=== design 1 ===
[config.mk]
export PLATFORM = sky130hd
export DESIGN_NAME = change_dispenser
export DESIGN_NICKNAME = d
export VERILOG_FILES = /design/src/rtl/vend_pkg.sv /design/src/rtl/coin_tube.sv /design/src/rtl/change_dispenser.sv
export SDC_FILE = /design/constraint.sdc
export NUM_CORES = 1
export LEC_CHECK = 0
export CAP_MARGIN = 10
export CORE_ASPECT_RATIO = 0.8
export CORE_MARGIN = 2
export CORE_UTILIZATION = 53
export CTS_CLUSTER_SIZE = 28
export DETAILED_ROUTE_END_ITERATION = 6
export HOLD_SLACK_MARGIN = 0.1
export PLACE_DENSITY_LB_ADDON = 0.05
export SYNTH_ARGS = -nofsm -noshare
export SYNTH_HDL_FRONTEND = slang
export SYNTH_SLANG_ARGS = --single-unit
[constraint.sdc]
create_clock -name clock -period 2.9 [get_ports clock]
set_input_delay 0.29 -clock clock [delete_from_list [all_inputs] [get_ports clock]]
set_output_delay 0.29 -clock clock [all_outputs]
set_load 0.005 [all_outputs]
[src/rtl/vend_pkg.sv]
// Shared vending-machine definitions: coin codes and change_dispenser state encoding.
package vend_pkg;

    localparam int unsigned COIN_W = 2;
    localparam int unsigned AMT_W  = 5;

    // Coin codes shared with vend_ctrl; the numeric value equals the value in 5-cent units.
    localparam logic [COIN_W-1:0] COIN_0  = 2'b00;
    localparam logic [COIN_W-1:0] COIN_5  = 2'b01;
    localparam logic [COIN_W-1:0] COIN_10 = 2'b10;

    typedef enum logic [1:0] {
        CD_IDLE  = 2'd0,
        CD_DISP  = 2'd1,
        CD_DONE  = 2'd2,
        CD_SHORT = 2'd3
    } cd_state_e;

    // Greedy coin choice for a given amount owed; COIN_0 means nothing can be offered.
    // A 10-cent coin is only offered when at least two units are owed, so change is never overpaid.
    function automatic logic [COIN_W-1:0] greedy_pick(
        input logic [AMT_W-1:0] rem,
        input logic             has10,
        input logic             has5
    );
        logic [COIN_W-1:0] pick;
        pick = COIN_0;
        if (rem >= AMT_W'(2) && has10) begin
            pick = COIN_10;
        end else if (rem != '0 && has5) begin
            pick = COIN_5;
        end
        return pick;
    endfunction

endpackage

[src/rtl/coin_tube.sv]
// Saturating up/down inventory counter for one coin tube.
module coin_tube #(
    parameter int unsigned CW   = 6,
    parameter int unsigned INIT = 8
) (
    input  logic          clock,
    input  logic          reset,
    input  logic          inc,
    input  logic          dec,
    output logic [CW-1:0] count,
    output logic [CW-1:0] count_next_c
);

    localparam logic [CW-1:0] COUNT_MAX = '1;

    logic [CW-1:0] count_q;
    logic [CW-1:0] count_d;

    // Next count: inc and dec together cancel; inc saturates, dec stops at zero.
    always_comb begin
        count_d = count_q;
        if (inc && !dec) begin
            if (count_q != COUNT_MAX) begin
                count_d = count_q + CW'(1);
            end
        end else if (dec && !inc) begin
            if (count_q != '0) begin
                count_d = count_q - CW'(1);
            end
        end
    end

    // Inventory register; refills arriving during reset are dropped.
    always_ff @(posedge clock) begin
        if (reset) begin
            count_q <= CW'(INIT);
        end else begin
            count_q <= count_d;
        end
    end

    assign count        = count_q;
    assign count_next_c = count_d;

endmodule

[src/rtl/change_dispenser.sv]
// Change payout: streams greedy 10/5-cent coins to the ejector until the credit is paid or a tube runs dry.
module change_dispenser
    import vend_pkg::*;
#(
    parameter int unsigned CW     = 6,
    parameter int unsigned INIT10 = 8,
    parameter int unsigned INIT5  = 8
) (
    input  logic          clock,
    input  logic          reset,
    input  logic          start,
    input  logic [4:0]    amount,
    input  logic          coin_ready,
    input  logic          refill10,
    input  logic          refill5,
    output logic [1:0]    coin,
    output logic          coin_valid,
    output logic          busy,
    output logic          done,
    output logic          short,
    output logic [4:0]    remaining,
    output logic [CW-1:0] count10,
    output logic [CW-1:0] count5
);

    cd_state_e          state_q, state_d;
    logic [COIN_W-1:0]  coin_q, coin_d;
    logic               coin_valid_q, coin_valid_d;
    logic               busy_q, busy_d;
    logic               done_q, done_d;
    logic               short_q, short_d;
    logic [AMT_W-1:0]   rem_q, rem_d;

    logic               xfer_c;
    logic               dec10_c;
    logic               dec5_c;
    logic [CW-1:0]      c10_next_c;
    logic [CW-1:0]      c5_next_c;
    logic [AMT_W-1:0]   sel_rem_c;
    logic               sel_go_c;
    logic [COIN_W-1:0]  pick_c;

    // A coin leaves the machine when the registered offer meets ejector ready.
    assign xfer_c  = coin_valid_q && coin_ready;
    assign dec10_c = xfer_c && (coin_q == COIN_10);
    assign dec5_c  = xfer_c && (coin_q == COIN_5);

    coin_tube #(
        .CW   (CW),
        .INIT (INIT10)
    ) u_tube10 (
        .clock        (clock),
        .reset        (reset),
        .inc          (refill10),
        .dec          (dec10_c),
        .count        (count10),
        .count_next_c (c10_next_c)
    );

    coin_tube #(
        .CW   (CW),
        .INIT (INIT5)
    ) u_tube5 (
        .clock        (clock),
        .reset        (reset),
        .inc          (refill5),
        .dec          (dec5_c),
        .count        (count5),
        .count_next_c (c5_next_c)
    );

    // Next state, next offer and amount owed; selection uses post-edge inventory so refills count immediately.
    always_comb begin
        state_d      = state_q;
        coin_d       = coin_q;
        coin_valid_d = coin_valid_q;
        rem_d        = rem_q;
        sel_rem_c    = rem_q;
        sel_go_c     = 1'b0;

        case (state_q)
            CD_IDLE: begin
                if (start) begin
                    rem_d     = amount;
                    sel_rem_c = amount;
                    sel_go_c  = 1'b1;
                end
            end
            CD_DISP: begin
                if (xfer_c) begin
                    if (coin_q == COIN_10) begin
                        rem_d = rem_q - AMT_W'(2);
                    end else begin
                        rem_d = rem_q - AMT_W'(1);
                    end
                    sel_rem_c = rem_d;
                    sel_go_c  = 1'b1;
                end
            end
            default: begin
                state_d = CD_IDLE;
            end
        endcase

        pick_c = greedy_pick(sel_rem_c, (c10_next_c != '0), (c5_next_c != '0));

        if (sel_go_c) begin
            if (pick_c != COIN_0) begin
                state_d      = CD_DISP;
                coin_d       = pick_c;
                coin_valid_d = 1'b1;
            end else begin
                coin_d       = COIN_0;
                coin_valid_d = 1'b0;
                state_d      = (sel_rem_c == '0) ? CD_DONE : CD_SHORT;
            end
        end

        busy_d  = (state_d == CD_DISP);
        done_d  = (state_d == CD_DONE);
        short_d = (state_d == CD_SHORT);
    end

    // State, offer and status registers; reset abandons any payout without a done/short pulse.
    always_ff @(posedge clock) begin
        if (reset) begin
            state_q      <= CD_IDLE;
            coin_q       <= COIN_0;
            coin_valid_q <= 1'b0;
            busy_q       <= 1'b0;
            done_q       <= 1'b0;
            short_q      <= 1'b0;
            rem_q        <= '0;
        end else begin
            state_q      <= state_d;
            coin_q       <= coin_d;
            coin_valid_q <= coin_valid_d;
            busy_q       <= busy_d;
            done_q       <= done_d;
            short_q      <= short_d;
            rem_q        <= rem_d;
        end
    end

    assign coin       = coin_q;
    assign coin_valid = coin_valid_q;
    assign busy       = busy_q;
    assign done       = done_q;
    assign short      = short_q;
    assign remaining  = rem_q;

endmodule
=== design 2 ===
<file path="src/rtl/int_root.sv">
// Iterative n-th root, out = floor(inx^(1/inn)); binary search over 16 bits, square-and-multiply per candidate.
// Latency fixed by inn (inn 0/1: ready back in the 3rd cycle); start ignored while busy, nothing queued.
module int_root (
    input  logic        clk,
    input  logic        rst,
    input  logic        start,
    input  logic [15:0] inx,
    input  logic [7:0]  inn,
    output logic        ready,
    output logic [15:0] out,
    output logic        err
);

    typedef enum logic [2:0] {
        S_IDLE,
        S_DISPATCH,
        S_BIT,
        S_POW,
        S_CMP,
        S_DONE
    } state_t;

    state_t      state, state_n;
    logic [15:0] x_q, x_n;
    logic [7:0]  n_q, n_n;
    logic [15:0] root_q, root_n;
    logic [15:0] cand_q, cand_n;
    logic [3:0]  b_q, b_n;
    logic [16:0] pw_q, pw_n;
    logic [16:0] base_q, base_n;
    logic [7:0]  e_q, e_n;
    logic        res_err_q, res_err_n;
    logic [15:0] out_n;
    logic        err_n;

    // 17'h10000 stands for "anything above 16 bits"; once reached it never shrinks.
    function automatic logic [16:0] sat_mul(input logic [16:0] a, input logic [16:0] b);
        logic [33:0] p;
        p = {17'd0, a} * {17'd0, b};
        if (a[16] || b[16] || (p > 34'h0_FFFF))
            return 17'h10000;
        return p[16:0];
    endfunction

    assign ready = (state == S_IDLE);

    always_comb begin
        state_n   = state;
        x_n       = x_q;
        n_n       = n_q;
        root_n    = root_q;
        cand_n    = cand_q;
        b_n       = b_q;
        pw_n      = pw_q;
        base_n    = base_q;
        e_n       = e_q;
        res_err_n = res_err_q;
        out_n     = out;
        err_n     = err;
        unique case (state)
            S_IDLE: begin
                if (start) begin
                    x_n     = inx;
                    n_n     = inn;
                    state_n = S_DISPATCH;
                end
            end
            S_DISPATCH: begin
                res_err_n = 1'b0;
                root_n    = 16'd0;
                if (n_q == 8'd0) begin
                    res_err_n = 1'b1;
                    state_n   = S_DONE;
                end else if (n_q == 8'd1) begin
                    root_n  = x_q;
                    state_n = S_DONE;
                end else begin
                    b_n     = 4'd15;
                    state_n = S_BIT;
                end
            end
            S_BIT: begin
                cand_n  = root_q | (16'd1 << b_q);
                pw_n    = 17'd1;
                base_n  = {1'b0, cand_n};
                e_n     = n_q;
                state_n = S_POW;
            end
            S_POW: begin
                if (e_q == 8'd0) begin
                    state_n = S_CMP;
                end else if (e_q[0]) begin
                    pw_n = sat_mul(pw_q, base_q);
                    e_n  = e_q - 8'd1;
                end else begin
                    base_n = sat_mul(base_q, base_q);
                    e_n    = e_q >> 1;
                end
            end
            S_CMP: begin
                if (pw_q <= {1'b0, x_q})
                    root_n = cand_q;
                if (b_q == 4'd0) begin
                    state_n = S_DONE;
                end else begin
                    b_n     = b_q - 4'd1;
                    state_n = S_BIT;
                end
            end
            S_DONE: begin
                out_n   = root_q;
                err_n   = res_err_q;
                state_n = S_IDLE;
            end
            default: state_n = S_IDLE;
        endcase
    end

    always_ff @(posedge clk) begin
        if (rst) begin
            state     <= S_IDLE;
            x_q       <= 16'd0;
            n_q       <= 8'd0;
            root_q    <= 16'd0;
            cand_q    <= 16'd0;
            b_q       <= 4'd0;
            pw_q      <= 17'd0;
            base_q    <= 17'd0;
            e_q       <= 8'd0;
            res_err_q <= 1'b0;
            out       <= 16'd0;
            err       <= 1'b0;
        end else begin
            state     <= state_n;
            x_q       <= x_n;
            n_q       <= n_n;
            root_q    <= root_n;
            cand_q    <= cand_n;
            b_q       <= b_n;
            pw_q      <= pw_n;
            base_q    <= base_n;
            e_q       <= e_n;
            res_err_q <= res_err_n;
            out       <= out_n;
            err       <= err_n;
        end
    end

endmodule

</file>
<file path="config.mk">
export PLATFORM = sky130hd
export DESIGN_NAME = int_root
export DESIGN_NICKNAME = d
export VERILOG_FILES = /design/src/rtl/int_root.sv
export SDC_FILE = /design/constraint.sdc
export NUM_CORES = 2
export LEC_CHECK = 0
export CORE_ASPECT_RATIO = 1.4
export CORE_MARGIN = 2
export CORE_UTILIZATION = 60
export CTS_CLUSTER_DIAMETER = 80
export CTS_CLUSTER_SIZE = 20
export DETAILED_ROUTE_END_ITERATION = 7
export GPL_TIMING_DRIVEN = 0
export PLACE_DENSITY = 0.77
export SLEW_MARGIN = 10
export SYNTH_ARGS = -nofsm -noshare
export SYNTH_HDL_FRONTEND = slang
export SYNTH_SLANG_ARGS = --single-unit
export TNS_END_PERCENT = 100
</file>
<file path="constraint.sdc">
create_clock -name clk -period 12.8 [get_ports clk]
set_input_delay 2.56 -clock clk [delete_from_list [all_inputs] [get_ports clk]]
set_output_delay 2.56 -clock clk [all_outputs]
set_load 0.05 [all_outputs]
</file>
=== design 3 ===
`src/rtl/adder_pkg.sv`:
```
// Shared types and constants for the multi-precision add sequencer.
package adder_pkg;
    localparam int WORD_W = 8;

    typedef enum logic [1:0] {IDLE, ADD, HOLD} seq_state_t;
endpackage

```
`src/rtl/adder_sequencer_if.sv`:
```
// Operand/result valid-ready bus between source, sequencer and consumer.
interface adder_sequencer_if
    import adder_pkg::*;
#(
    parameter int W = 4 * WORD_W
);
    logic         in_valid;
    logic         in_ready;
    logic [W-1:0] a;
    logic [W-1:0] b;
    logic         carry_in;
    logic         out_valid;
    logic         out_ready;
    logic [W-1:0] sum;
    logic         carry_out;
    logic         overflow;

    modport master (
        output in_valid, a, b, carry_in, out_ready,
        input  in_ready, out_valid, sum, carry_out, overflow
    );

    modport slave (
        input  in_valid, a, b, carry_in, out_ready,
        output in_ready, out_valid, sum, carry_out, overflow
    );
endinterface

```
`src/rtl/adder_8bit.sv`:
```
// One word of ripple-carry addition; 'overflow' is the unsigned carry out.
module adder_8bit
    import adder_pkg::*;
(
    input  logic [WORD_W-1:0] a,
    input  logic [WORD_W-1:0] b,
    input  logic              carry_in,
    output logic [WORD_W-1:0] sum,
    output logic              overflow
);
    logic [WORD_W:0] c;

    assign c[0] = carry_in;

    for (genvar i = 0; i < WORD_W; i++) begin : g_fa
        assign sum[i]   = a[i] ^ b[i] ^ c[i];
        assign c[i+1]   = (a[i] & b[i]) | (c[i] & (a[i] ^ b[i]));
    end

    assign overflow = c[WORD_W];
endmodule

```
`src/rtl/adder_sequencer.sv`:
```
// Adds two NUM_WORDS-word operands one word per cycle through a single
// 8-bit adder, chaining the carry through a register.
module adder_sequencer
    import adder_pkg::*;
#(
    parameter int NUM_WORDS = 4
) (
    input logic               clk,
    input logic               rst,
    adder_sequencer_if.slave  bus
);
    localparam int IDX_W = (NUM_WORDS > 1) ? $clog2(NUM_WORDS) : 1;

    seq_state_t state, state_nxt;

    logic [IDX_W-1:0]                   idx;
    logic [NUM_WORDS-1:0][WORD_W-1:0]   a_reg, b_reg, sum_reg;
    logic                               carry_reg, cout_reg, ovf_reg;
    logic [WORD_W-1:0]                  add_sum;
    logic                               add_cout;
    logic                               last;

    assign last = (idx == IDX_W'(NUM_WORDS - 1));

    adder_8bit u_adder (
        .a        (a_reg[idx]),
        .b        (b_reg[idx]),
        .carry_in (carry_reg),
        .sum      (add_sum),
        .overflow (add_cout)
    );

    always_ff @(posedge clk) begin
        if (rst) state <= IDLE;
        else     state <= state_nxt;
    end

    always_comb begin
        state_nxt = state;
        case (state)
            IDLE:    if (bus.in_valid)  state_nxt = ADD;
            ADD:     if (last)          state_nxt = HOLD;
            HOLD:    if (bus.out_ready) state_nxt = IDLE;
            default:                    state_nxt = IDLE;
        endcase
    end

    assign bus.in_ready  = (state == IDLE);
    assign bus.out_valid = (state == HOLD);
    assign bus.sum       = sum_reg;
    assign bus.carry_out = cout_reg;
    assign bus.overflow  = ovf_reg;

    always_ff @(posedge clk) begin
        if (rst) begin
            idx       <= '0;
            a_reg     <= '0;
            b_reg     <= '0;
            sum_reg   <= '0;
            carry_reg <= 1'b0;
            cout_reg  <= 1'b0;
            ovf_reg   <= 1'b0;
        end else begin
            case (state)
                IDLE: if (bus.in_valid) begin
                    a_reg     <= bus.a;
                    b_reg     <= bus.b;
                    carry_reg <= bus.carry_in;
                    idx       <= '0;
                end
                ADD: begin
                    sum_reg[idx] <= add_sum;
                    carry_reg    <= add_cout;
                    if (last) begin
                        cout_reg <= add_cout;
                        // Signed overflow: like-signed operands, result sign differs.
                        ovf_reg  <= (a_reg[idx][WORD_W-1] == b_reg[idx][WORD_W-1]) &&
                                    (add_sum[WORD_W-1] != a_reg[idx][WORD_W-1]);
                    end else begin
                        idx <= idx + 1'b1;
                    end
                end
                default: ;
            endcase
        end
    end
endmodule

```
`src/flat_wrapper.sv`:
```
// flat-port wrapper written by rule: the top's interface ports become plain ports
module adder_sequencer_flat import adder_pkg::*;
#(
    parameter int NUM_WORDS = 4
)
  (clk, rst, bus_in_valid, bus_a, bus_b, bus_carry_in, bus_out_ready, bus_in_ready, bus_out_valid, bus_sum, bus_carry_out, bus_overflow);
  adder_sequencer_if #(.W(((4) * 8))) bus_i ();
  input logic clk;
  input logic rst;
  input wire logic [$bits(bus_i.in_valid)-1:0] bus_in_valid;
  input wire logic [$bits(bus_i.a)-1:0] bus_a;
  input wire logic [$bits(bus_i.b)-1:0] bus_b;
  input wire logic [$bits(bus_i.carry_in)-1:0] bus_carry_in;
  input wire logic [$bits(bus_i.out_ready)-1:0] bus_out_ready;
  output wire logic [$bits(bus_i.in_ready)-1:0] bus_in_ready;
  output wire logic [$bits(bus_i.out_valid)-1:0] bus_out_valid;
  output wire logic [$bits(bus_i.sum)-1:0] bus_sum;
  output wire logic [$bits(bus_i.carry_out)-1:0] bus_carry_out;
  output wire logic [$bits(bus_i.overflow)-1:0] bus_overflow;
  assign bus_i.in_valid = bus_in_valid;
  assign bus_i.a = bus_a;
  assign bus_i.b = bus_b;
  assign bus_i.carry_in = bus_carry_in;
  assign bus_i.out_ready = bus_out_ready;
  assign bus_in_ready = bus_i.in_ready;
  assign bus_out_valid = bus_i.out_valid;
  assign bus_sum = bus_i.sum;
  assign bus_carry_out = bus_i.carry_out;
  assign bus_overflow = bus_i.overflow;
  adder_sequencer #(.NUM_WORDS(NUM_WORDS)) u_core (.clk(clk), .rst(rst), .bus(bus_i));
endmodule
```
`config.mk`:
```
export PLATFORM = sky130hd
export DESIGN_NAME = adder_sequencer_flat
export DESIGN_NICKNAME = d
export VERILOG_FILES = /design/src/rtl/adder_pkg.sv /design/src/rtl/adder_sequencer_if.sv /design/src/rtl/adder_8bit.sv /design/src/rtl/adder_sequencer.sv /design/src/flat_wrapper.sv
export SDC_FILE = /design/constraint.sdc
export NUM_CORES = 1
export LEC_CHECK = 0
export CELL_PAD_IN_SITES_DETAIL_PLACEMENT = 1
export CELL_PAD_IN_SITES_GLOBAL_PLACEMENT = 2
export CORE_MARGIN = 5
export CORE_UTILIZATION = 31
export DETAILED_ROUTE_END_ITERATION = 8
export GPL_ROUTABILITY_DRIVEN = 0
export MAX_ROUTING_LAYER = met4
export PLACE_DENSITY = 0.8
export SETUP_SLACK_MARGIN = 0.15
export SLEW_MARGIN = 20
export SYNTH_ARGS = -nofsm -noshare
export SYNTH_HDL_FRONTEND = slang
export SYNTH_HIERARCHICAL = 1
export SYNTH_SLANG_ARGS = --single-unit
```
`constraint.sdc`:
```
create_clock -name clk -period 12.05 [get_ports clk]
set_input_delay 3.615 -clock clk [delete_from_list [all_inputs] [get_ports clk]]
set_output_delay 3.615 -clock clk [all_outputs]
set_load 0.02 [all_outputs]
```
=== design 4 ===
**config.mk**
```make
export PLATFORM = sky130hd
export DESIGN_NAME = nand_seq_ctrl
export DESIGN_NICKNAME = d
export VERILOG_FILES = /design/src/rtl/nand_seq_pkg.sv /design/src/rtl/nand_vec.sv /design/src/rtl/nand_seq_ctrl.sv
export SDC_FILE = /design/constraint.sdc
export NUM_CORES = 1
export LEC_CHECK = 0
export ABC_AREA = 1
export ABC_CLOCK_PERIOD_IN_PS = 3200
export CAP_MARGIN = 20
export CELL_PAD_IN_SITES_DETAIL_PLACEMENT = 0
export CELL_PAD_IN_SITES_GLOBAL_PLACEMENT = 1
export CORE_MARGIN = 2
export CORE_UTILIZATION = 30
export DETAILED_ROUTE_END_ITERATION = 8
export PLACE_DENSITY = 0.61
export SLEW_MARGIN = 20
export SYNTH_ARGS = -nofsm -noshare
export SYNTH_HDL_FRONTEND = slang
export SYNTH_SLANG_ARGS = --single-unit
```
**constraint.sdc**
```tcl
create_clock -name clk -period 3.2 [get_ports clk]
set_input_delay 0.64 -clock clk [delete_from_list [all_inputs] [get_ports clk]]
set_output_delay 0.64 -clock clk [all_outputs]
set_load 0.01 [all_outputs]
```
**src/rtl/nand_seq_pkg.sv**
```systemverilog
// rtl/nand_seq_pkg.sv - opcodes, step table, state and operand-select encodings for nand_seq_ctrl
package nand_seq_pkg;

    localparam logic [2:0] OP_NAND = 3'b000;
    localparam logic [2:0] OP_NOTA = 3'b001;
    localparam logic [2:0] OP_AND  = 3'b010;
    localparam logic [2:0] OP_OR   = 3'b011;
    localparam logic [2:0] OP_XOR  = 3'b100;
    localparam logic [2:0] OP_XNOR = 3'b101;

    typedef enum logic [1:0] {
        ST_IDLE = 2'd0,
        ST_RUN  = 2'd1,
        ST_DONE = 2'd2
    } state_e;

    typedef enum logic [2:0] {
        SEL_A  = 3'd0,
        SEL_B  = 3'd1,
        SEL_T1 = 3'd2,
        SEL_T2 = 3'd3,
        SEL_T3 = 3'd4
    } sel_e;

    typedef enum logic [1:0] {
        DST_T1 = 2'd0,
        DST_T2 = 2'd1,
        DST_T3 = 2'd2,
        DST_Y  = 2'd3
    } dst_e;

    typedef struct packed {
        sel_e p;
        sel_e q;
        dst_e dst;
    } step_t;

    // Zero steps marks an illegal opcode.
    function automatic logic [2:0] op_steps(input logic [2:0] op);
        case (op)
            OP_NAND: return 3'd1;
            OP_NOTA: return 3'd1;
            OP_AND:  return 3'd2;
            OP_OR:   return 3'd3;
            OP_XOR:  return 3'd4;
            OP_XNOR: return 3'd5;
            default: return 3'd0;
        endcase
    endfunction

    function automatic logic op_legal(input logic [2:0] op);
        return op_steps(op) != 3'd0;
    endfunction

    function automatic step_t mk_step(input sel_e p, input sel_e q, input dst_e d);
        step_t s;
        s.p   = p;
        s.q   = q;
        s.dst = d;
        return s;
    endfunction

    function automatic step_t step_plan(input logic [2:0] op, input logic [2:0] step);
        step_t s;
        s = mk_step(SEL_A, SEL_A, DST_Y);
        case (op)
            OP_NAND: s = mk_step(SEL_A, SEL_B, DST_Y);
            OP_NOTA: s = mk_step(SEL_A, SEL_A, DST_Y);
            OP_AND: begin
                if (step == 3'd0) s = mk_step(SEL_A, SEL_B, DST_T1);
                else              s = mk_step(SEL_T1, SEL_T1, DST_Y);
            end
            OP_OR: begin
                case (step)
                    3'd0:    s = mk_step(SEL_A, SEL_A, DST_T1);
                    3'd1:    s = mk_step(SEL_B, SEL_B, DST_T2);
                    default: s = mk_step(SEL_T1, SEL_T2, DST_Y);
                endcase
            end
            OP_XOR, OP_XNOR: begin
                case (step)
                    3'd0: s = mk_step(SEL_A, SEL_B, DST_T1);
                    3'd1: s = mk_step(SEL_A, SEL_T1, DST_T2);
                    3'd2: s = mk_step(SEL_B, SEL_T1, DST_T3);
                    3'd3: s = mk_step(SEL_T2, SEL_T3, (op == OP_XOR) ? DST_Y : DST_T1);
                    default: s = mk_step(SEL_T1, SEL_T1, DST_Y);
                endcase
            end
            default: s = mk_step(SEL_A, SEL_A, DST_Y);
        endcase
        return s;
    endfunction

endpackage

```
**src/rtl/nand_vec.sv**
```systemverilog
// rtl/nand_vec.sv - combinational WIDTH-bit bitwise NAND array
module nand_vec #(
    parameter int WIDTH = 8
) (
    input  logic [WIDTH-1:0] p,
    input  logic [WIDTH-1:0] q,
    output logic [WIDTH-1:0] n
);

    assign n = ~(p & q);

endmodule

```
**src/rtl/nand_seq_ctrl.sv**
```systemverilog
// rtl/nand_seq_ctrl.sv - sequences bitwise logic ops as multi-cycle NAND steps on one shared array
module nand_seq_ctrl
    import nand_seq_pkg::*;
#(
    parameter int WIDTH = 8,
    parameter int CNT_W = 16
) (
    input  logic             clk,
    input  logic             rst,
    input  logic             start,
    input  logic [2:0]       op,
    input  logic [WIDTH-1:0] a,
    input  logic [WIDTH-1:0] b,
    output logic             busy,
    output logic             done,
    output logic             err,
    output logic [WIDTH-1:0] y,
    output logic [CNT_W-1:0] nand_count
);

    state_e           state_q, state_d;
    logic [WIDTH-1:0] ra_q, ra_d, rb_q, rb_d;
    logic [2:0]       rop_q, rop_d;
    logic [WIDTH-1:0] t1_q, t1_d, t2_q, t2_d, t3_q, t3_d;
    logic [2:0]       step_q, step_d;
    logic [WIDTH-1:0] y_q, y_d;
    logic             busy_q, busy_d, done_q, done_d, err_q, err_d;
    logic [CNT_W-1:0] cnt_q, cnt_d;

    step_t            plan;
    logic [WIDTH-1:0] p_op, q_op, n_out;

    assign plan = step_plan(rop_q, step_q);

    always_comb begin
        p_op = ra_q;
        case (plan.p)
            SEL_A:   p_op = ra_q;
            SEL_B:   p_op = rb_q;
            SEL_T1:  p_op = t1_q;
            SEL_T2:  p_op = t2_q;
            SEL_T3:  p_op = t3_q;
            default: p_op = ra_q;
        endcase
    end

    always_comb begin
        q_op = ra_q;
        case (plan.q)
            SEL_A:   q_op = ra_q;
            SEL_B:   q_op = rb_q;
            SEL_T1:  q_op = t1_q;
            SEL_T2:  q_op = t2_q;
            SEL_T3:  q_op = t3_q;
            default: q_op = ra_q;
        endcase
    end

    nand_vec #(.WIDTH(WIDTH)) u_nand (
        .p (p_op),
        .q (q_op),
        .n (n_out)
    );

    always_comb begin
        state_d = state_q;
        ra_d    = ra_q;
        rb_d    = rb_q;
        rop_d   = rop_q;
        t1_d    = t1_q;
        t2_d    = t2_q;
        t3_d    = t3_q;
        step_d  = step_q;
        y_d     = y_q;
        busy_d  = busy_q;
        done_d  = 1'b0;
        err_d   = err_q;
        cnt_d   = cnt_q;
        case (state_q)
            ST_IDLE: begin
                if (start) begin
                    ra_d   = a;
                    rb_d   = b;
                    rop_d  = op;
                    step_d = 3'd0;
                    if (op_legal(op)) begin
                        state_d = ST_RUN;
                        busy_d  = 1'b1;
                        err_d   = 1'b0;
                    end else begin
                        // Illegal ops skip RUN entirely; y is left untouched.
                        state_d = ST_DONE;
                        done_d  = 1'b1;
                        err_d   = 1'b1;
                    end
                end
            end
            ST_RUN: begin
                case (plan.dst)
                    DST_T1:  t1_d = n_out;
                    DST_T2:  t2_d = n_out;
                    DST_T3:  t3_d = n_out;
                    default: y_d  = n_out;
                endcase
                step_d = step_q + 3'd1;
                if (cnt_q != {CNT_W{1'b1}}) begin
                    cnt_d = cnt_q + CNT_W'(1);
                end
                if (step_q == op_steps(rop_q) - 3'd1) begin
                    state_d = ST_DONE;
                    busy_d  = 1'b0;
                    done_d  = 1'b1;
                end
            end
            ST_DONE: begin
                state_d = ST_IDLE;
            end
            default: begin
                state_d = ST_IDLE;
                busy_d  = 1'b0;
            end
        endcase
    end

    always_ff @(posedge clk or posedge rst) begin
        if (rst) begin
            state_q <= ST_IDLE;
            ra_q    <= '0;
            rb_q    <= '0;
            rop_q   <= 3'd0;
            t1_q    <= '0;
            t2_q    <= '0;
            t3_q    <= '0;
            step_q  <= 3'd0;
            y_q     <= '0;
            busy_q  <= 1'b0;
            done_q  <= 1'b0;
            err_q   <= 1'b0;
            cnt_q   <= '0;
        end else begin
            state_q <= state_d;
            ra_q    <= ra_d;
            rb_q    <= rb_d;
            rop_q   <= rop_d;
            t1_q    <= t1_d;
            t2_q    <= t2_d;
            t3_q    <= t3_d;
            step_q  <= step_d;
            y_q     <= y_d;
            busy_q  <= busy_d;
            done_q  <= done_d;
            err_q   <= err_d;
            cnt_q   <= cnt_d;
        end
    end

    assign busy       = busy_q;
    assign done       = done_q;
    assign err        = err_q;
    assign y          = y_q;
    assign nand_count = cnt_q;

endmodule

```
### Metal layers overlaid, design 4

(4 px per µm) Only two layers are drawn.
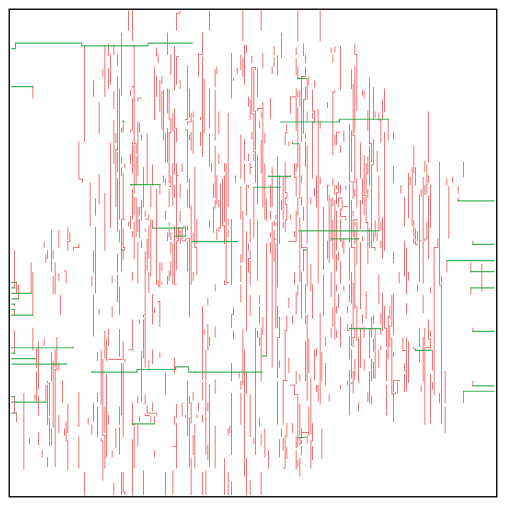
legend:
  met2:
    colour: red
    wire_length: 5,110 µm
  met3:
    colour: green
    wire_length: 336 µm
via count: 3,621
WL per Instance: 14.2 µm
GRT Util Overall: 0.166
final WL: 11,100 µm

==> results.sh, design 4 <==
# implementation run metrics
export IMPL_fp_util=0.310
export IMPL_comb_share=0.396
export IMPL_min_path_cells=1
export IMPL_ctsRootBufferMaster="clkbuf_16"
export IMPL_drv_cap=0
export IMPL_switchingPower_w=0.00297
export IMPL_antenna_left=0
export IMPL_drtIter0Drc=239
export IMPL_first_global_vias=3801
export IMPL_worst_path_stages=14
export IMPL_crit_arrival_ns=2.78
export IMPL_gr_total_overflow=0
export IMPL_coreArea_um2=13300
export IMPL_stdcell_area_um2=5150
export IMPL_yosysWarnings=0
export IMPL_postCtsHoldBufs=0
export IMPL_hold_path_class="reg2reg"
export IMPL_mux_area_frac=0
export IMPL_gp_congestion=0.844
export IMPL_common_cells="228 x nand2_1, 75 x dfrtp_1, 42 x nor2_1, 36 x nand3_1, 25 x inv_1"
export IMPL_seq_cell_count=75
export IMPL_pwr_density_cell_nw_per_um2=1200
export IMPL_cp_required_ns=3.43
export IMPL_synthArstFlopShare=1.00
export IMPL_yosys_area_um2=4140
export IMPL_yosysMostFrequentCell="nand2_1"
export IMPL_outcome="complete, no violations"
[design 4: metal layers]
metal / vias up / routed length (µm)
met4: 0 / 166
met3: 12 / 335
met1: 1710 / 5460
met5: - / 0
met2: 56 / 5110
li1: 1843 / -
[design 4: path summary, 6_finish.rpt]
path	slack [ns]	to	startpoint
max in group asynchronous	1.84	state_q[1]	rst
hold / removal	0.47	busy	state_q[0]
setup reg to reg	0.65	t3_q[2]	step_q[0]
setup / recovery	0.65	t3_q[2]	step_q[0]
min in group asynchronous	0.67	t2_q[5]	rst
hold reg to reg	0.47	busy	state_q[0]
[design 4: metrics by stage]
stage	hold WS [ns]	setup WS, ns
5_1_grt	0.510	0.389
2_1_floorplan	0.441	0.650
3_5_place_dp	0.466	0.676
3_3_place_gp	0.463	0.699
6_report	0.471	0.651
4_1_cts	0.474	0.658
[design 4: power by group through the flow]
stage / Sequential [W] / Clock [W] / Combinational [W]
floorplan: 0.00167 / 0 / 0.00247
global placement: 0.00174 / 0 / 0.00334
detailed placement: 0.00173 / 0 / 0.00337
CTS: 0.00172 / 0.00117 / 0.00337
global route: 0.00179 / 0.00120 / 0.00382
finish: 0.00172 / 0.00113 / 0.00333
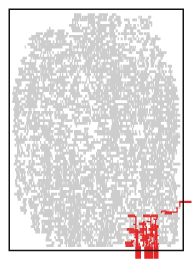
*Wires at chosen ports, followed through buffers, design 2*
(1 px per µm)
legend:
  out:
    colour: red
    bits: 16
    direction: output
    edge: 15 south, 1 east
    end_cells: 16
    buffers: 16
    wire: 419 µm
# port buffers: 44
I/O pins: 45

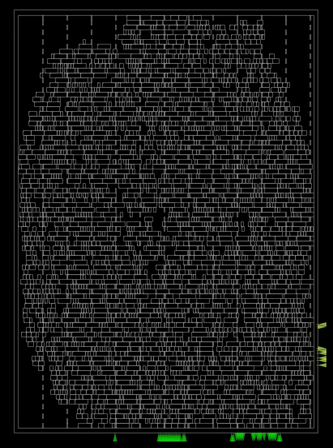
*Cell placement, design 2*
Seq/total area: 0.0966
row cnt: 86
final cell count without fillers: 3,425
fin util: 0.649

==> results.sh, design 2 <==
# implementation run metrics
export IMPL_outcome="complete, no violations"
export IMPL_p_int_w=0.00142
export IMPL_whs_ns=0.458
export IMPL_hpwl_um=57800
export IMPL_criticalPathCategory="reg2reg"
export IMPL_n_all_buffers=196
export IMPL_sequentialPower_w=0.000577
export IMPL_worstPathBufferInverterCount=8
export IMPL_met3RoutedLength_um=4450
export IMPL_max_stage_delay_ns=0.77
export IMPL_drc=0
export IMPL_grt_pass1_wl_um=110000
export IMPL_ys_types=89
export IMPL_num_fill_cells=3367
export IMPL_antenna_left=0
export IMPL_num_nets_final=3565
export IMPL_area_growth_pct=6.99
export IMPL_seq_cell_count=123
export IMPL_mux_area_frac=0.00394
export IMPL_wl_um=69100
export IMPL_skew_ns=0.0131
export IMPL_comb_power_w=0.00210
export IMPL_p_sw_frac=0.549
export IMPL_post_cts_buffers=0
[design 2: logic make-up (layout without fill, tap and decap cells)]
logic type               after synthesis  in the layout
XOR/XNOR                              46             46
multiplexers                           9              9
AND-OR/OR-AND                        410            410
buffers and inverters                752            828
adder cells (fa/ha/maj)              654            654
AND/OR/NAND/NOR                      827            827
flip-flops                           123            123
[design 2: state kept, by name, indices dropped and copies added, names as in the netlist, named ones only]
register	flops
out	16
b_q	4
x_q	16
err	1
e_q	7
state	3
base_q	17
n_q	8
root_q	16
res_err_q	1
cand_q	16
pw_q	17
[design 2: cell usage after synthesis (all sizes together), types with 22 or more instances]
cell type	n	share of area
inv	598	0.094
fa	417	0.35
nand2	400	0.063
ha	237	0.12
and2	169	0.044
a21oi	147	0.031
clkbuf	139	0.024
nor2	128	0.020
dfxtp	123	0.10
a211oi	52	0.017
o21ai	45	0.0095
xnor2	31	0.011
nor3	22	0.0046
[design 2: through the flow]
stage | cell area [µm²] | instances | power (W)
finish | 25500 | 3425 | 0.00315
global route | 25500 | 3425 | 0.00336
CTS | 25500 | 3425 | 0.00309
detailed placement | 24900 | 3393 | 0.00262
global placement | 24900 | 3393 | 0.00256
floorplan | 23800 | 2821 | 0.00193
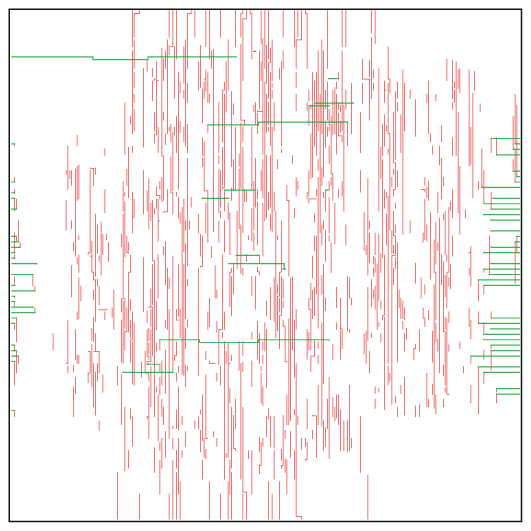
*Metal layers overlaid, design 3*
(4 px per µm) Only two layers are drawn.
legend:
  met3:
    colour: green
    wire_length: 488 µm
  met2:
    colour: red
    wire_length: 6,110 µm
WL per Instance: 16.2 µm
via count: 3,517
final WL: 12,100 µm
GRT Util Overall: 0.153

==> results.sh, design 3 <==
# implementation run metrics
export IMPL_drv_slew=0
export IMPL_xor_share=0
export IMPL_cp_required_ns=12.30
export IMPL_crit_family="adder cells"
export IMPL_syn_cell_area_um2=4290
export IMPL_place_inst=728
export IMPL_post_cts_buffers=0
export IMPL_antenna_found_initial=0
export IMPL_htree_levels=3
export IMPL_stdcell_area_um2=5740
export IMPL_power_leader="registers"
export IMPL_ys_types=25
export IMPL_fin_crit_ns=5.55
export IMPL_tightest_slew_ns=1.05
export IMPL_outcome="complete, no violations"
export IMPL_area_leaders="dfxtp_1 48%, nand2_1 13%, a21oi_1 8.9%, mux2i_1 5.8%, mux4_2 5.2%"
export IMPL_setup_tns_ns=0
export IMPL_yosys_area_share_simple=0.183
export IMPL_grt_max_degree=104
export IMPL_fin_cells=744
export IMPL_pg_clk_w=0.000292
export IMPL_p_clk_frac=0.382
export IMPL_cp_common_cell="fa_1"
export IMPL_synthFlopType="dfxtp_1"
export IMPL_hpwl_um=8590
export IMPL_regArea_um2=2060
export IMPL_pwr_share_seq=0.478
export IMPL_place_port_buffers=104
export IMPL_drv_cap=0
-- design 3: final cells by class --
type	instances	area share
inverter	13	0.00850
clock inverter	5	0.00981
timing repair buffer	108	0.186
sequential	103	0.359
multi-input combinational	324	0.355
clock buffer	11	0.0423
tap	180	0.0392
-- design 3: worst paths after layout --
kind                   startpoint                  end  depth (start not counted)
hold / removal    u_core/a_reg[3]      u_core/a_reg[3]                          2
hold reg to reg   u_core/a_reg[3]      u_core/a_reg[3]                          2
setup reg to reg    u_core/idx[1]  u_core/bus.overflow                         16
setup / recovery    u_core/idx[1]  u_core/bus.overflow                         16
-- design 3: layer usage --
layer | up-vias | wire [µm] | global-route usage
met1 | 1687 | 5310 | 0.185
met5 | - | 0 | -
met4 | 0 | 164 | 0.0424
li1 | 1739 | - | -
met2 | 80 | 6110 | 0.261
met3 | 11 | 488 | 0.0321
-- design 3: cells in the final DEF, fill, tap and decap left out, drive strengths merged, types with 3 or more instances in the layout --
cell type and n:
mux4 16, or3b 4, ha 4, a21oi 76, clkdlybuf4s50 103, clkbuf 11, nor2 27, nand2b 3
nand2 148, dfxtp 103, mux2i 25, buf 5, fa 8, nand3b 5, inv 14
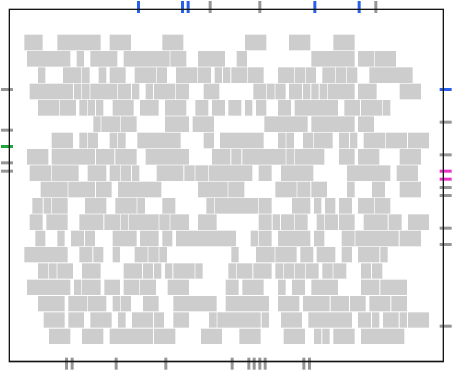
*Pin map, design 1*
(6 px per µm) Pins as bars across the die edge, other pins in grey.
legend:
  coin:
    colour: magenta
    pins: 2
    direction: output
    edge: east
  count5:
    colour: blue
    pins: 6
    direction: output
    edge: 5 north, 1 east
  short:
    colour: green
    pins: 1
    direction: output
    edge: west
all pins by edge: 11 south, 10 east, 8 north, 5 west
# port buffers: 33
height of the die: 58.5 µm
Die X: 72.1 µm

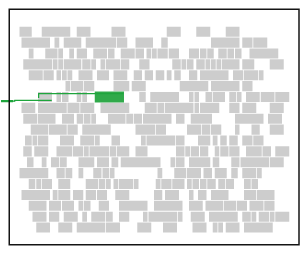
*Wires at chosen ports, followed through buffers, design 1*
(4 px per µm)
legend:
  short:
    colour: green
    bits: 1
    direction: output
    edge: west
    end_cells: 1
    buffers: 1
    wire: 32.2 µm
I/O pins: 34

==> results.sh, design 1 <==
# implementation run metrics
export IMPL_critical_path_startpoint="u_tube5.count[2]"
export IMPL_tightest_slew_ns=0.530
export IMPL_path_max_fanout=11
export IMPL_area_leaders="dfxtp_1 25%, ha_1 5.7%, mux2i_1 5.1%, nor2_1 4.2%, nand2_1 3.6%"
export IMPL_outcome="complete, no violations"
export IMPL_ys_seq_elements=25
export IMPL_regArea_um2=500
export IMPL_p_sw_frac=0.348
export IMPL_r2r_slack_ns=0.22
export IMPL_final_common_cell="clkdlybuf4s50_1"
export IMPL_ir_drop_v=0.000250
export IMPL_grt_util_met2=0.396
export IMPL_num_fill_cells=297
export IMPL_coreArea_um2=3490
export IMPL_criticalPathCategory="reg2reg"
-- design 1: synthesized netlist by cell type (5+ instances only) --
master     n
dfxtp_1   25
nor2_1    22
nand2_1   19
inv_1     17
a21oi_1   11
mux2i_1   10
ha_1       9
nor3_1     9
nand3_1    8
a31oi_1    6
clkbuf_1   6
o21ai_0    6
and2_1     5
and3_1     5
buf_2      5
nand2b_1   5
nand4_1    5
-- design 1: per-stage QoR --
stage	setup slack, ns	hold slack, ns	utilization	total power (W)	cell area [µm²]
after global placement	0.0733	0.538	0.684	0.000779	2390
after floorplan	0.371	0.506	-	0.000645	1970
final	0.215	0.575	0.698	0.000997	2440
after detailed placement	0.0275	0.563	0.684	0.000780	2390
after CTS	0.211	0.579	0.697	0.000995	2440
after global routing	0.0542	0.598	0.698	0.00106	2440
-- design 1: cell families (layout without fill, tap and decap cells) --
logic type | count (synthesis) | in the layout | share of synthesized area
simple gates | 101 | 101 | 0.296
flops | 25 | 25 | 0.255
buf+inv | 32 | 71 | 0.0757
compound gates | 62 | 62 | 0.252
fa+ha+maj | 9 | 9 | 0.0573
xor+xnor | 3 | 3 | 0.0134
mux | 10 | 10 | 0.0509

=== design 5 ===
### Drive-strength map, design 5

(3 px per µm)
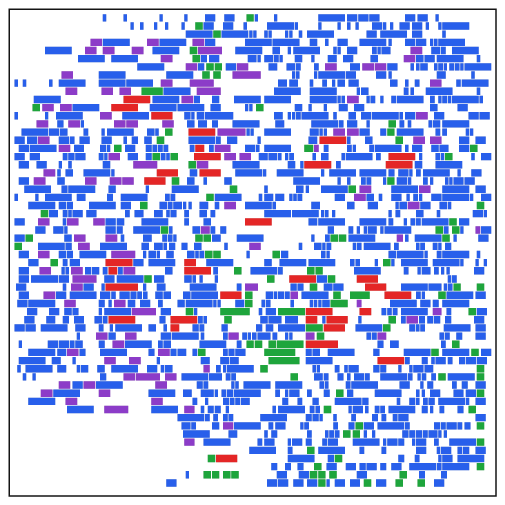

`config.mk`:
```
export PLATFORM = sky130hd
export DESIGN_NAME = mem_bridge
export DESIGN_NICKNAME = d
export VERILOG_FILES = /design/src/rtl/mem_bridge.sv
export SDC_FILE = /design/constraint.sdc
export NUM_CORES = 1
export LEC_CHECK = 0
export CORE_UTILIZATION = 40
export DETAILED_ROUTE_END_ITERATION = 10
export RECOVER_POWER = 50
export SLEW_MARGIN = 20
export SYNTH_ARGS = -nofsm -noshare
export SYNTH_HDL_FRONTEND = slang
export SYNTH_SLANG_ARGS = --single-unit
```
`constraint.sdc`:
```
create_clock -name clk -period 2.6 [get_ports clk]
set_input_delay 0.52 -clock clk [delete_from_list [all_inputs] [get_ports clk]]
set_output_delay 0.52 -clock clk [all_outputs]
set_load 0.1 [all_outputs]
```
`src/rtl/mem_bridge.sv`:
```
// -----------------------------------------------------------------------------
// mem_bridge
//   Converts core load/store requests (byte/half/word, LSB-aligned data) into
//   word-addressed bus accesses with byte-lane enables. Loads come back shifted
//   to bit 0 and zero- or sign-extended.
//
//   Optional feature macro: MEM_BRIDGE_SPLIT_EN
//     defined   : misaligned accesses are split into two word accesses
//                 (lower word / upper lanes, then addr+4 / lower lanes).
//     undefined : misaligned accesses issue no bus cycle and report err.
//
//   Ports
//     clk, rstn            clock, asynchronous active-low reset
//     rmem, wmem           core load / store request (both high = store)
//     mem_addr             byte address
//     mem_wdata            store data, LSB-aligned
//     mem_type             00 byte, 01 half, 10 word
//     mem_sign             1 = sign-extend load result
//     mem_rdata            aligned, extended load data (held until next DONE)
//     busy                 core must hold its request while high
//     err                  one-cycle error pulse (misalign or timeout)
//     bus_req/bus_we       bus access valid / write strobe
//     bus_addr/bus_be      word address / byte-lane enables
//     bus_wdata            lane-positioned write data
//     bus_rdata/bus_ack    read word / access complete
//     dbg_state            current FSM state (IDLE=0, ACC0=1, ACC1=2, DONE=3)
//
//   Handshake: bus_req acts as "valid" and bus_ack as "complete". Once bus_req
//   rises, bus_we/bus_addr/bus_be/bus_wdata stay constant until the cycle in
//   which bus_ack is sampled high; bus_ack is ignored whenever bus_req is low.
//   On the core side, a request seen in IDLE raises busy in the same cycle and
//   busy stays high until the DONE cycle, where mem_rdata/err are valid.
// -----------------------------------------------------------------------------
module mem_bridge #(
  parameter int unsigned TIMEOUT   = 255,
  parameter logic [31:0] RST_RDATA = 32'h0
) (
  input  logic        clk,
  input  logic        rstn,
  input  logic        rmem,
  input  logic        wmem,
  input  logic [31:0] mem_addr,
  input  logic [31:0] mem_wdata,
  input  logic [1:0]  mem_type,
  input  logic        mem_sign,
  output logic [31:0] mem_rdata,
  output logic        busy,
  output logic        err,
  output logic        bus_req,
  output logic        bus_we,
  output logic [31:0] bus_addr,
  output logic [3:0]  bus_be,
  output logic [31:0] bus_wdata,
  input  logic [31:0] bus_rdata,
  input  logic        bus_ack,
  output logic [1:0]  dbg_state
);

  typedef enum logic [1:0] {
    IDLE = 2'd0,
    ACC0 = 2'd1,
    ACC1 = 2'd2,
    DONE = 2'd3
  } state_e;

  // Counter only needs to reach TIMEOUT-1: the abort fires in the wait cycle
  // that would otherwise be the TIMEOUT-th one without an ack.
  localparam int unsigned CW = (TIMEOUT < 2) ? 1 : $clog2(TIMEOUT);
  localparam logic [CW-1:0] CNT_LAST = CW'(TIMEOUT - 1);

  state_e         state_q, state_d;
  logic [CW-1:0]  cnt_q, cnt_d;
  logic           we_q, we_d;
  logic [1:0]     type_q, type_d;
  logic           sign_q, sign_d;
  logic [1:0]     off_q, off_d;
  logic           span_q, span_d;
  logic [3:0]     hi_be_q, hi_be_d;
  logic [31:0]    hi_wdata_q, hi_wdata_d;
  logic [31:0]    lo_word_q, lo_word_d;
  logic           err_q, err_d;
  logic [31:0]    bus_addr_q, bus_addr_d;
  logic [3:0]     bus_be_q, bus_be_d;
  logic [31:0]    bus_wdata_q, bus_wdata_d;
  logic [31:0]    rdata_q, rdata_d;

  // ---------------------------------------------------------------------------
  // Request decode. Lanes are computed across an 8-byte window so an access
  // that runs past the end of its word yields the second word's lanes/data
  // in the upper half.
  // ---------------------------------------------------------------------------
  logic [1:0]  req_off;
  logic [3:0]  base_be;
  logic [7:0]  be8;
  logic [63:0] wdata64;
  logic        misal;

  always_comb begin
    req_off = mem_addr[1:0];
    if (mem_type[1]) begin
      base_be = 4'hF;
    end else if (mem_type[0]) begin
      base_be = 4'h3;
    end else begin
      base_be = 4'h1;
    end
    be8     = {4'b0000, base_be} << req_off;
    wdata64 = {32'h0, mem_wdata} << {req_off, 3'b000};
    misal   = (mem_type[1] && (req_off != 2'b00)) ||
              (!mem_type[1] && mem_type[0] && req_off[0]);
  end

  // Selects the addressed bytes out of the (upper, lower) word pair and
  // extends them according to size and signedness.
  function automatic logic [31:0] load_fmt(input logic [63:0] pair,
                                           input logic [1:0]  off,
                                           input logic [1:0]  typ,
                                           input logic        sgn);
    logic [31:0] sel;
    sel = 32'(pair >> {off, 3'b000});
    if (typ[1]) begin
      return sel;
    end else if (typ[0]) begin
      return sgn ? {{16{sel[15]}}, sel[15:0]} : {16'h0, sel[15:0]};
    end else begin
      return sgn ? {{24{sel[7]}}, sel[7:0]} : {24'h0, sel[7:0]};
    end
  endfunction

  // ---------------------------------------------------------------------------
  // Next-state logic
  // ---------------------------------------------------------------------------
  always_comb begin
    state_d     = state_q;
    cnt_d       = cnt_q;
    we_d        = we_q;
    type_d      = type_q;
    sign_d      = sign_q;
    off_d       = off_q;
    span_d      = span_q;
    hi_be_d     = hi_be_q;
    hi_wdata_d  = hi_wdata_q;
    lo_word_d   = lo_word_q;
    err_d       = err_q;
    bus_addr_d  = bus_addr_q;
    bus_be_d    = bus_be_q;
    bus_wdata_d = bus_wdata_q;
    rdata_d     = rdata_q;

    case (state_q)
      IDLE: begin
        if (rmem || wmem) begin
          we_d        = wmem;  // simultaneous rmem/wmem is a store
          type_d      = mem_type;
          sign_d      = mem_sign;
          off_d       = req_off;
          span_d      = |be8[7:4];
          hi_be_d     = be8[7:4];
          hi_wdata_d  = wdata64[63:32];
          bus_addr_d  = {mem_addr[31:2], 2'b00};
          bus_be_d    = be8[3:0];
          bus_wdata_d = wdata64[31:0];
          cnt_d       = '0;
          err_d       = 1'b0;
`ifdef MEM_BRIDGE_SPLIT_EN
          state_d     = ACC0;
`else
          if (misal) begin
            // No bus cycle at all; report the error in the DONE cycle.
            state_d = DONE;
            err_d   = 1'b1;
            rdata_d = RST_RDATA;
          end else begin
            state_d = ACC0;
          end
`endif
        end
      end

      ACC0: begin
        if (bus_ack) begin
          lo_word_d = bus_rdata;
          if (span_q) begin
            state_d     = ACC1;
            cnt_d       = '0;
            bus_addr_d  = bus_addr_q + 32'd4;
            bus_be_d    = hi_be_q;
            bus_wdata_d = hi_wdata_q;
          end else begin
            state_d = DONE;
            if (!we_q) begin
              rdata_d = load_fmt({32'h0, bus_rdata}, off_q, type_q, sign_q);
            end
          end
        end else if (cnt_q == CNT_LAST) begin
          state_d = DONE;
          err_d   = 1'b1;
          rdata_d = RST_RDATA;
        end else begin
          cnt_d = cnt_q + 1'b1;
        end
      end

      ACC1: begin
        if (bus_ack) begin
          state_d = DONE;
          if (!we_q) begin
            rdata_d = load_fmt({bus_rdata, lo_word_q}, off_q, type_q, sign_q);
          end
        end else if (cnt_q == CNT_LAST) begin
          // Abort drops the remaining word of a split store.
          state_d = DONE;
          err_d   = 1'b1;
          rdata_d = RST_RDATA;
        end else begin
          cnt_d = cnt_q + 1'b1;
        end
      end

      DONE: begin
        state_d = IDLE;
      end

      default: begin
        state_d = IDLE;
      end
    endcase
  end

  // ---------------------------------------------------------------------------
  // State registers
  // ---------------------------------------------------------------------------
  always_ff @(posedge clk or negedge rstn) begin
    if (!rstn) begin
      state_q     <= IDLE;
      cnt_q       <= '0;
      we_q        <= 1'b0;
      type_q      <= 2'b00;
      sign_q      <= 1'b0;
      off_q       <= 2'b00;
      span_q      <= 1'b0;
      hi_be_q     <= 4'h0;
      hi_wdata_q  <= 32'h0;
      lo_word_q   <= 32'h0;
      err_q       <= 1'b0;
      bus_addr_q  <= 32'h0;
      bus_be_q    <= 4'h0;
      bus_wdata_q <= 32'h0;
      rdata_q     <= RST_RDATA;
    end else begin
      state_q     <= state_d;
      cnt_q       <= cnt_d;
      we_q        <= we_d;
      type_q      <= type_d;
      sign_q      <= sign_d;
      off_q       <= off_d;
      span_q      <= span_d;
      hi_be_q     <= hi_be_d;
      hi_wdata_q  <= hi_wdata_d;
      lo_word_q   <= lo_word_d;
      err_q       <= err_d;
      bus_addr_q  <= bus_addr_d;
      bus_be_q    <= bus_be_d;
      bus_wdata_q <= bus_wdata_d;
      rdata_q     <= rdata_d;
    end
  end

  // ---------------------------------------------------------------------------
  // Outputs. busy is gated by rstn so an asserted reset clears it even while
  // the core keeps its request high.
  // ---------------------------------------------------------------------------
  always_comb begin
    bus_req   = (state_q == ACC0) || (state_q == ACC1);
    bus_we    = bus_req && we_q;
    busy      = rstn && (bus_req || ((state_q == IDLE) && (rmem || wmem)));
    err       = (state_q == DONE) && err_q;
    mem_rdata = rdata_q;
    bus_addr  = bus_addr_q;
    bus_be    = bus_be_q;
    bus_wdata = bus_wdata_q;
    dbg_state = state_q;
  end

endmodule
```
=== design 6 ===
### config.mk
export PLATFORM = sky130hd
export DESIGN_NAME = control_fsm
export DESIGN_NICKNAME = d
export VERILOG_FILES = /design/src/rtl/nic8_ctrl_pkg.sv /design/src/rtl/control_decode.sv /design/src/rtl/control_fsm.sv
export SDC_FILE = /design/constraint.sdc
export NUM_CORES = 1
export LEC_CHECK = 0
export ABC_AREA = 1
export CAP_MARGIN = 10
export CORE_UTILIZATION = 41
export CTS_BUF_LIST = sky130_fd_sc_hd__clkbuf_4
export CTS_CLUSTER_DIAMETER = 30
export DETAILED_ROUTE_END_ITERATION = 16
export HOLD_SLACK_MARGIN = 0.03
export PLACE_DENSITY = 0.86
export SLEW_MARGIN = 0
export SYNTH_ARGS = -nofsm -noshare
export SYNTH_HDL_FRONTEND = slang
export SYNTH_SLANG_ARGS = --single-unit
export TNS_END_PERCENT = 30
### constraint.sdc
create_clock -name clk -period 3.9 [get_ports clk]
set_clock_uncertainty 0.2 [all_clocks]
set_input_delay 0.78 -clock clk [delete_from_list [all_inputs] [get_ports clk]]
set_output_delay 0.78 -clock clk [all_outputs]
set_load 0.05 [all_outputs]
### src/rtl/nic8_ctrl_pkg.sv
// nic8_ctrl_pkg
//  Shared encodings for the nic8 control sequencer.
//  - DEST_* : IR destination field codes (index into load_en)
//  - SRC_*  : IR source field codes
//  - COND_* : IR condition field codes (only meaningful for dest PC)
//  - S_*    : sequencer state codes
//  - SEL_*  : bit positions inside the one-hot src_sel bus {x,a,e,ram,rom}
package nic8_ctrl_pkg;

    localparam logic [2:0] DEST_IR   = 3'd0;
    localparam logic [2:0] DEST_PC   = 3'd1;
    localparam logic [2:0] DEST_A    = 3'd2;
    localparam logic [2:0] DEST_B    = 3'd3;
    localparam logic [2:0] DEST_X    = 3'd4;
    localparam logic [2:0] DEST_MEM  = 3'd5;
    localparam logic [2:0] DEST_Q    = 3'd6;
    localparam logic [2:0] DEST_HALT = 3'd7;

    localparam logic [1:0] SRC_MEM = 2'd0;
    localparam logic [1:0] SRC_E   = 2'd1;
    localparam logic [1:0] SRC_A   = 2'd2;
    localparam logic [1:0] SRC_X   = 2'd3;

    localparam logic [1:0] COND_NEVER  = 2'd0;
    localparam logic [1:0] COND_Z      = 2'd1;
    localparam logic [1:0] COND_C      = 2'd2;
    localparam logic [1:0] COND_ALWAYS = 2'd3;

    typedef logic [1:0] ctrlState_t;
    localparam ctrlState_t S_RESET = 2'd0;
    localparam ctrlState_t S_FETCH = 2'd1;
    localparam ctrlState_t S_EXEC  = 2'd2;
    localparam ctrlState_t S_HALT  = 2'd3;

    localparam int SRC_SEL_W = 5;
    localparam int SEL_ROM   = 0;
    localparam int SEL_RAM   = 1;
    localparam int SEL_E     = 2;
    localparam int SEL_A     = 3;
    localparam int SEL_X     = 4;

    function automatic logic [SRC_SEL_W-1:0] selOneHot(input int bitIdx);
        return SRC_SEL_W'(1) << bitIdx;
    endfunction

endpackage

### src/rtl/control_decode.sv
// control_decode
//  Pure combinational instruction decode for the nic8 sequencer.
//  Ports:
//   ir         in   8         {cond[1:0], src[1:0], idx, dest[2:0]}
//   destOneHot out  NUM_DEST  one-hot of the dest field
//   srcOneHot  out  5         one-hot bus driver {x,a,e,ram,rom}
//   cond       out  2         jump condition field
//   isMem      out  1         instruction touches RAM/ROM (must wait for mem_ready)
//   isImm      out  1         operand is the next ROM word (PC must advance past it)
//   isHalt     out  1         dest decodes as HALT
//   isPcDest   out  1         dest is the PC (conditional jump)
module control_decode
    import nic8_ctrl_pkg::*;
#(
    parameter int DEST_W    = 3,
    parameter int HALT_DEST = 7,
    localparam int NUM_DEST = 2 ** DEST_W
) (
    input  logic [7:0]           ir,
    output logic [NUM_DEST-1:0]  destOneHot,
    output logic [SRC_SEL_W-1:0] srcOneHot,
    output logic [1:0]           cond,
    output logic                 isMem,
    output logic                 isImm,
    output logic                 isHalt,
    output logic                 isPcDest
);

    logic [DEST_W-1:0] dest;
    logic [1:0]        src;
    logic              idx;

    assign dest = ir[DEST_W-1:0];
    assign idx  = ir[3];
    assign src  = ir[5:4];
    assign cond = ir[7:6];

    for (genvar gi = 0; gi < NUM_DEST; gi++) begin : gDest
        assign destOneHot[gi] = (dest == DEST_W'(gi));
    end

    always_comb begin
        srcOneHot = '0;
        case (src)
            SRC_MEM: srcOneHot = idx ? selOneHot(SEL_RAM) : selOneHot(SEL_ROM);
            SRC_E:   srcOneHot = selOneHot(SEL_E);
            SRC_A:   srcOneHot = selOneHot(SEL_A);
            SRC_X:   srcOneHot = selOneHot(SEL_X);
            default: srcOneHot = '0;
        endcase
    end

    // A store to memory is a memory access even when the bus source is a register.
    assign isMem    = (src == SRC_MEM) || (dest == DEST_W'(DEST_MEM));
    assign isImm    = (src == SRC_MEM) && !idx;
    assign isHalt   = (dest == DEST_W'(HALT_DEST));
    assign isPcDest = (dest == DEST_W'(DEST_PC));

endmodule

### src/rtl/control_fsm.sv
// control_fsm
//  FETCH/EXEC control sequencer for the nic8 datapath. Produces synchronous
//  one-hot load enables and bus selects; only the state and the optional
//  latched flags are registered, all strobes are decoded from state + ir
//  (and mem_ready for stalls).
//  Ports:
//   clk, reset               clock (rising) / asynchronous active-high reset
//   ir                       current instruction register
//   alu_zero, alu_carry      live ALU flags
//   mem_ready                RAM/ROM access completes this cycle
//   load_en                  one-hot register load enable (0=IR, 1=PC, 5=mem store)
//   src_sel                  one-hot bus driver {x,a,e,ram,rom}
//   do_subtract              ALU subtract (ir[6] during EXEC)
//   do_jump, pc_inc          PC control
//   flag_z, flag_c           flags used for conditional jumps
//   halted                   sequencer stopped until reset
module control_fsm
    import nic8_ctrl_pkg::*;
#(
    parameter int DEST_W    = 3,
    parameter int FLAG_MODE = 1,
    parameter int HALT_DEST = 7,
    localparam int NUM_DEST = 2 ** DEST_W
) (
    input  logic                 clk,
    input  logic                 reset,
    input  logic [7:0]           ir,
    input  logic                 alu_zero,
    input  logic                 alu_carry,
    input  logic                 mem_ready,
    output logic [NUM_DEST-1:0]  load_en,
    output logic [SRC_SEL_W-1:0] src_sel,
    output logic                 do_subtract,
    output logic                 do_jump,
    output logic                 pc_inc,
    output logic                 flag_z,
    output logic                 flag_c,
    output logic                 halted
);

    logic [NUM_DEST-1:0]  destOneHot;
    logic [SRC_SEL_W-1:0] srcOneHot;
    logic [1:0]           cond;
    logic                 isMem, isImm, isHalt, isPcDest;

    control_decode #(
        .DEST_W    (DEST_W),
        .HALT_DEST (HALT_DEST)
    ) uDecode (
        .ir         (ir),
        .destOneHot (destOneHot),
        .srcOneHot  (srcOneHot),
        .cond       (cond),
        .isMem      (isMem),
        .isImm      (isImm),
        .isHalt     (isHalt),
        .isPcDest   (isPcDest)
    );

    ctrlState_t           stateReg, stateNext;
    logic [NUM_DEST-1:0]  loadEnInt;
    logic [SRC_SEL_W-1:0] srcSelInt;
    logic                 doSubInt, doJumpInt, pcIncInt, haltedInt;
    logic                 condZ, condC, flagZInt, flagCInt, taken;

    always_ff @(posedge clk or posedge reset) begin
        if (reset) begin
            stateReg <= S_RESET;
        end else begin
            stateReg <= stateNext;
        end
    end

    if (FLAG_MODE != 0) begin : gLatchedFlags
        logic flagZReg, flagCReg;

        // Flags follow the ALU only when A is actually written, so a jump
        // tests the result of the last accumulator operation.
        always_ff @(posedge clk or posedge reset) begin
            if (reset) begin
                flagZReg <= 1'b0;
                flagCReg <= 1'b0;
            end else if (loadEnInt[DEST_A]) begin
                flagZReg <= alu_zero;
                flagCReg <= alu_carry;
            end
        end

        assign condZ    = flagZReg;
        assign condC    = flagCReg;
        assign flagZInt = flagZReg;
        assign flagCInt = flagCReg;
    end else begin : gLiveFlags
        assign condZ    = alu_zero;
        assign condC    = alu_carry;
        assign flagZInt = alu_zero;
        assign flagCInt = alu_carry;
    end

    always_comb begin
        taken = 1'b0;
        case (cond)
            COND_NEVER:  taken = 1'b0;
            COND_Z:      taken = condZ;
            COND_C:      taken = condC;
            COND_ALWAYS: taken = 1'b1;
            default:     taken = 1'b0;
        endcase
    end

    always_comb begin
        stateNext = stateReg;
        loadEnInt = '0;
        srcSelInt = '0;
        doSubInt  = 1'b0;
        doJumpInt = 1'b0;
        pcIncInt  = 1'b0;
        haltedInt = 1'b0;
        case (stateReg)
            S_RESET: stateNext = S_FETCH;
            S_FETCH: begin
                // ROM stays on the bus through a stall so the read is undisturbed.
                srcSelInt = selOneHot(SEL_ROM);
                if (mem_ready) begin
                    loadEnInt[DEST_IR] = 1'b1;
                    pcIncInt           = 1'b1;
                    stateNext          = S_EXEC;
                end
            end
            S_EXEC: begin
                srcSelInt = srcOneHot;
                doSubInt  = ir[6];
                if (isHalt) begin
                    // HALT consumes no operand, so it never waits on memory.
                    stateNext = S_HALT;
                end else if (!isMem || mem_ready) begin
                    stateNext = S_FETCH;
                    pcIncInt  = isImm;
                    if (!isPcDest) begin
                        loadEnInt = destOneHot;
                    end else if (taken) begin
                        loadEnInt = destOneHot;
                        doJumpInt = 1'b1;
                        pcIncInt  = 1'b0;
                    end
                end
            end
            S_HALT: haltedInt = 1'b1;
            default: stateNext = S_RESET;
        endcase
    end

    // Outputs are forced quiet while reset is high regardless of the flag source.
    assign load_en     = reset ? '0 : loadEnInt;
    assign src_sel     = reset ? '0 : srcSelInt;
    assign do_subtract = !reset && doSubInt;
    assign do_jump     = !reset && doJumpInt;
    assign pc_inc      = !reset && pcIncInt;
    assign halted      = !reset && haltedInt;
    assign flag_z      = !reset && flagZInt;
    assign flag_c      = !reset && flagCInt;

endmodule

=== design 7 ===
### src/rtl/prbs_pkg.sv
// Purpose: shared types, per-mode PRBS order/tap constants and tap-mask helper.
// Latency: n/a (types and constant functions only).
// Backpressure: n/a.
package prbs_pkg;

  typedef enum logic [1:0] {
    PRBS7  = 2'd0,
    PRBS15 = 2'd1,
    PRBS23 = 2'd2,
    PRBS31 = 2'd3
  } prbs_mode_t;

  typedef enum logic {
    SEARCH = 1'b0,
    LOCKED = 1'b1
  } fsm_state_t;

  localparam int HIST_W = 31;

  // Polynomial x^ORDER + x^TAP + 1: next bit = bit(ORDER ago) ^ bit(TAP ago).
  localparam int ORDER_7  = 7;
  localparam int TAP_7    = 6;
  localparam int ORDER_15 = 15;
  localparam int TAP_15   = 14;
  localparam int ORDER_23 = 23;
  localparam int TAP_23   = 18;
  localparam int ORDER_31 = 31;
  localparam int TAP_31   = 28;

  function automatic logic [5:0] prbs_order(prbs_mode_t m);
    case (m)
      PRBS7:   return 6'(ORDER_7);
      PRBS15:  return 6'(ORDER_15);
      PRBS23:  return 6'(ORDER_23);
      default: return 6'(ORDER_31);
    endcase
  endfunction

  // History bit k-1 holds the bit received k steps ago.
  function automatic logic [HIST_W-1:0] prbs_tap_mask(prbs_mode_t m);
    logic [HIST_W-1:0] one;
    one = 31'd1;
    case (m)
      PRBS7:   return (one << (ORDER_7 - 1))  | (one << (TAP_7 - 1));
      PRBS15:  return (one << (ORDER_15 - 1)) | (one << (TAP_15 - 1));
      PRBS23:  return (one << (ORDER_23 - 1)) | (one << (TAP_23 - 1));
      default: return (one << (ORDER_31 - 1)) | (one << (TAP_31 - 1));
    endcase
  endfunction

endpackage

### src/rtl/prbs_lfsr.sv
// Purpose: 31-bit PRBS history/predictor; shifts in received data or its own prediction.
// Latency: prediction is combinational from history; history updates 1 clk after adv.
// Backpressure: none; history only moves on adv.
module prbs_lfsr import prbs_pkg::*; #(
  parameter int W = HIST_W
) (
  input  logic       clk,
  input  logic       rst,
  input  logic       adv,
  input  logic       load_in,
  input  logic       din,
  input  prbs_mode_t mode,
  output logic       pred
);
  logic [W-1:0] hist;
  logic [W-1:0] mask;

  assign mask = W'(prbs_tap_mask(mode));
  assign pred = ^(hist & mask);

  // Shift register: received bit while searching, predicted bit when free-running.
  always_ff @(posedge clk or negedge rst) begin
    if (!rst) hist <= '0;
    else if (adv) hist <= {hist[W-2:0], (load_in ? din : pred)};
  end
endmodule

### config.mk
export PLATFORM = sky130hd
export DESIGN_NAME = prbs_lfsr
export DESIGN_NICKNAME = d
export VERILOG_FILES = /design/src/rtl/prbs_pkg.sv /design/src/rtl/prbs_lfsr.sv
export SDC_FILE = /design/constraint.sdc
export NUM_CORES = 1
export LEC_CHECK = 0
export ABC_AREA = 1
export CORE_MARGIN = 2
export CORE_UTILIZATION = 60
export DETAILED_ROUTE_END_ITERATION = 10
export GPL_ROUTABILITY_DRIVEN = 1
export GPL_TIMING_DRIVEN = 0
export PLACE_DENSITY = 0.8
export SYNTH_ARGS = -nofsm -noshare
export SYNTH_HDL_FRONTEND = slang
export SYNTH_SLANG_ARGS = --single-unit
### constraint.sdc
create_clock -name clk -period 3.3 [get_ports clk]
set_clock_uncertainty 0.2 [all_clocks]
set_input_delay 0.99 -clock clk [delete_from_list [all_inputs] [get_ports clk]]
set_output_delay 0.99 -clock clk [all_outputs]
set_load 0.01 [all_outputs]
=== design 8 ===
==> config.mk <==
export PLATFORM = sky130hd
export DESIGN_NAME = mem_fill_seq_flat
export DESIGN_NICKNAME = d
export VERILOG_FILES = /design/src/rtl/mem_fill_seq_if.sv /design/src/rtl/mem_fill_seq.sv /design/src/flat_wrapper.sv
export SDC_FILE = /design/constraint.sdc
export NUM_CORES = 1
export LEC_CHECK = 0
export ABC_CLOCK_PERIOD_IN_PS = 1500
export CAP_MARGIN = 20
export CORE_MARGIN = 2
export CORE_UTILIZATION = 42
export DETAILED_ROUTE_END_ITERATION = 16
export PLACE_DENSITY = 0.76
export SLEW_MARGIN = 20
export SYNTH_ARGS = -nofsm -noshare
export SYNTH_HDL_FRONTEND = slang
export SYNTH_SLANG_ARGS = --single-unit
==> constraint.sdc <==
create_clock -name clk -period 1.5 [get_ports clk]
set_input_delay 0.3 -clock clk [delete_from_list [all_inputs] [get_ports clk]]
set_output_delay 0.3 -clock clk [all_outputs]
set_load 0.03 [all_outputs]
==> src/rtl/mem_fill_seq_if.sv <==
// Control and memory-port bundle between mem_fill_seq, its controller and the memory array.
// master = the sequencer; slave = the controller plus array side.
interface mem_fill_seq_if #(
  parameter int WIDTH  = 8,
  parameter int ADDR_W = 4
);
  logic              start;
  logic [1:0]        mode;
  logic [WIDTH-1:0]  fill_val;
  logic              busy;
  logic              done;
  logic              mem_we;
  logic [ADDR_W-1:0] mem_addr;
  logic [WIDTH-1:0]  mem_wdata;
  logic              mem_re;
  logic [WIDTH-1:0]  mem_rdata;
  logic              err;
  logic [ADDR_W-1:0] err_addr;

  modport master (
    input  start, mode, fill_val, mem_rdata,
    output busy, done, mem_we, mem_addr, mem_wdata, mem_re, err, err_addr
  );

  modport slave (
    output start, mode, fill_val, mem_rdata,
    input  busy, done, mem_we, mem_addr, mem_wdata, mem_re, err, err_addr
  );
endinterface

==> src/rtl/mem_fill_seq.sv <==
// Fills a DEPTH x WIDTH register memory with a generated pattern, one word per cycle.
// Define MEM_FILL_SEQ_CHECK_EN to build the readback pass (CHECK/FLUSH, mem_re, err, err_addr).
//
// state | meaning
// IDLE  | waiting for start, array port released
// FILL  | writing pattern(addr) to addresses 0..DEPTH-1
// CHECK | reading addresses 0..DEPTH-1 back
// FLUSH | last read data returning, final compare
module mem_fill_seq #(
  parameter int WIDTH  = 8,
  parameter int DEPTH  = 16,
  parameter int ADDR_W = 4
) (
  input  logic           clk,
  input  logic           rst,
  mem_fill_seq_if.master bus
);

  typedef enum logic [1:0] {IDLE, FILL, CHECK, FLUSH} state_t;

  localparam logic [ADDR_W-1:0] LAST_ADDR = ADDR_W'(DEPTH - 1);

  state_t            state;
  state_t            state_nxt;
  logic [1:0]        mode_q;
  logic [1:0]        mode_nxt;
  logic [WIDTH-1:0]  val_q;
  logic [WIDTH-1:0]  val_nxt;
  logic              busy_q;
  logic              busy_nxt;
  logic              done_q;
  logic              done_nxt;
  logic              we_q;
  logic              we_nxt;
  logic [ADDR_W-1:0] addr_q;
  logic [ADDR_W-1:0] addr_nxt;
  logic [WIDTH-1:0]  wdata_q;
  logic [WIDTH-1:0]  wdata_nxt;

`ifdef MEM_FILL_SEQ_CHECK_EN
  logic              re_q;
  logic              re_nxt;
  logic              err_q;
  logic              err_nxt;
  logic [ADDR_W-1:0] err_addr_q;
  logic [ADDR_W-1:0] err_addr_nxt;
  logic              chk_vld_q;
  logic [ADDR_W-1:0] chk_addr_q;
`endif

  function automatic logic [WIDTH-1:0] pattern(
    input logic [1:0]        m,
    input logic [WIDTH-1:0]  v,
    input logic [ADDR_W-1:0] a
  );
    logic [WIDTH-1:0] p;
    case (m)
      2'd0:    p = v;
      2'd1:    p = WIDTH'(a);
      2'd2:    p = {{(WIDTH-1){1'b0}}, 1'b1} << (32'(a) % WIDTH);
      default: p = a[0] ? ~v : v;
    endcase
    return p;
  endfunction

  always_ff @(posedge clk or posedge rst) begin
    if (rst) begin
      state <= IDLE;
    end else begin
      state <= state_nxt;
    end
  end

  always_comb begin
    state_nxt = state;
    mode_nxt  = mode_q;
    val_nxt   = val_q;
    busy_nxt  = busy_q;
    done_nxt  = 1'b0;
    we_nxt    = 1'b0;
    addr_nxt  = addr_q;
    wdata_nxt = '0;
`ifdef MEM_FILL_SEQ_CHECK_EN
    re_nxt       = 1'b0;
    err_nxt      = err_q;
    err_addr_nxt = err_addr_q;
    // read data in this cycle belongs to the address issued last cycle; first mismatch sticks
    if (chk_vld_q && !err_q && (bus.mem_rdata != pattern(mode_q, val_q, chk_addr_q))) begin
      err_nxt      = 1'b1;
      err_addr_nxt = chk_addr_q;
    end
`endif

    case (state)
      IDLE: begin
        if (bus.start) begin
          state_nxt = FILL;
          mode_nxt  = bus.mode;
          val_nxt   = bus.fill_val;
          busy_nxt  = 1'b1;
          we_nxt    = 1'b1;
          addr_nxt  = '0;
          wdata_nxt = pattern(bus.mode, bus.fill_val, '0);
`ifdef MEM_FILL_SEQ_CHECK_EN
          err_nxt      = 1'b0;
          err_addr_nxt = '0;
`endif
        end
      end

      FILL: begin
        if (addr_q == LAST_ADDR) begin
          addr_nxt = '0;
`ifdef MEM_FILL_SEQ_CHECK_EN
          state_nxt = CHECK;
          re_nxt    = 1'b1;
`else
          state_nxt = IDLE;
          busy_nxt  = 1'b0;
          done_nxt  = 1'b1;
`endif
        end else begin
          we_nxt    = 1'b1;
          addr_nxt  = addr_q + 1'b1;
          wdata_nxt = pattern(mode_q, val_q, addr_q + 1'b1);
        end
      end

`ifdef MEM_FILL_SEQ_CHECK_EN
      CHECK: begin
        if (addr_q == LAST_ADDR) begin
          state_nxt = FLUSH;
          addr_nxt  = '0;
        end else begin
          re_nxt   = 1'b1;
          addr_nxt = addr_q + 1'b1;
        end
      end

      FLUSH: begin
        state_nxt = IDLE;
        busy_nxt  = 1'b0;
        done_nxt  = 1'b1;
      end
`endif

      default: state_nxt = IDLE;
    endcase
  end

  always_ff @(posedge clk or posedge rst) begin
    if (rst) begin
      mode_q  <= '0;
      val_q   <= '0;
      busy_q  <= 1'b0;
      done_q  <= 1'b0;
      we_q    <= 1'b0;
      addr_q  <= '0;
      wdata_q <= '0;
    end else begin
      mode_q  <= mode_nxt;
      val_q   <= val_nxt;
      busy_q  <= busy_nxt;
      done_q  <= done_nxt;
      we_q    <= we_nxt;
      addr_q  <= addr_nxt;
      wdata_q <= wdata_nxt;
    end
  end

`ifdef MEM_FILL_SEQ_CHECK_EN
  always_ff @(posedge clk or posedge rst) begin
    if (rst) begin
      re_q       <= 1'b0;
      err_q      <= 1'b0;
      err_addr_q <= '0;
      chk_vld_q  <= 1'b0;
      chk_addr_q <= '0;
    end else begin
      re_q       <= re_nxt;
      err_q      <= err_nxt;
      err_addr_q <= err_addr_nxt;
      chk_vld_q  <= re_q;
      chk_addr_q <= addr_q;
    end
  end

  assign bus.mem_re   = re_q;
  assign bus.err      = err_q;
  assign bus.err_addr = err_addr_q;
`else
  logic unused_rdata;
  assign unused_rdata = ^bus.mem_rdata;

  assign bus.mem_re   = 1'b0;
  assign bus.err      = 1'b0;
  assign bus.err_addr = '0;
`endif

  assign bus.busy      = busy_q;
  assign bus.done      = done_q;
  assign bus.mem_we    = we_q;
  assign bus.mem_addr  = addr_q;
  assign bus.mem_wdata = wdata_q;

endmodule

==> src/flat_wrapper.sv <==
// flat-port wrapper written by rule: the top's interface ports become plain ports
module mem_fill_seq_flat 
#(
  parameter int WIDTH  = 8,
  parameter int DEPTH  = 16,
  parameter int ADDR_W = 4
)
  (clk, rst, bus_start, bus_mode, bus_fill_val, bus_mem_rdata, bus_busy, bus_done, bus_mem_we, bus_mem_addr, bus_mem_wdata, bus_mem_re, bus_err, bus_err_addr);
  mem_fill_seq_if #(.WIDTH(WIDTH), .ADDR_W(ADDR_W)) bus_i ();
  input  logic clk;
  input  logic rst;
  input wire logic [$bits(bus_i.start)-1:0] bus_start;
  input wire logic [$bits(bus_i.mode)-1:0] bus_mode;
  input wire logic [$bits(bus_i.fill_val)-1:0] bus_fill_val;
  input wire logic [$bits(bus_i.mem_rdata)-1:0] bus_mem_rdata;
  output wire logic [$bits(bus_i.busy)-1:0] bus_busy;
  output wire logic [$bits(bus_i.done)-1:0] bus_done;
  output wire logic [$bits(bus_i.mem_we)-1:0] bus_mem_we;
  output wire logic [$bits(bus_i.mem_addr)-1:0] bus_mem_addr;
  output wire logic [$bits(bus_i.mem_wdata)-1:0] bus_mem_wdata;
  output wire logic [$bits(bus_i.mem_re)-1:0] bus_mem_re;
  output wire logic [$bits(bus_i.err)-1:0] bus_err;
  output wire logic [$bits(bus_i.err_addr)-1:0] bus_err_addr;
  assign bus_i.start = bus_start;
  assign bus_i.mode = bus_mode;
  assign bus_i.fill_val = bus_fill_val;
  assign bus_i.mem_rdata = bus_mem_rdata;
  assign bus_busy = bus_i.busy;
  assign bus_done = bus_i.done;
  assign bus_mem_we = bus_i.mem_we;
  assign bus_mem_addr = bus_i.mem_addr;
  assign bus_mem_wdata = bus_i.mem_wdata;
  assign bus_mem_re = bus_i.mem_re;
  assign bus_err = bus_i.err;
  assign bus_err_addr = bus_i.err_addr;
  mem_fill_seq #(.WIDTH(WIDTH), .DEPTH(DEPTH), .ADDR_W(ADDR_W)) u_core (.clk(clk), .rst(rst), .bus(bus_i));
endmodule
### Cell placement, design 5

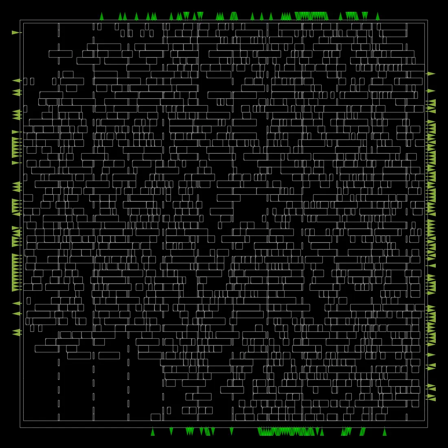
registers: 175
row cnt: 58
CORE AREA: 25,100 µm²
Tap Cells: 330
Fillers: 2,377

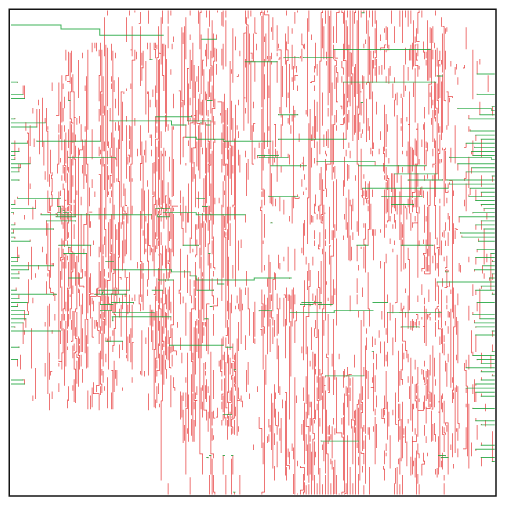
*Metal layers overlaid, design 5*
(3 px per µm) Only two layers are drawn.
legend:
  met2:
    colour: red
    wire_length: 14,600 µm
  met3:
    colour: green
    wire_length: 1,540 µm
GRT Util Overall: 0.241
WL per Instance: 19.5 µm
via count: 9,224

About 'Drive-strength map' of design 5:
legend:
  drive 1 or less:
    colour: blue
    cells: 1,015
    share: 80%
  drive 2:
    colour: purple
    cells: 110
    share: 8.6%
  drive 6 and up:
    colour: red
    cells: 35
    share: 2.7%
  drive 3 to 4:
    colour: green
    cells: 113
    share: 8.9%
area delta synth->final: 28.2%
PnR worst setup slack: 0.185 ns
design area: 13,100 µm²

==> results.sh, design 5 <==
# implementation run metrics
export IMPL_outcome="finished with violations"
export IMPL_failed_checks="capacitance limit, slew limit"
export IMPL_rr_startpoint="dbg_state[1]"
export IMPL_viasPerCell=5.75
export IMPL_cts_tree="built"
export IMPL_drv_slew=176
export IMPL_place_area_um2=12700
export IMPL_criticalPathCategory="reg2out"
export IMPL_clk_pin_slew_ns=0.07
export IMPL_synthArstFlopShare=1.00
export IMPL_n_clock_buffer=18
export IMPL_final_layout_size_suffix_gt1_frac=0.203
export IMPL_place_ws_ns=-0.155
export IMPL_ys_seq_elements=175
export IMPL_fin_cells=1603
export IMPL_drv_cap=1
export IMPL_die_area_um2=26200
export IMPL_gp_congestion=0.833
export IMPL_comb_area_um2=5470
export IMPL_setup_tns_ns=0
export IMPL_comb_share=0.418
[design 5: synthesized netlist by cell type, drive strengths merged (14+ instances only)]
library cell,number
nand3,20
nor2,79
o21ai,75
o211ai,23
a21oi,65
inv,16
dfrtp,175
nor2b,14
a211oi,14
nand2,119
o221a,16
mux2i,64
a221oi,16
clkbuf,64
a22oi,15
mux2,68
o31ai,15
buf,25
o22ai,35
[design 5: layer usage]
metal	global-route usage	part of all wire	vias up
met5	0	0	-
met4	0.0746	0.023	0
met3	0.0411	0.049	40
met2	0.385	0.47	276
met1	0.334	0.46	4548
li1	-	-	4360
[design 5: flip-flops by register name, indices dropped and copies added (netlist names), 2 cells and up]
register and cells:
off_q 2, bus_wdata 32, type_q 2, bus_addr 30, hi_wdata_q 24, bus_be 4, hi_be_q 3, dbg_state 2
lo_word_q 32, cnt_q 8, mem_rdata 32
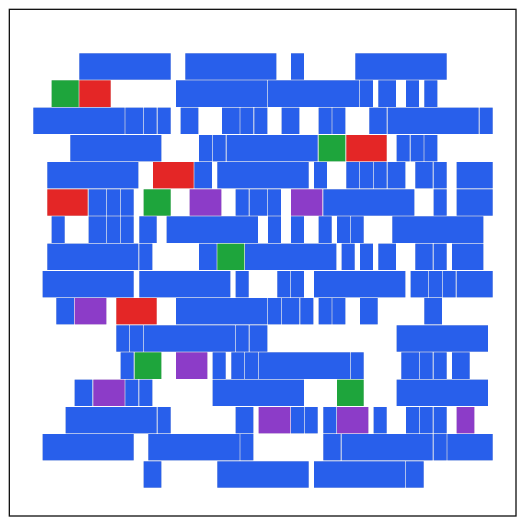
*Drive-strength map, design 7*
(10 px per µm)
legend:
  drive 3 to 4:
    colour: green
    cells: 6
    share: 3.9%
  drive 2:
    colour: purple
    cells: 8
    share: 5.2%
  drive 6 and up:
    colour: red
    cells: 5
    share: 3.3%
  drive 1 or less:
    colour: blue
    cells: 134
    share: 88%
design area: 1430 µm²
non-clock buffer total of the final layout: 12
area delta synth->final: 10.1%
PnR worst setup slack: 0.152 ns

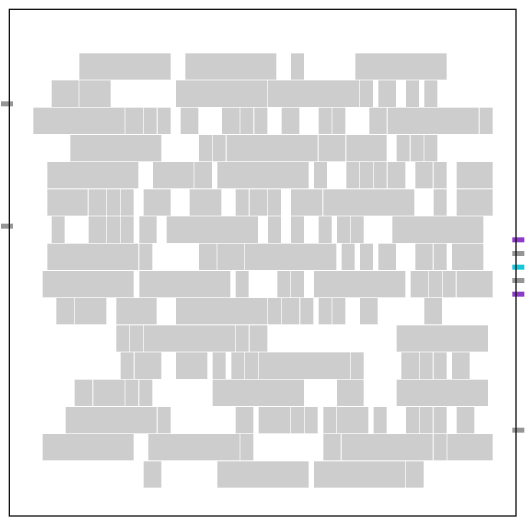
*Pin map, design 7*
(10 px per µm) Pins as bars across the die edge, other pins in grey.
legend:
  load_in:
    colour: cyan
    pins: 1
    direction: input
    edge: east
  mode:
    colour: purple
    pins: 2
    direction: input
    edge: east
all pins by edge: 6 east, 2 west
# port buffers: 6
height of the die: 50.5 µm
Die X: 50.5 µm

==> results.sh, design 7 <==
# implementation run metrics
export IMPL_outcome="complete, no violations"
export IMPL_yosysWarnings=0
export IMPL_clk_path_buf_depth=2
export IMPL_max_stage_delay_ns=0.48
export IMPL_synth_top_area_share=0.597
export IMPL_final_common_cell="nand2_1"
export IMPL_wl_met1_um=1140
export IMPL_setup_viol=0
export IMPL_largestRegisters="hist (31)"
export IMPL_ys_seq_share=0.597
export IMPL_lay_top_cells="44 x nand2_1, 31 x dfrtp_1, 22 x o21ai_0"
export IMPL_utilization=0.714
export IMPL_antenna_cells=0
==> design 7: worst max-delay path, delay by kind of cell <==
kind | cells | cell delay, ns
and+or+nand+nor | 2 | 0.15
buffers and inverters | 3 | 0.81
==> design 7: cell families (layout without fill, tap and decap cells) <==
logic type | Yosys count | count (layout) | synth area share
AND/OR/NAND/NOR | 53 | 53 | 0.160
flip-flops | 31 | 31 | 0.597
AND-OR/OR-AND | 29 | 29 | 0.132
buffers and inverters | 28 | 40 | 0.111
==> design 7: per-layer routing <==
metal,vias up,global-route usage
met5,-,0
met3,6,0.0982
met4,0,0.0946
met1,452,0.330
met2,31,0.325
li1,461,-
==> design 7: cells in the mapped netlist <==
cell type	instances
o21ai_0	22
o21ai_2	7
nand2_1	44
buf_6	4
nand3_1	7
inv_1	21
inv_6	1
nor2_1	2
dfrtp_1	31
clkbuf_1	1
buf_4	1
==> design 7: area by class of cell <==
cell class | count | area [µm²]
inverter | 22 | 87.6
clock buffer | 6 | 41.3
multi-input combinational | 82 | 379
buffer | 6 | 56.3
sequential | 31 | 776
timing repair buffer | 6 | 56.3
fill | 157 | 572
tap | 27 | 33.8
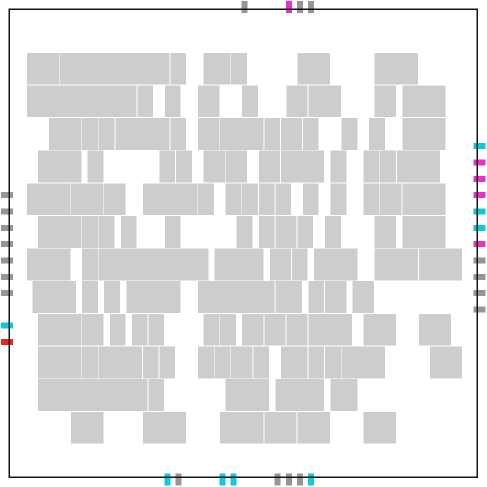
*Pin map, design 6*
(12 px per µm) Pins as bars across the die edge, other pins in grey.
legend:
  ir:
    colour: cyan
    pins: 8
    direction: input
    edge: 4 south, 3 east, 1 west
  alu_zero:
    colour: red
    pins: 1
    direction: input
    edge: west
  src_sel:
    colour: magenta
    pins: 5
    direction: output
    edge: 4 east, 1 north
all pins by edge: 11 east, 9 west, 8 south, 4 north
Die X: 38.9 µm
# port buffers: 30
height of the die: 38.9 µm

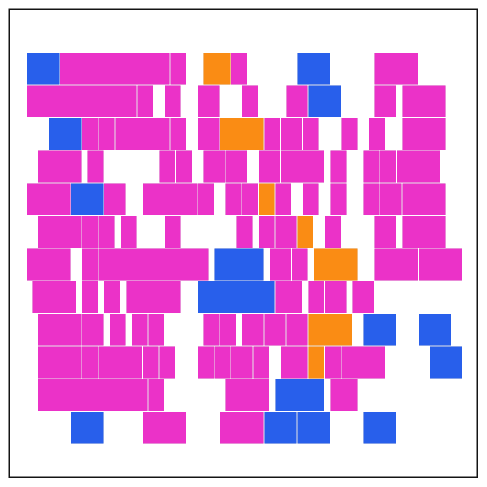
*Drive-strength map, design 6*
(12 px per µm)
legend:
  drive 2:
    colour: orange
    cells: 7
    share: 5.7%
  drive 3 to 4:
    colour: blue
    cells: 15
    share: 12%
  drive 1 or less:
    colour: magenta
    cells: 101
    share: 82%
non-clock buffer total of the final layout: 30
design area: 850 µm²
PnR worst setup slack: 0.325 ns
area delta synth->final: 52.2%

==> results.sh, design 6 <==
# implementation run metrics
export IMPL_edf_count=0
export IMPL_yosysMostFrequentCell="nand2_1"
export IMPL_tightest_slew_ns=0.501
export IMPL_rsz0062_at_grt="no"
export IMPL_r2r_slack_ns=2.33
export IMPL_path_max_fanout=7
export IMPL_critical_path_startpoint="reset"
export IMPL_grt_pass1_wl_um=2180
export IMPL_num_rows=12
export IMPL_whs_ns=0.313
export IMPL_fin_crit_sh=0.917
export IMPL_hpwl_um=1180
export IMPL_outcome="complete, no violations"
export IMPL_place_ws_ns=0.328
export IMPL_ys_sh_aoi=0.0717
export IMPL_synthArstFlopShare=1.00
export IMPL_holdPathEnd="condZ"
export IMPL_drc=0
export IMPL_place_inst=134
export IMPL_drt_pass1_iterations=4
export IMPL_htree_levels=1
export IMPL_postCtsHoldBufs=0
design 6: layout make-up:
type / count / area (µm²)
clock buffer: 3 / 22.5
fill: 107 / 337
inverter: 19 / 71.3
multi-input combinational: 67 / 360
sequential: 4 / 100
tap: 14 / 17.5
timing repair buffer: 30 / 278
design 6: worst max-delay path: stages:
cell and delay [ns]:
clkdlybuf4s50_1 0.50, inv_1 0.25, nand2_1 0.16, nor2_1 0.11, clkdlybuf4s50_1 0.80
design 6: worst max-delay path by stage:
stage	depth (start not counted)	endpoint
after floorplan	6	load_en[1]
after global placement	5	do_subtract
after detailed placement	5	do_subtract
after CTS	5	do_subtract
after global routing	5	do_subtract
final	5	do_subtract
design 6: per-layer routing:
metal | GRT usage | share of wire
met1 | 0.232 | 0.41
met2 | 0.383 | 0.52
met3 | 0.00578 | 0.048
met4 | 0.138 | 0.011
met5 | 0 | 0
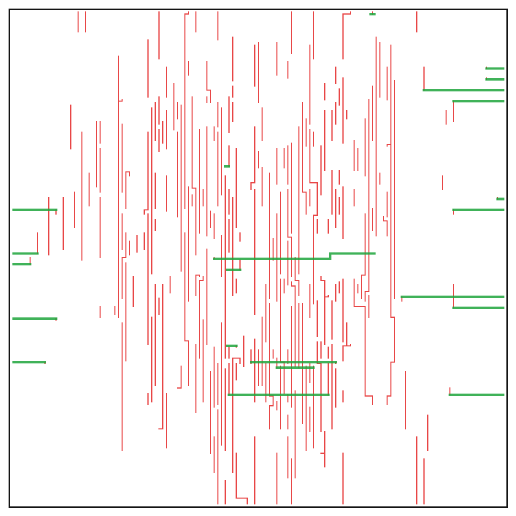
*Metal layers overlaid, design 8*
(8 px per µm) Only two layers are drawn.
legend:
  met3:
    colour: green
    wire_length: 124 µm
  met2:
    colour: red
    wire_length: 1,550 µm
WL per Instance: 13.4 µm
final WL: 3000 µm
GRT Util Overall: 0.167
via count: 1,119

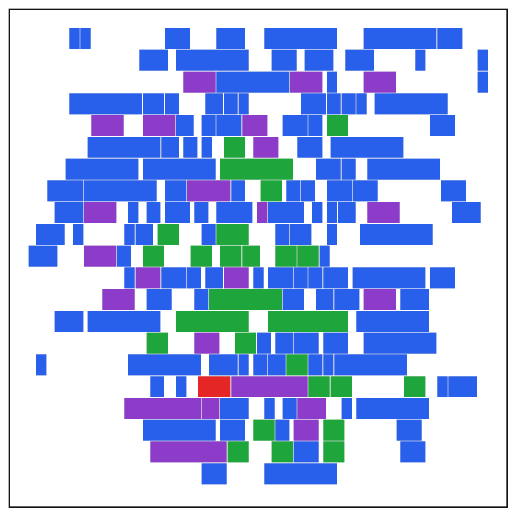
*Drive-strength map, design 8*
(8 px per µm)
legend:
  drive 6 and up:
    colour: red
    cells: 1
    share: 0.56%
  drive 2:
    colour: purple
    cells: 23
    share: 13%
  drive 3 to 4:
    colour: green
    cells: 26
    share: 15%
  drive 1 or less:
    colour: blue
    cells: 128
    share: 72%
PnR worst setup slack: -0.00254 ns
non-clock buffer total of the final layout: 42
area delta synth->final: 32.4%

==> results.sh, design 8 <==
# implementation run metrics
export IMPL_place_ws_ns=-0.276
export IMPL_slowest_stage="dfrtp_2"
export IMPL_final_common_cell="dfrtp_1"
export IMPL_outcome="finished with violations"
export IMPL_crit_chain="ha_4, xor2_4, a21oi_1, a211o_1, o21ai_1"
export IMPL_synthArstFlopShare=1.00
export IMPL_num_nets_final=206
export IMPL_use_met3=0.0248
export IMPL_mux_area_frac=0.0796
export IMPL_ys_cells=142
export IMPL_area_leaders="dfrtp_1 44%, mux2_2 8.0%, ha_1 5.3%, xor2_1 4.3%, a21oi_1 4.2%"
export IMPL_setup_slack_ns=-0.00254
export IMPL_edf_count=0
export IMPL_cp_endpoint="u_core.bus.mem_wdata[5]"
export IMPL_buffer_area_frac=0.194
export IMPL_ys_sh_aoi=0.187
export IMPL_lay_top_cells="22 x dfrtp_1, 17 x buf_4, 12 x clkdlybuf4s50_1, 12 x dlygate4sd2_1, 11 x nand2_1"
export IMPL_start_kind="register"
export IMPL_htree_levels=1
export IMPL_worst_path_stages=5
export IMPL_failed_checks="setup timing"
export IMPL_antenna_found_initial=0
export IMPL_setup_viol=1
export IMPL_cts_buffers=3
export IMPL_nWellTaps=46
-- design 8: logic make-up after synthesis --
family / count (synthesis)
DFF: 25
muxes: 10
buffers and inverters: 20
and+or+nand+nor: 29
adders and majority gates: 6
xor gates and xnor gates: 9
AOI/OAI and AO/OA: 42
other: 1
-- design 8: per-stage QoR --
stage / hold WS (ns) / utilization
3_5_place_dp: 0.528 / 0.555
5_1_grt: 0.362 / 0.571
2_1_floorplan: 0.327 / -
6_report: 0.318 / 0.571
3_3_place_gp: 0.521 / 0.555
4_1_cts: 0.328 / 0.559
-- design 8: tightest hold or removal path: stages --
cell and delay (ns):
clkdlybuf4s50_1 0.40, inv_1 0.05, buf_4 0.30
-- design 8: state kept, by name, summed over array words and instances, names as in the netlist --
signal / count
u_core.val_q: 8
u_core.state: 1
u_core.mode_q: 2
u_core.bus.done: 1
u_core.bus.mem_addr: 4
u_core.bus.mem_wdata: 8
u_core.bus.mem_we: 1

==> layout pictures side by side <==
Wires at chosen ports, followed through buffers.
shot_01.png
(6 px per µm)
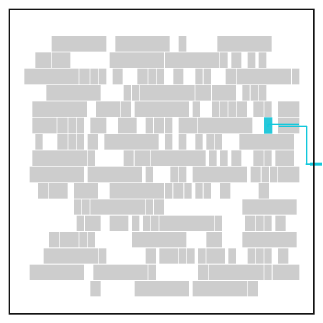
shot_02.png
(1.5 px per µm)
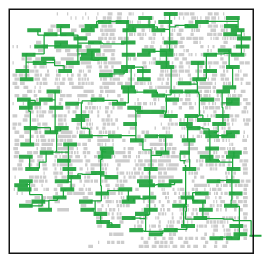
shot_03.png
(8 px per µm)
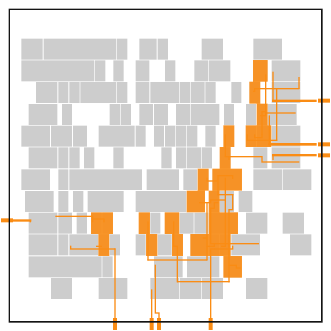
shot_04.png
(4 px per µm)
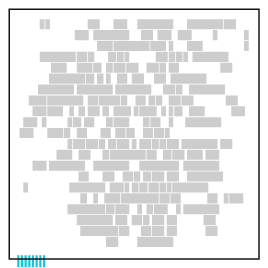
shot_04.png: design 8
shot_02.png: design 5
shot_03.png: design 6
shot_01.png: design 7



## Gallery

Drive-strength map.
panel A
(4 px per µm)
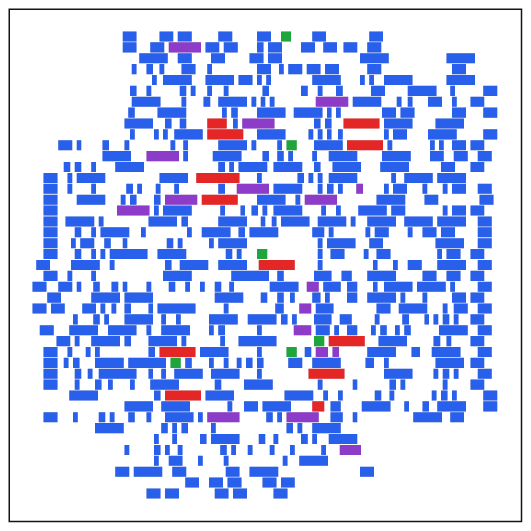
panel B
(2 px per µm)
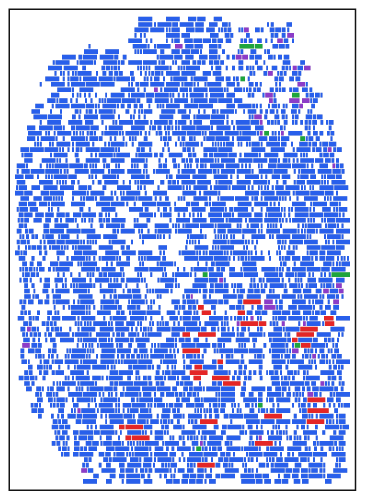
panel C
(6 px per µm)
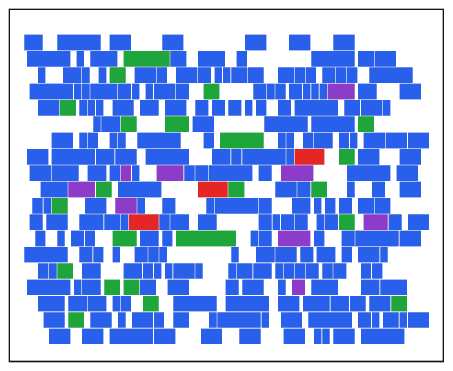
panel D
(4 px per µm)
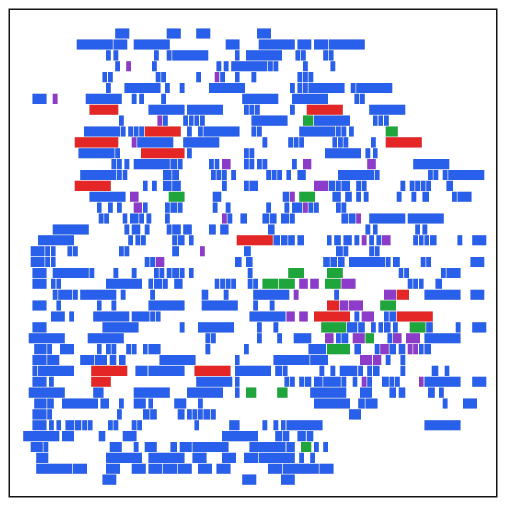
- smallest die: panel C
- fewest cells: panel C
Panel C is design 1.
Panel D is design 4.
Panel A is design 3.
Panel B is design 2.

Key to panel B:
legend:
  drive 6 and up:
    colour: red
    cells: 32
    share: 1.1%
  drive 1 or less:
    colour: blue
    cells: 2,810
    share: 97%
  drive 2:
    colour: purple
    cells: 44
    share: 1.5%
  drive 3 to 4:
    colour: green
    cells: 11
    share: 0.38%


==> screenshots <==
Pin map.
image #1
(4 px per µm) Pins as bars across the die edge, other pins in grey.
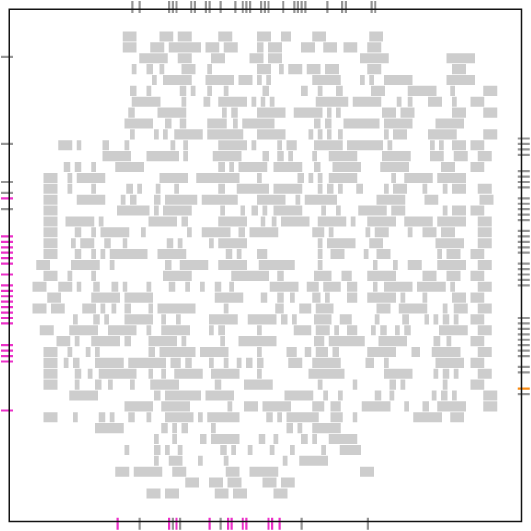
image #2
(2 px per µm) Pins as bars across the die edge, other pins in grey.
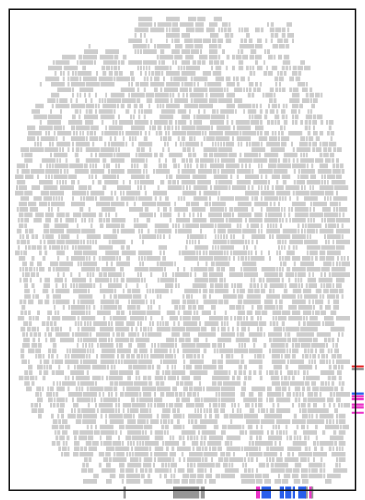
image #3
(3 px per µm) Pins as bars across the die edge, other pins in grey.
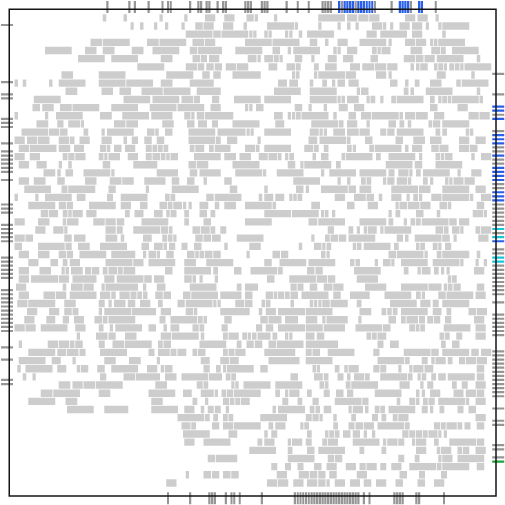
image #4
(8 px per µm) Pins as bars across the die edge, other pins in grey.
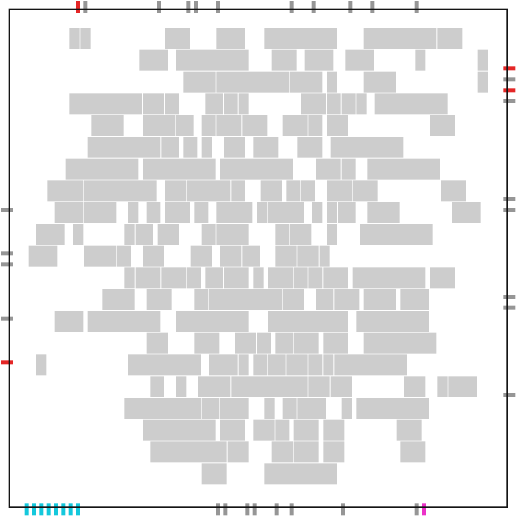
image #5
(4 px per µm) Pins as bars across the die edge, other pins in grey.
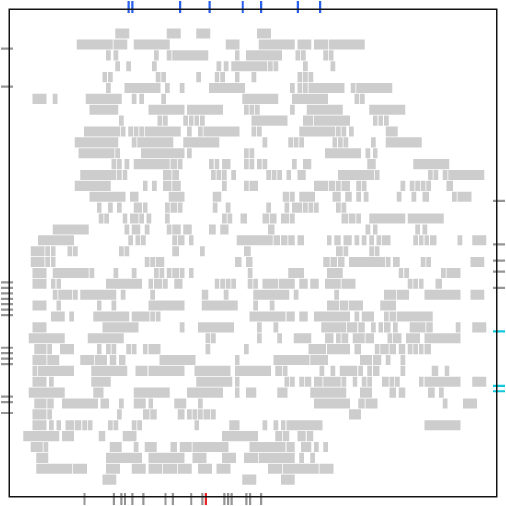
| picture | from |
|---|---|
| image #4 | design 8 |
| image #2 | design 2 |
| image #5 | design 4 |
| image #3 | design 5 |
| image #1 | design 3 |
The one with the smallest die is image #4.

Key to image #5:
legend:
  busy:
    colour: red
    pins: 1
    direction: output
    edge: south
  y:
    colour: blue
    pins: 8
    direction: output
    edge: north
  op:
    colour: cyan
    pins: 3
    direction: input
    edge: east

Power figures rest on the tool's default switching activity, not on a simulated workload.
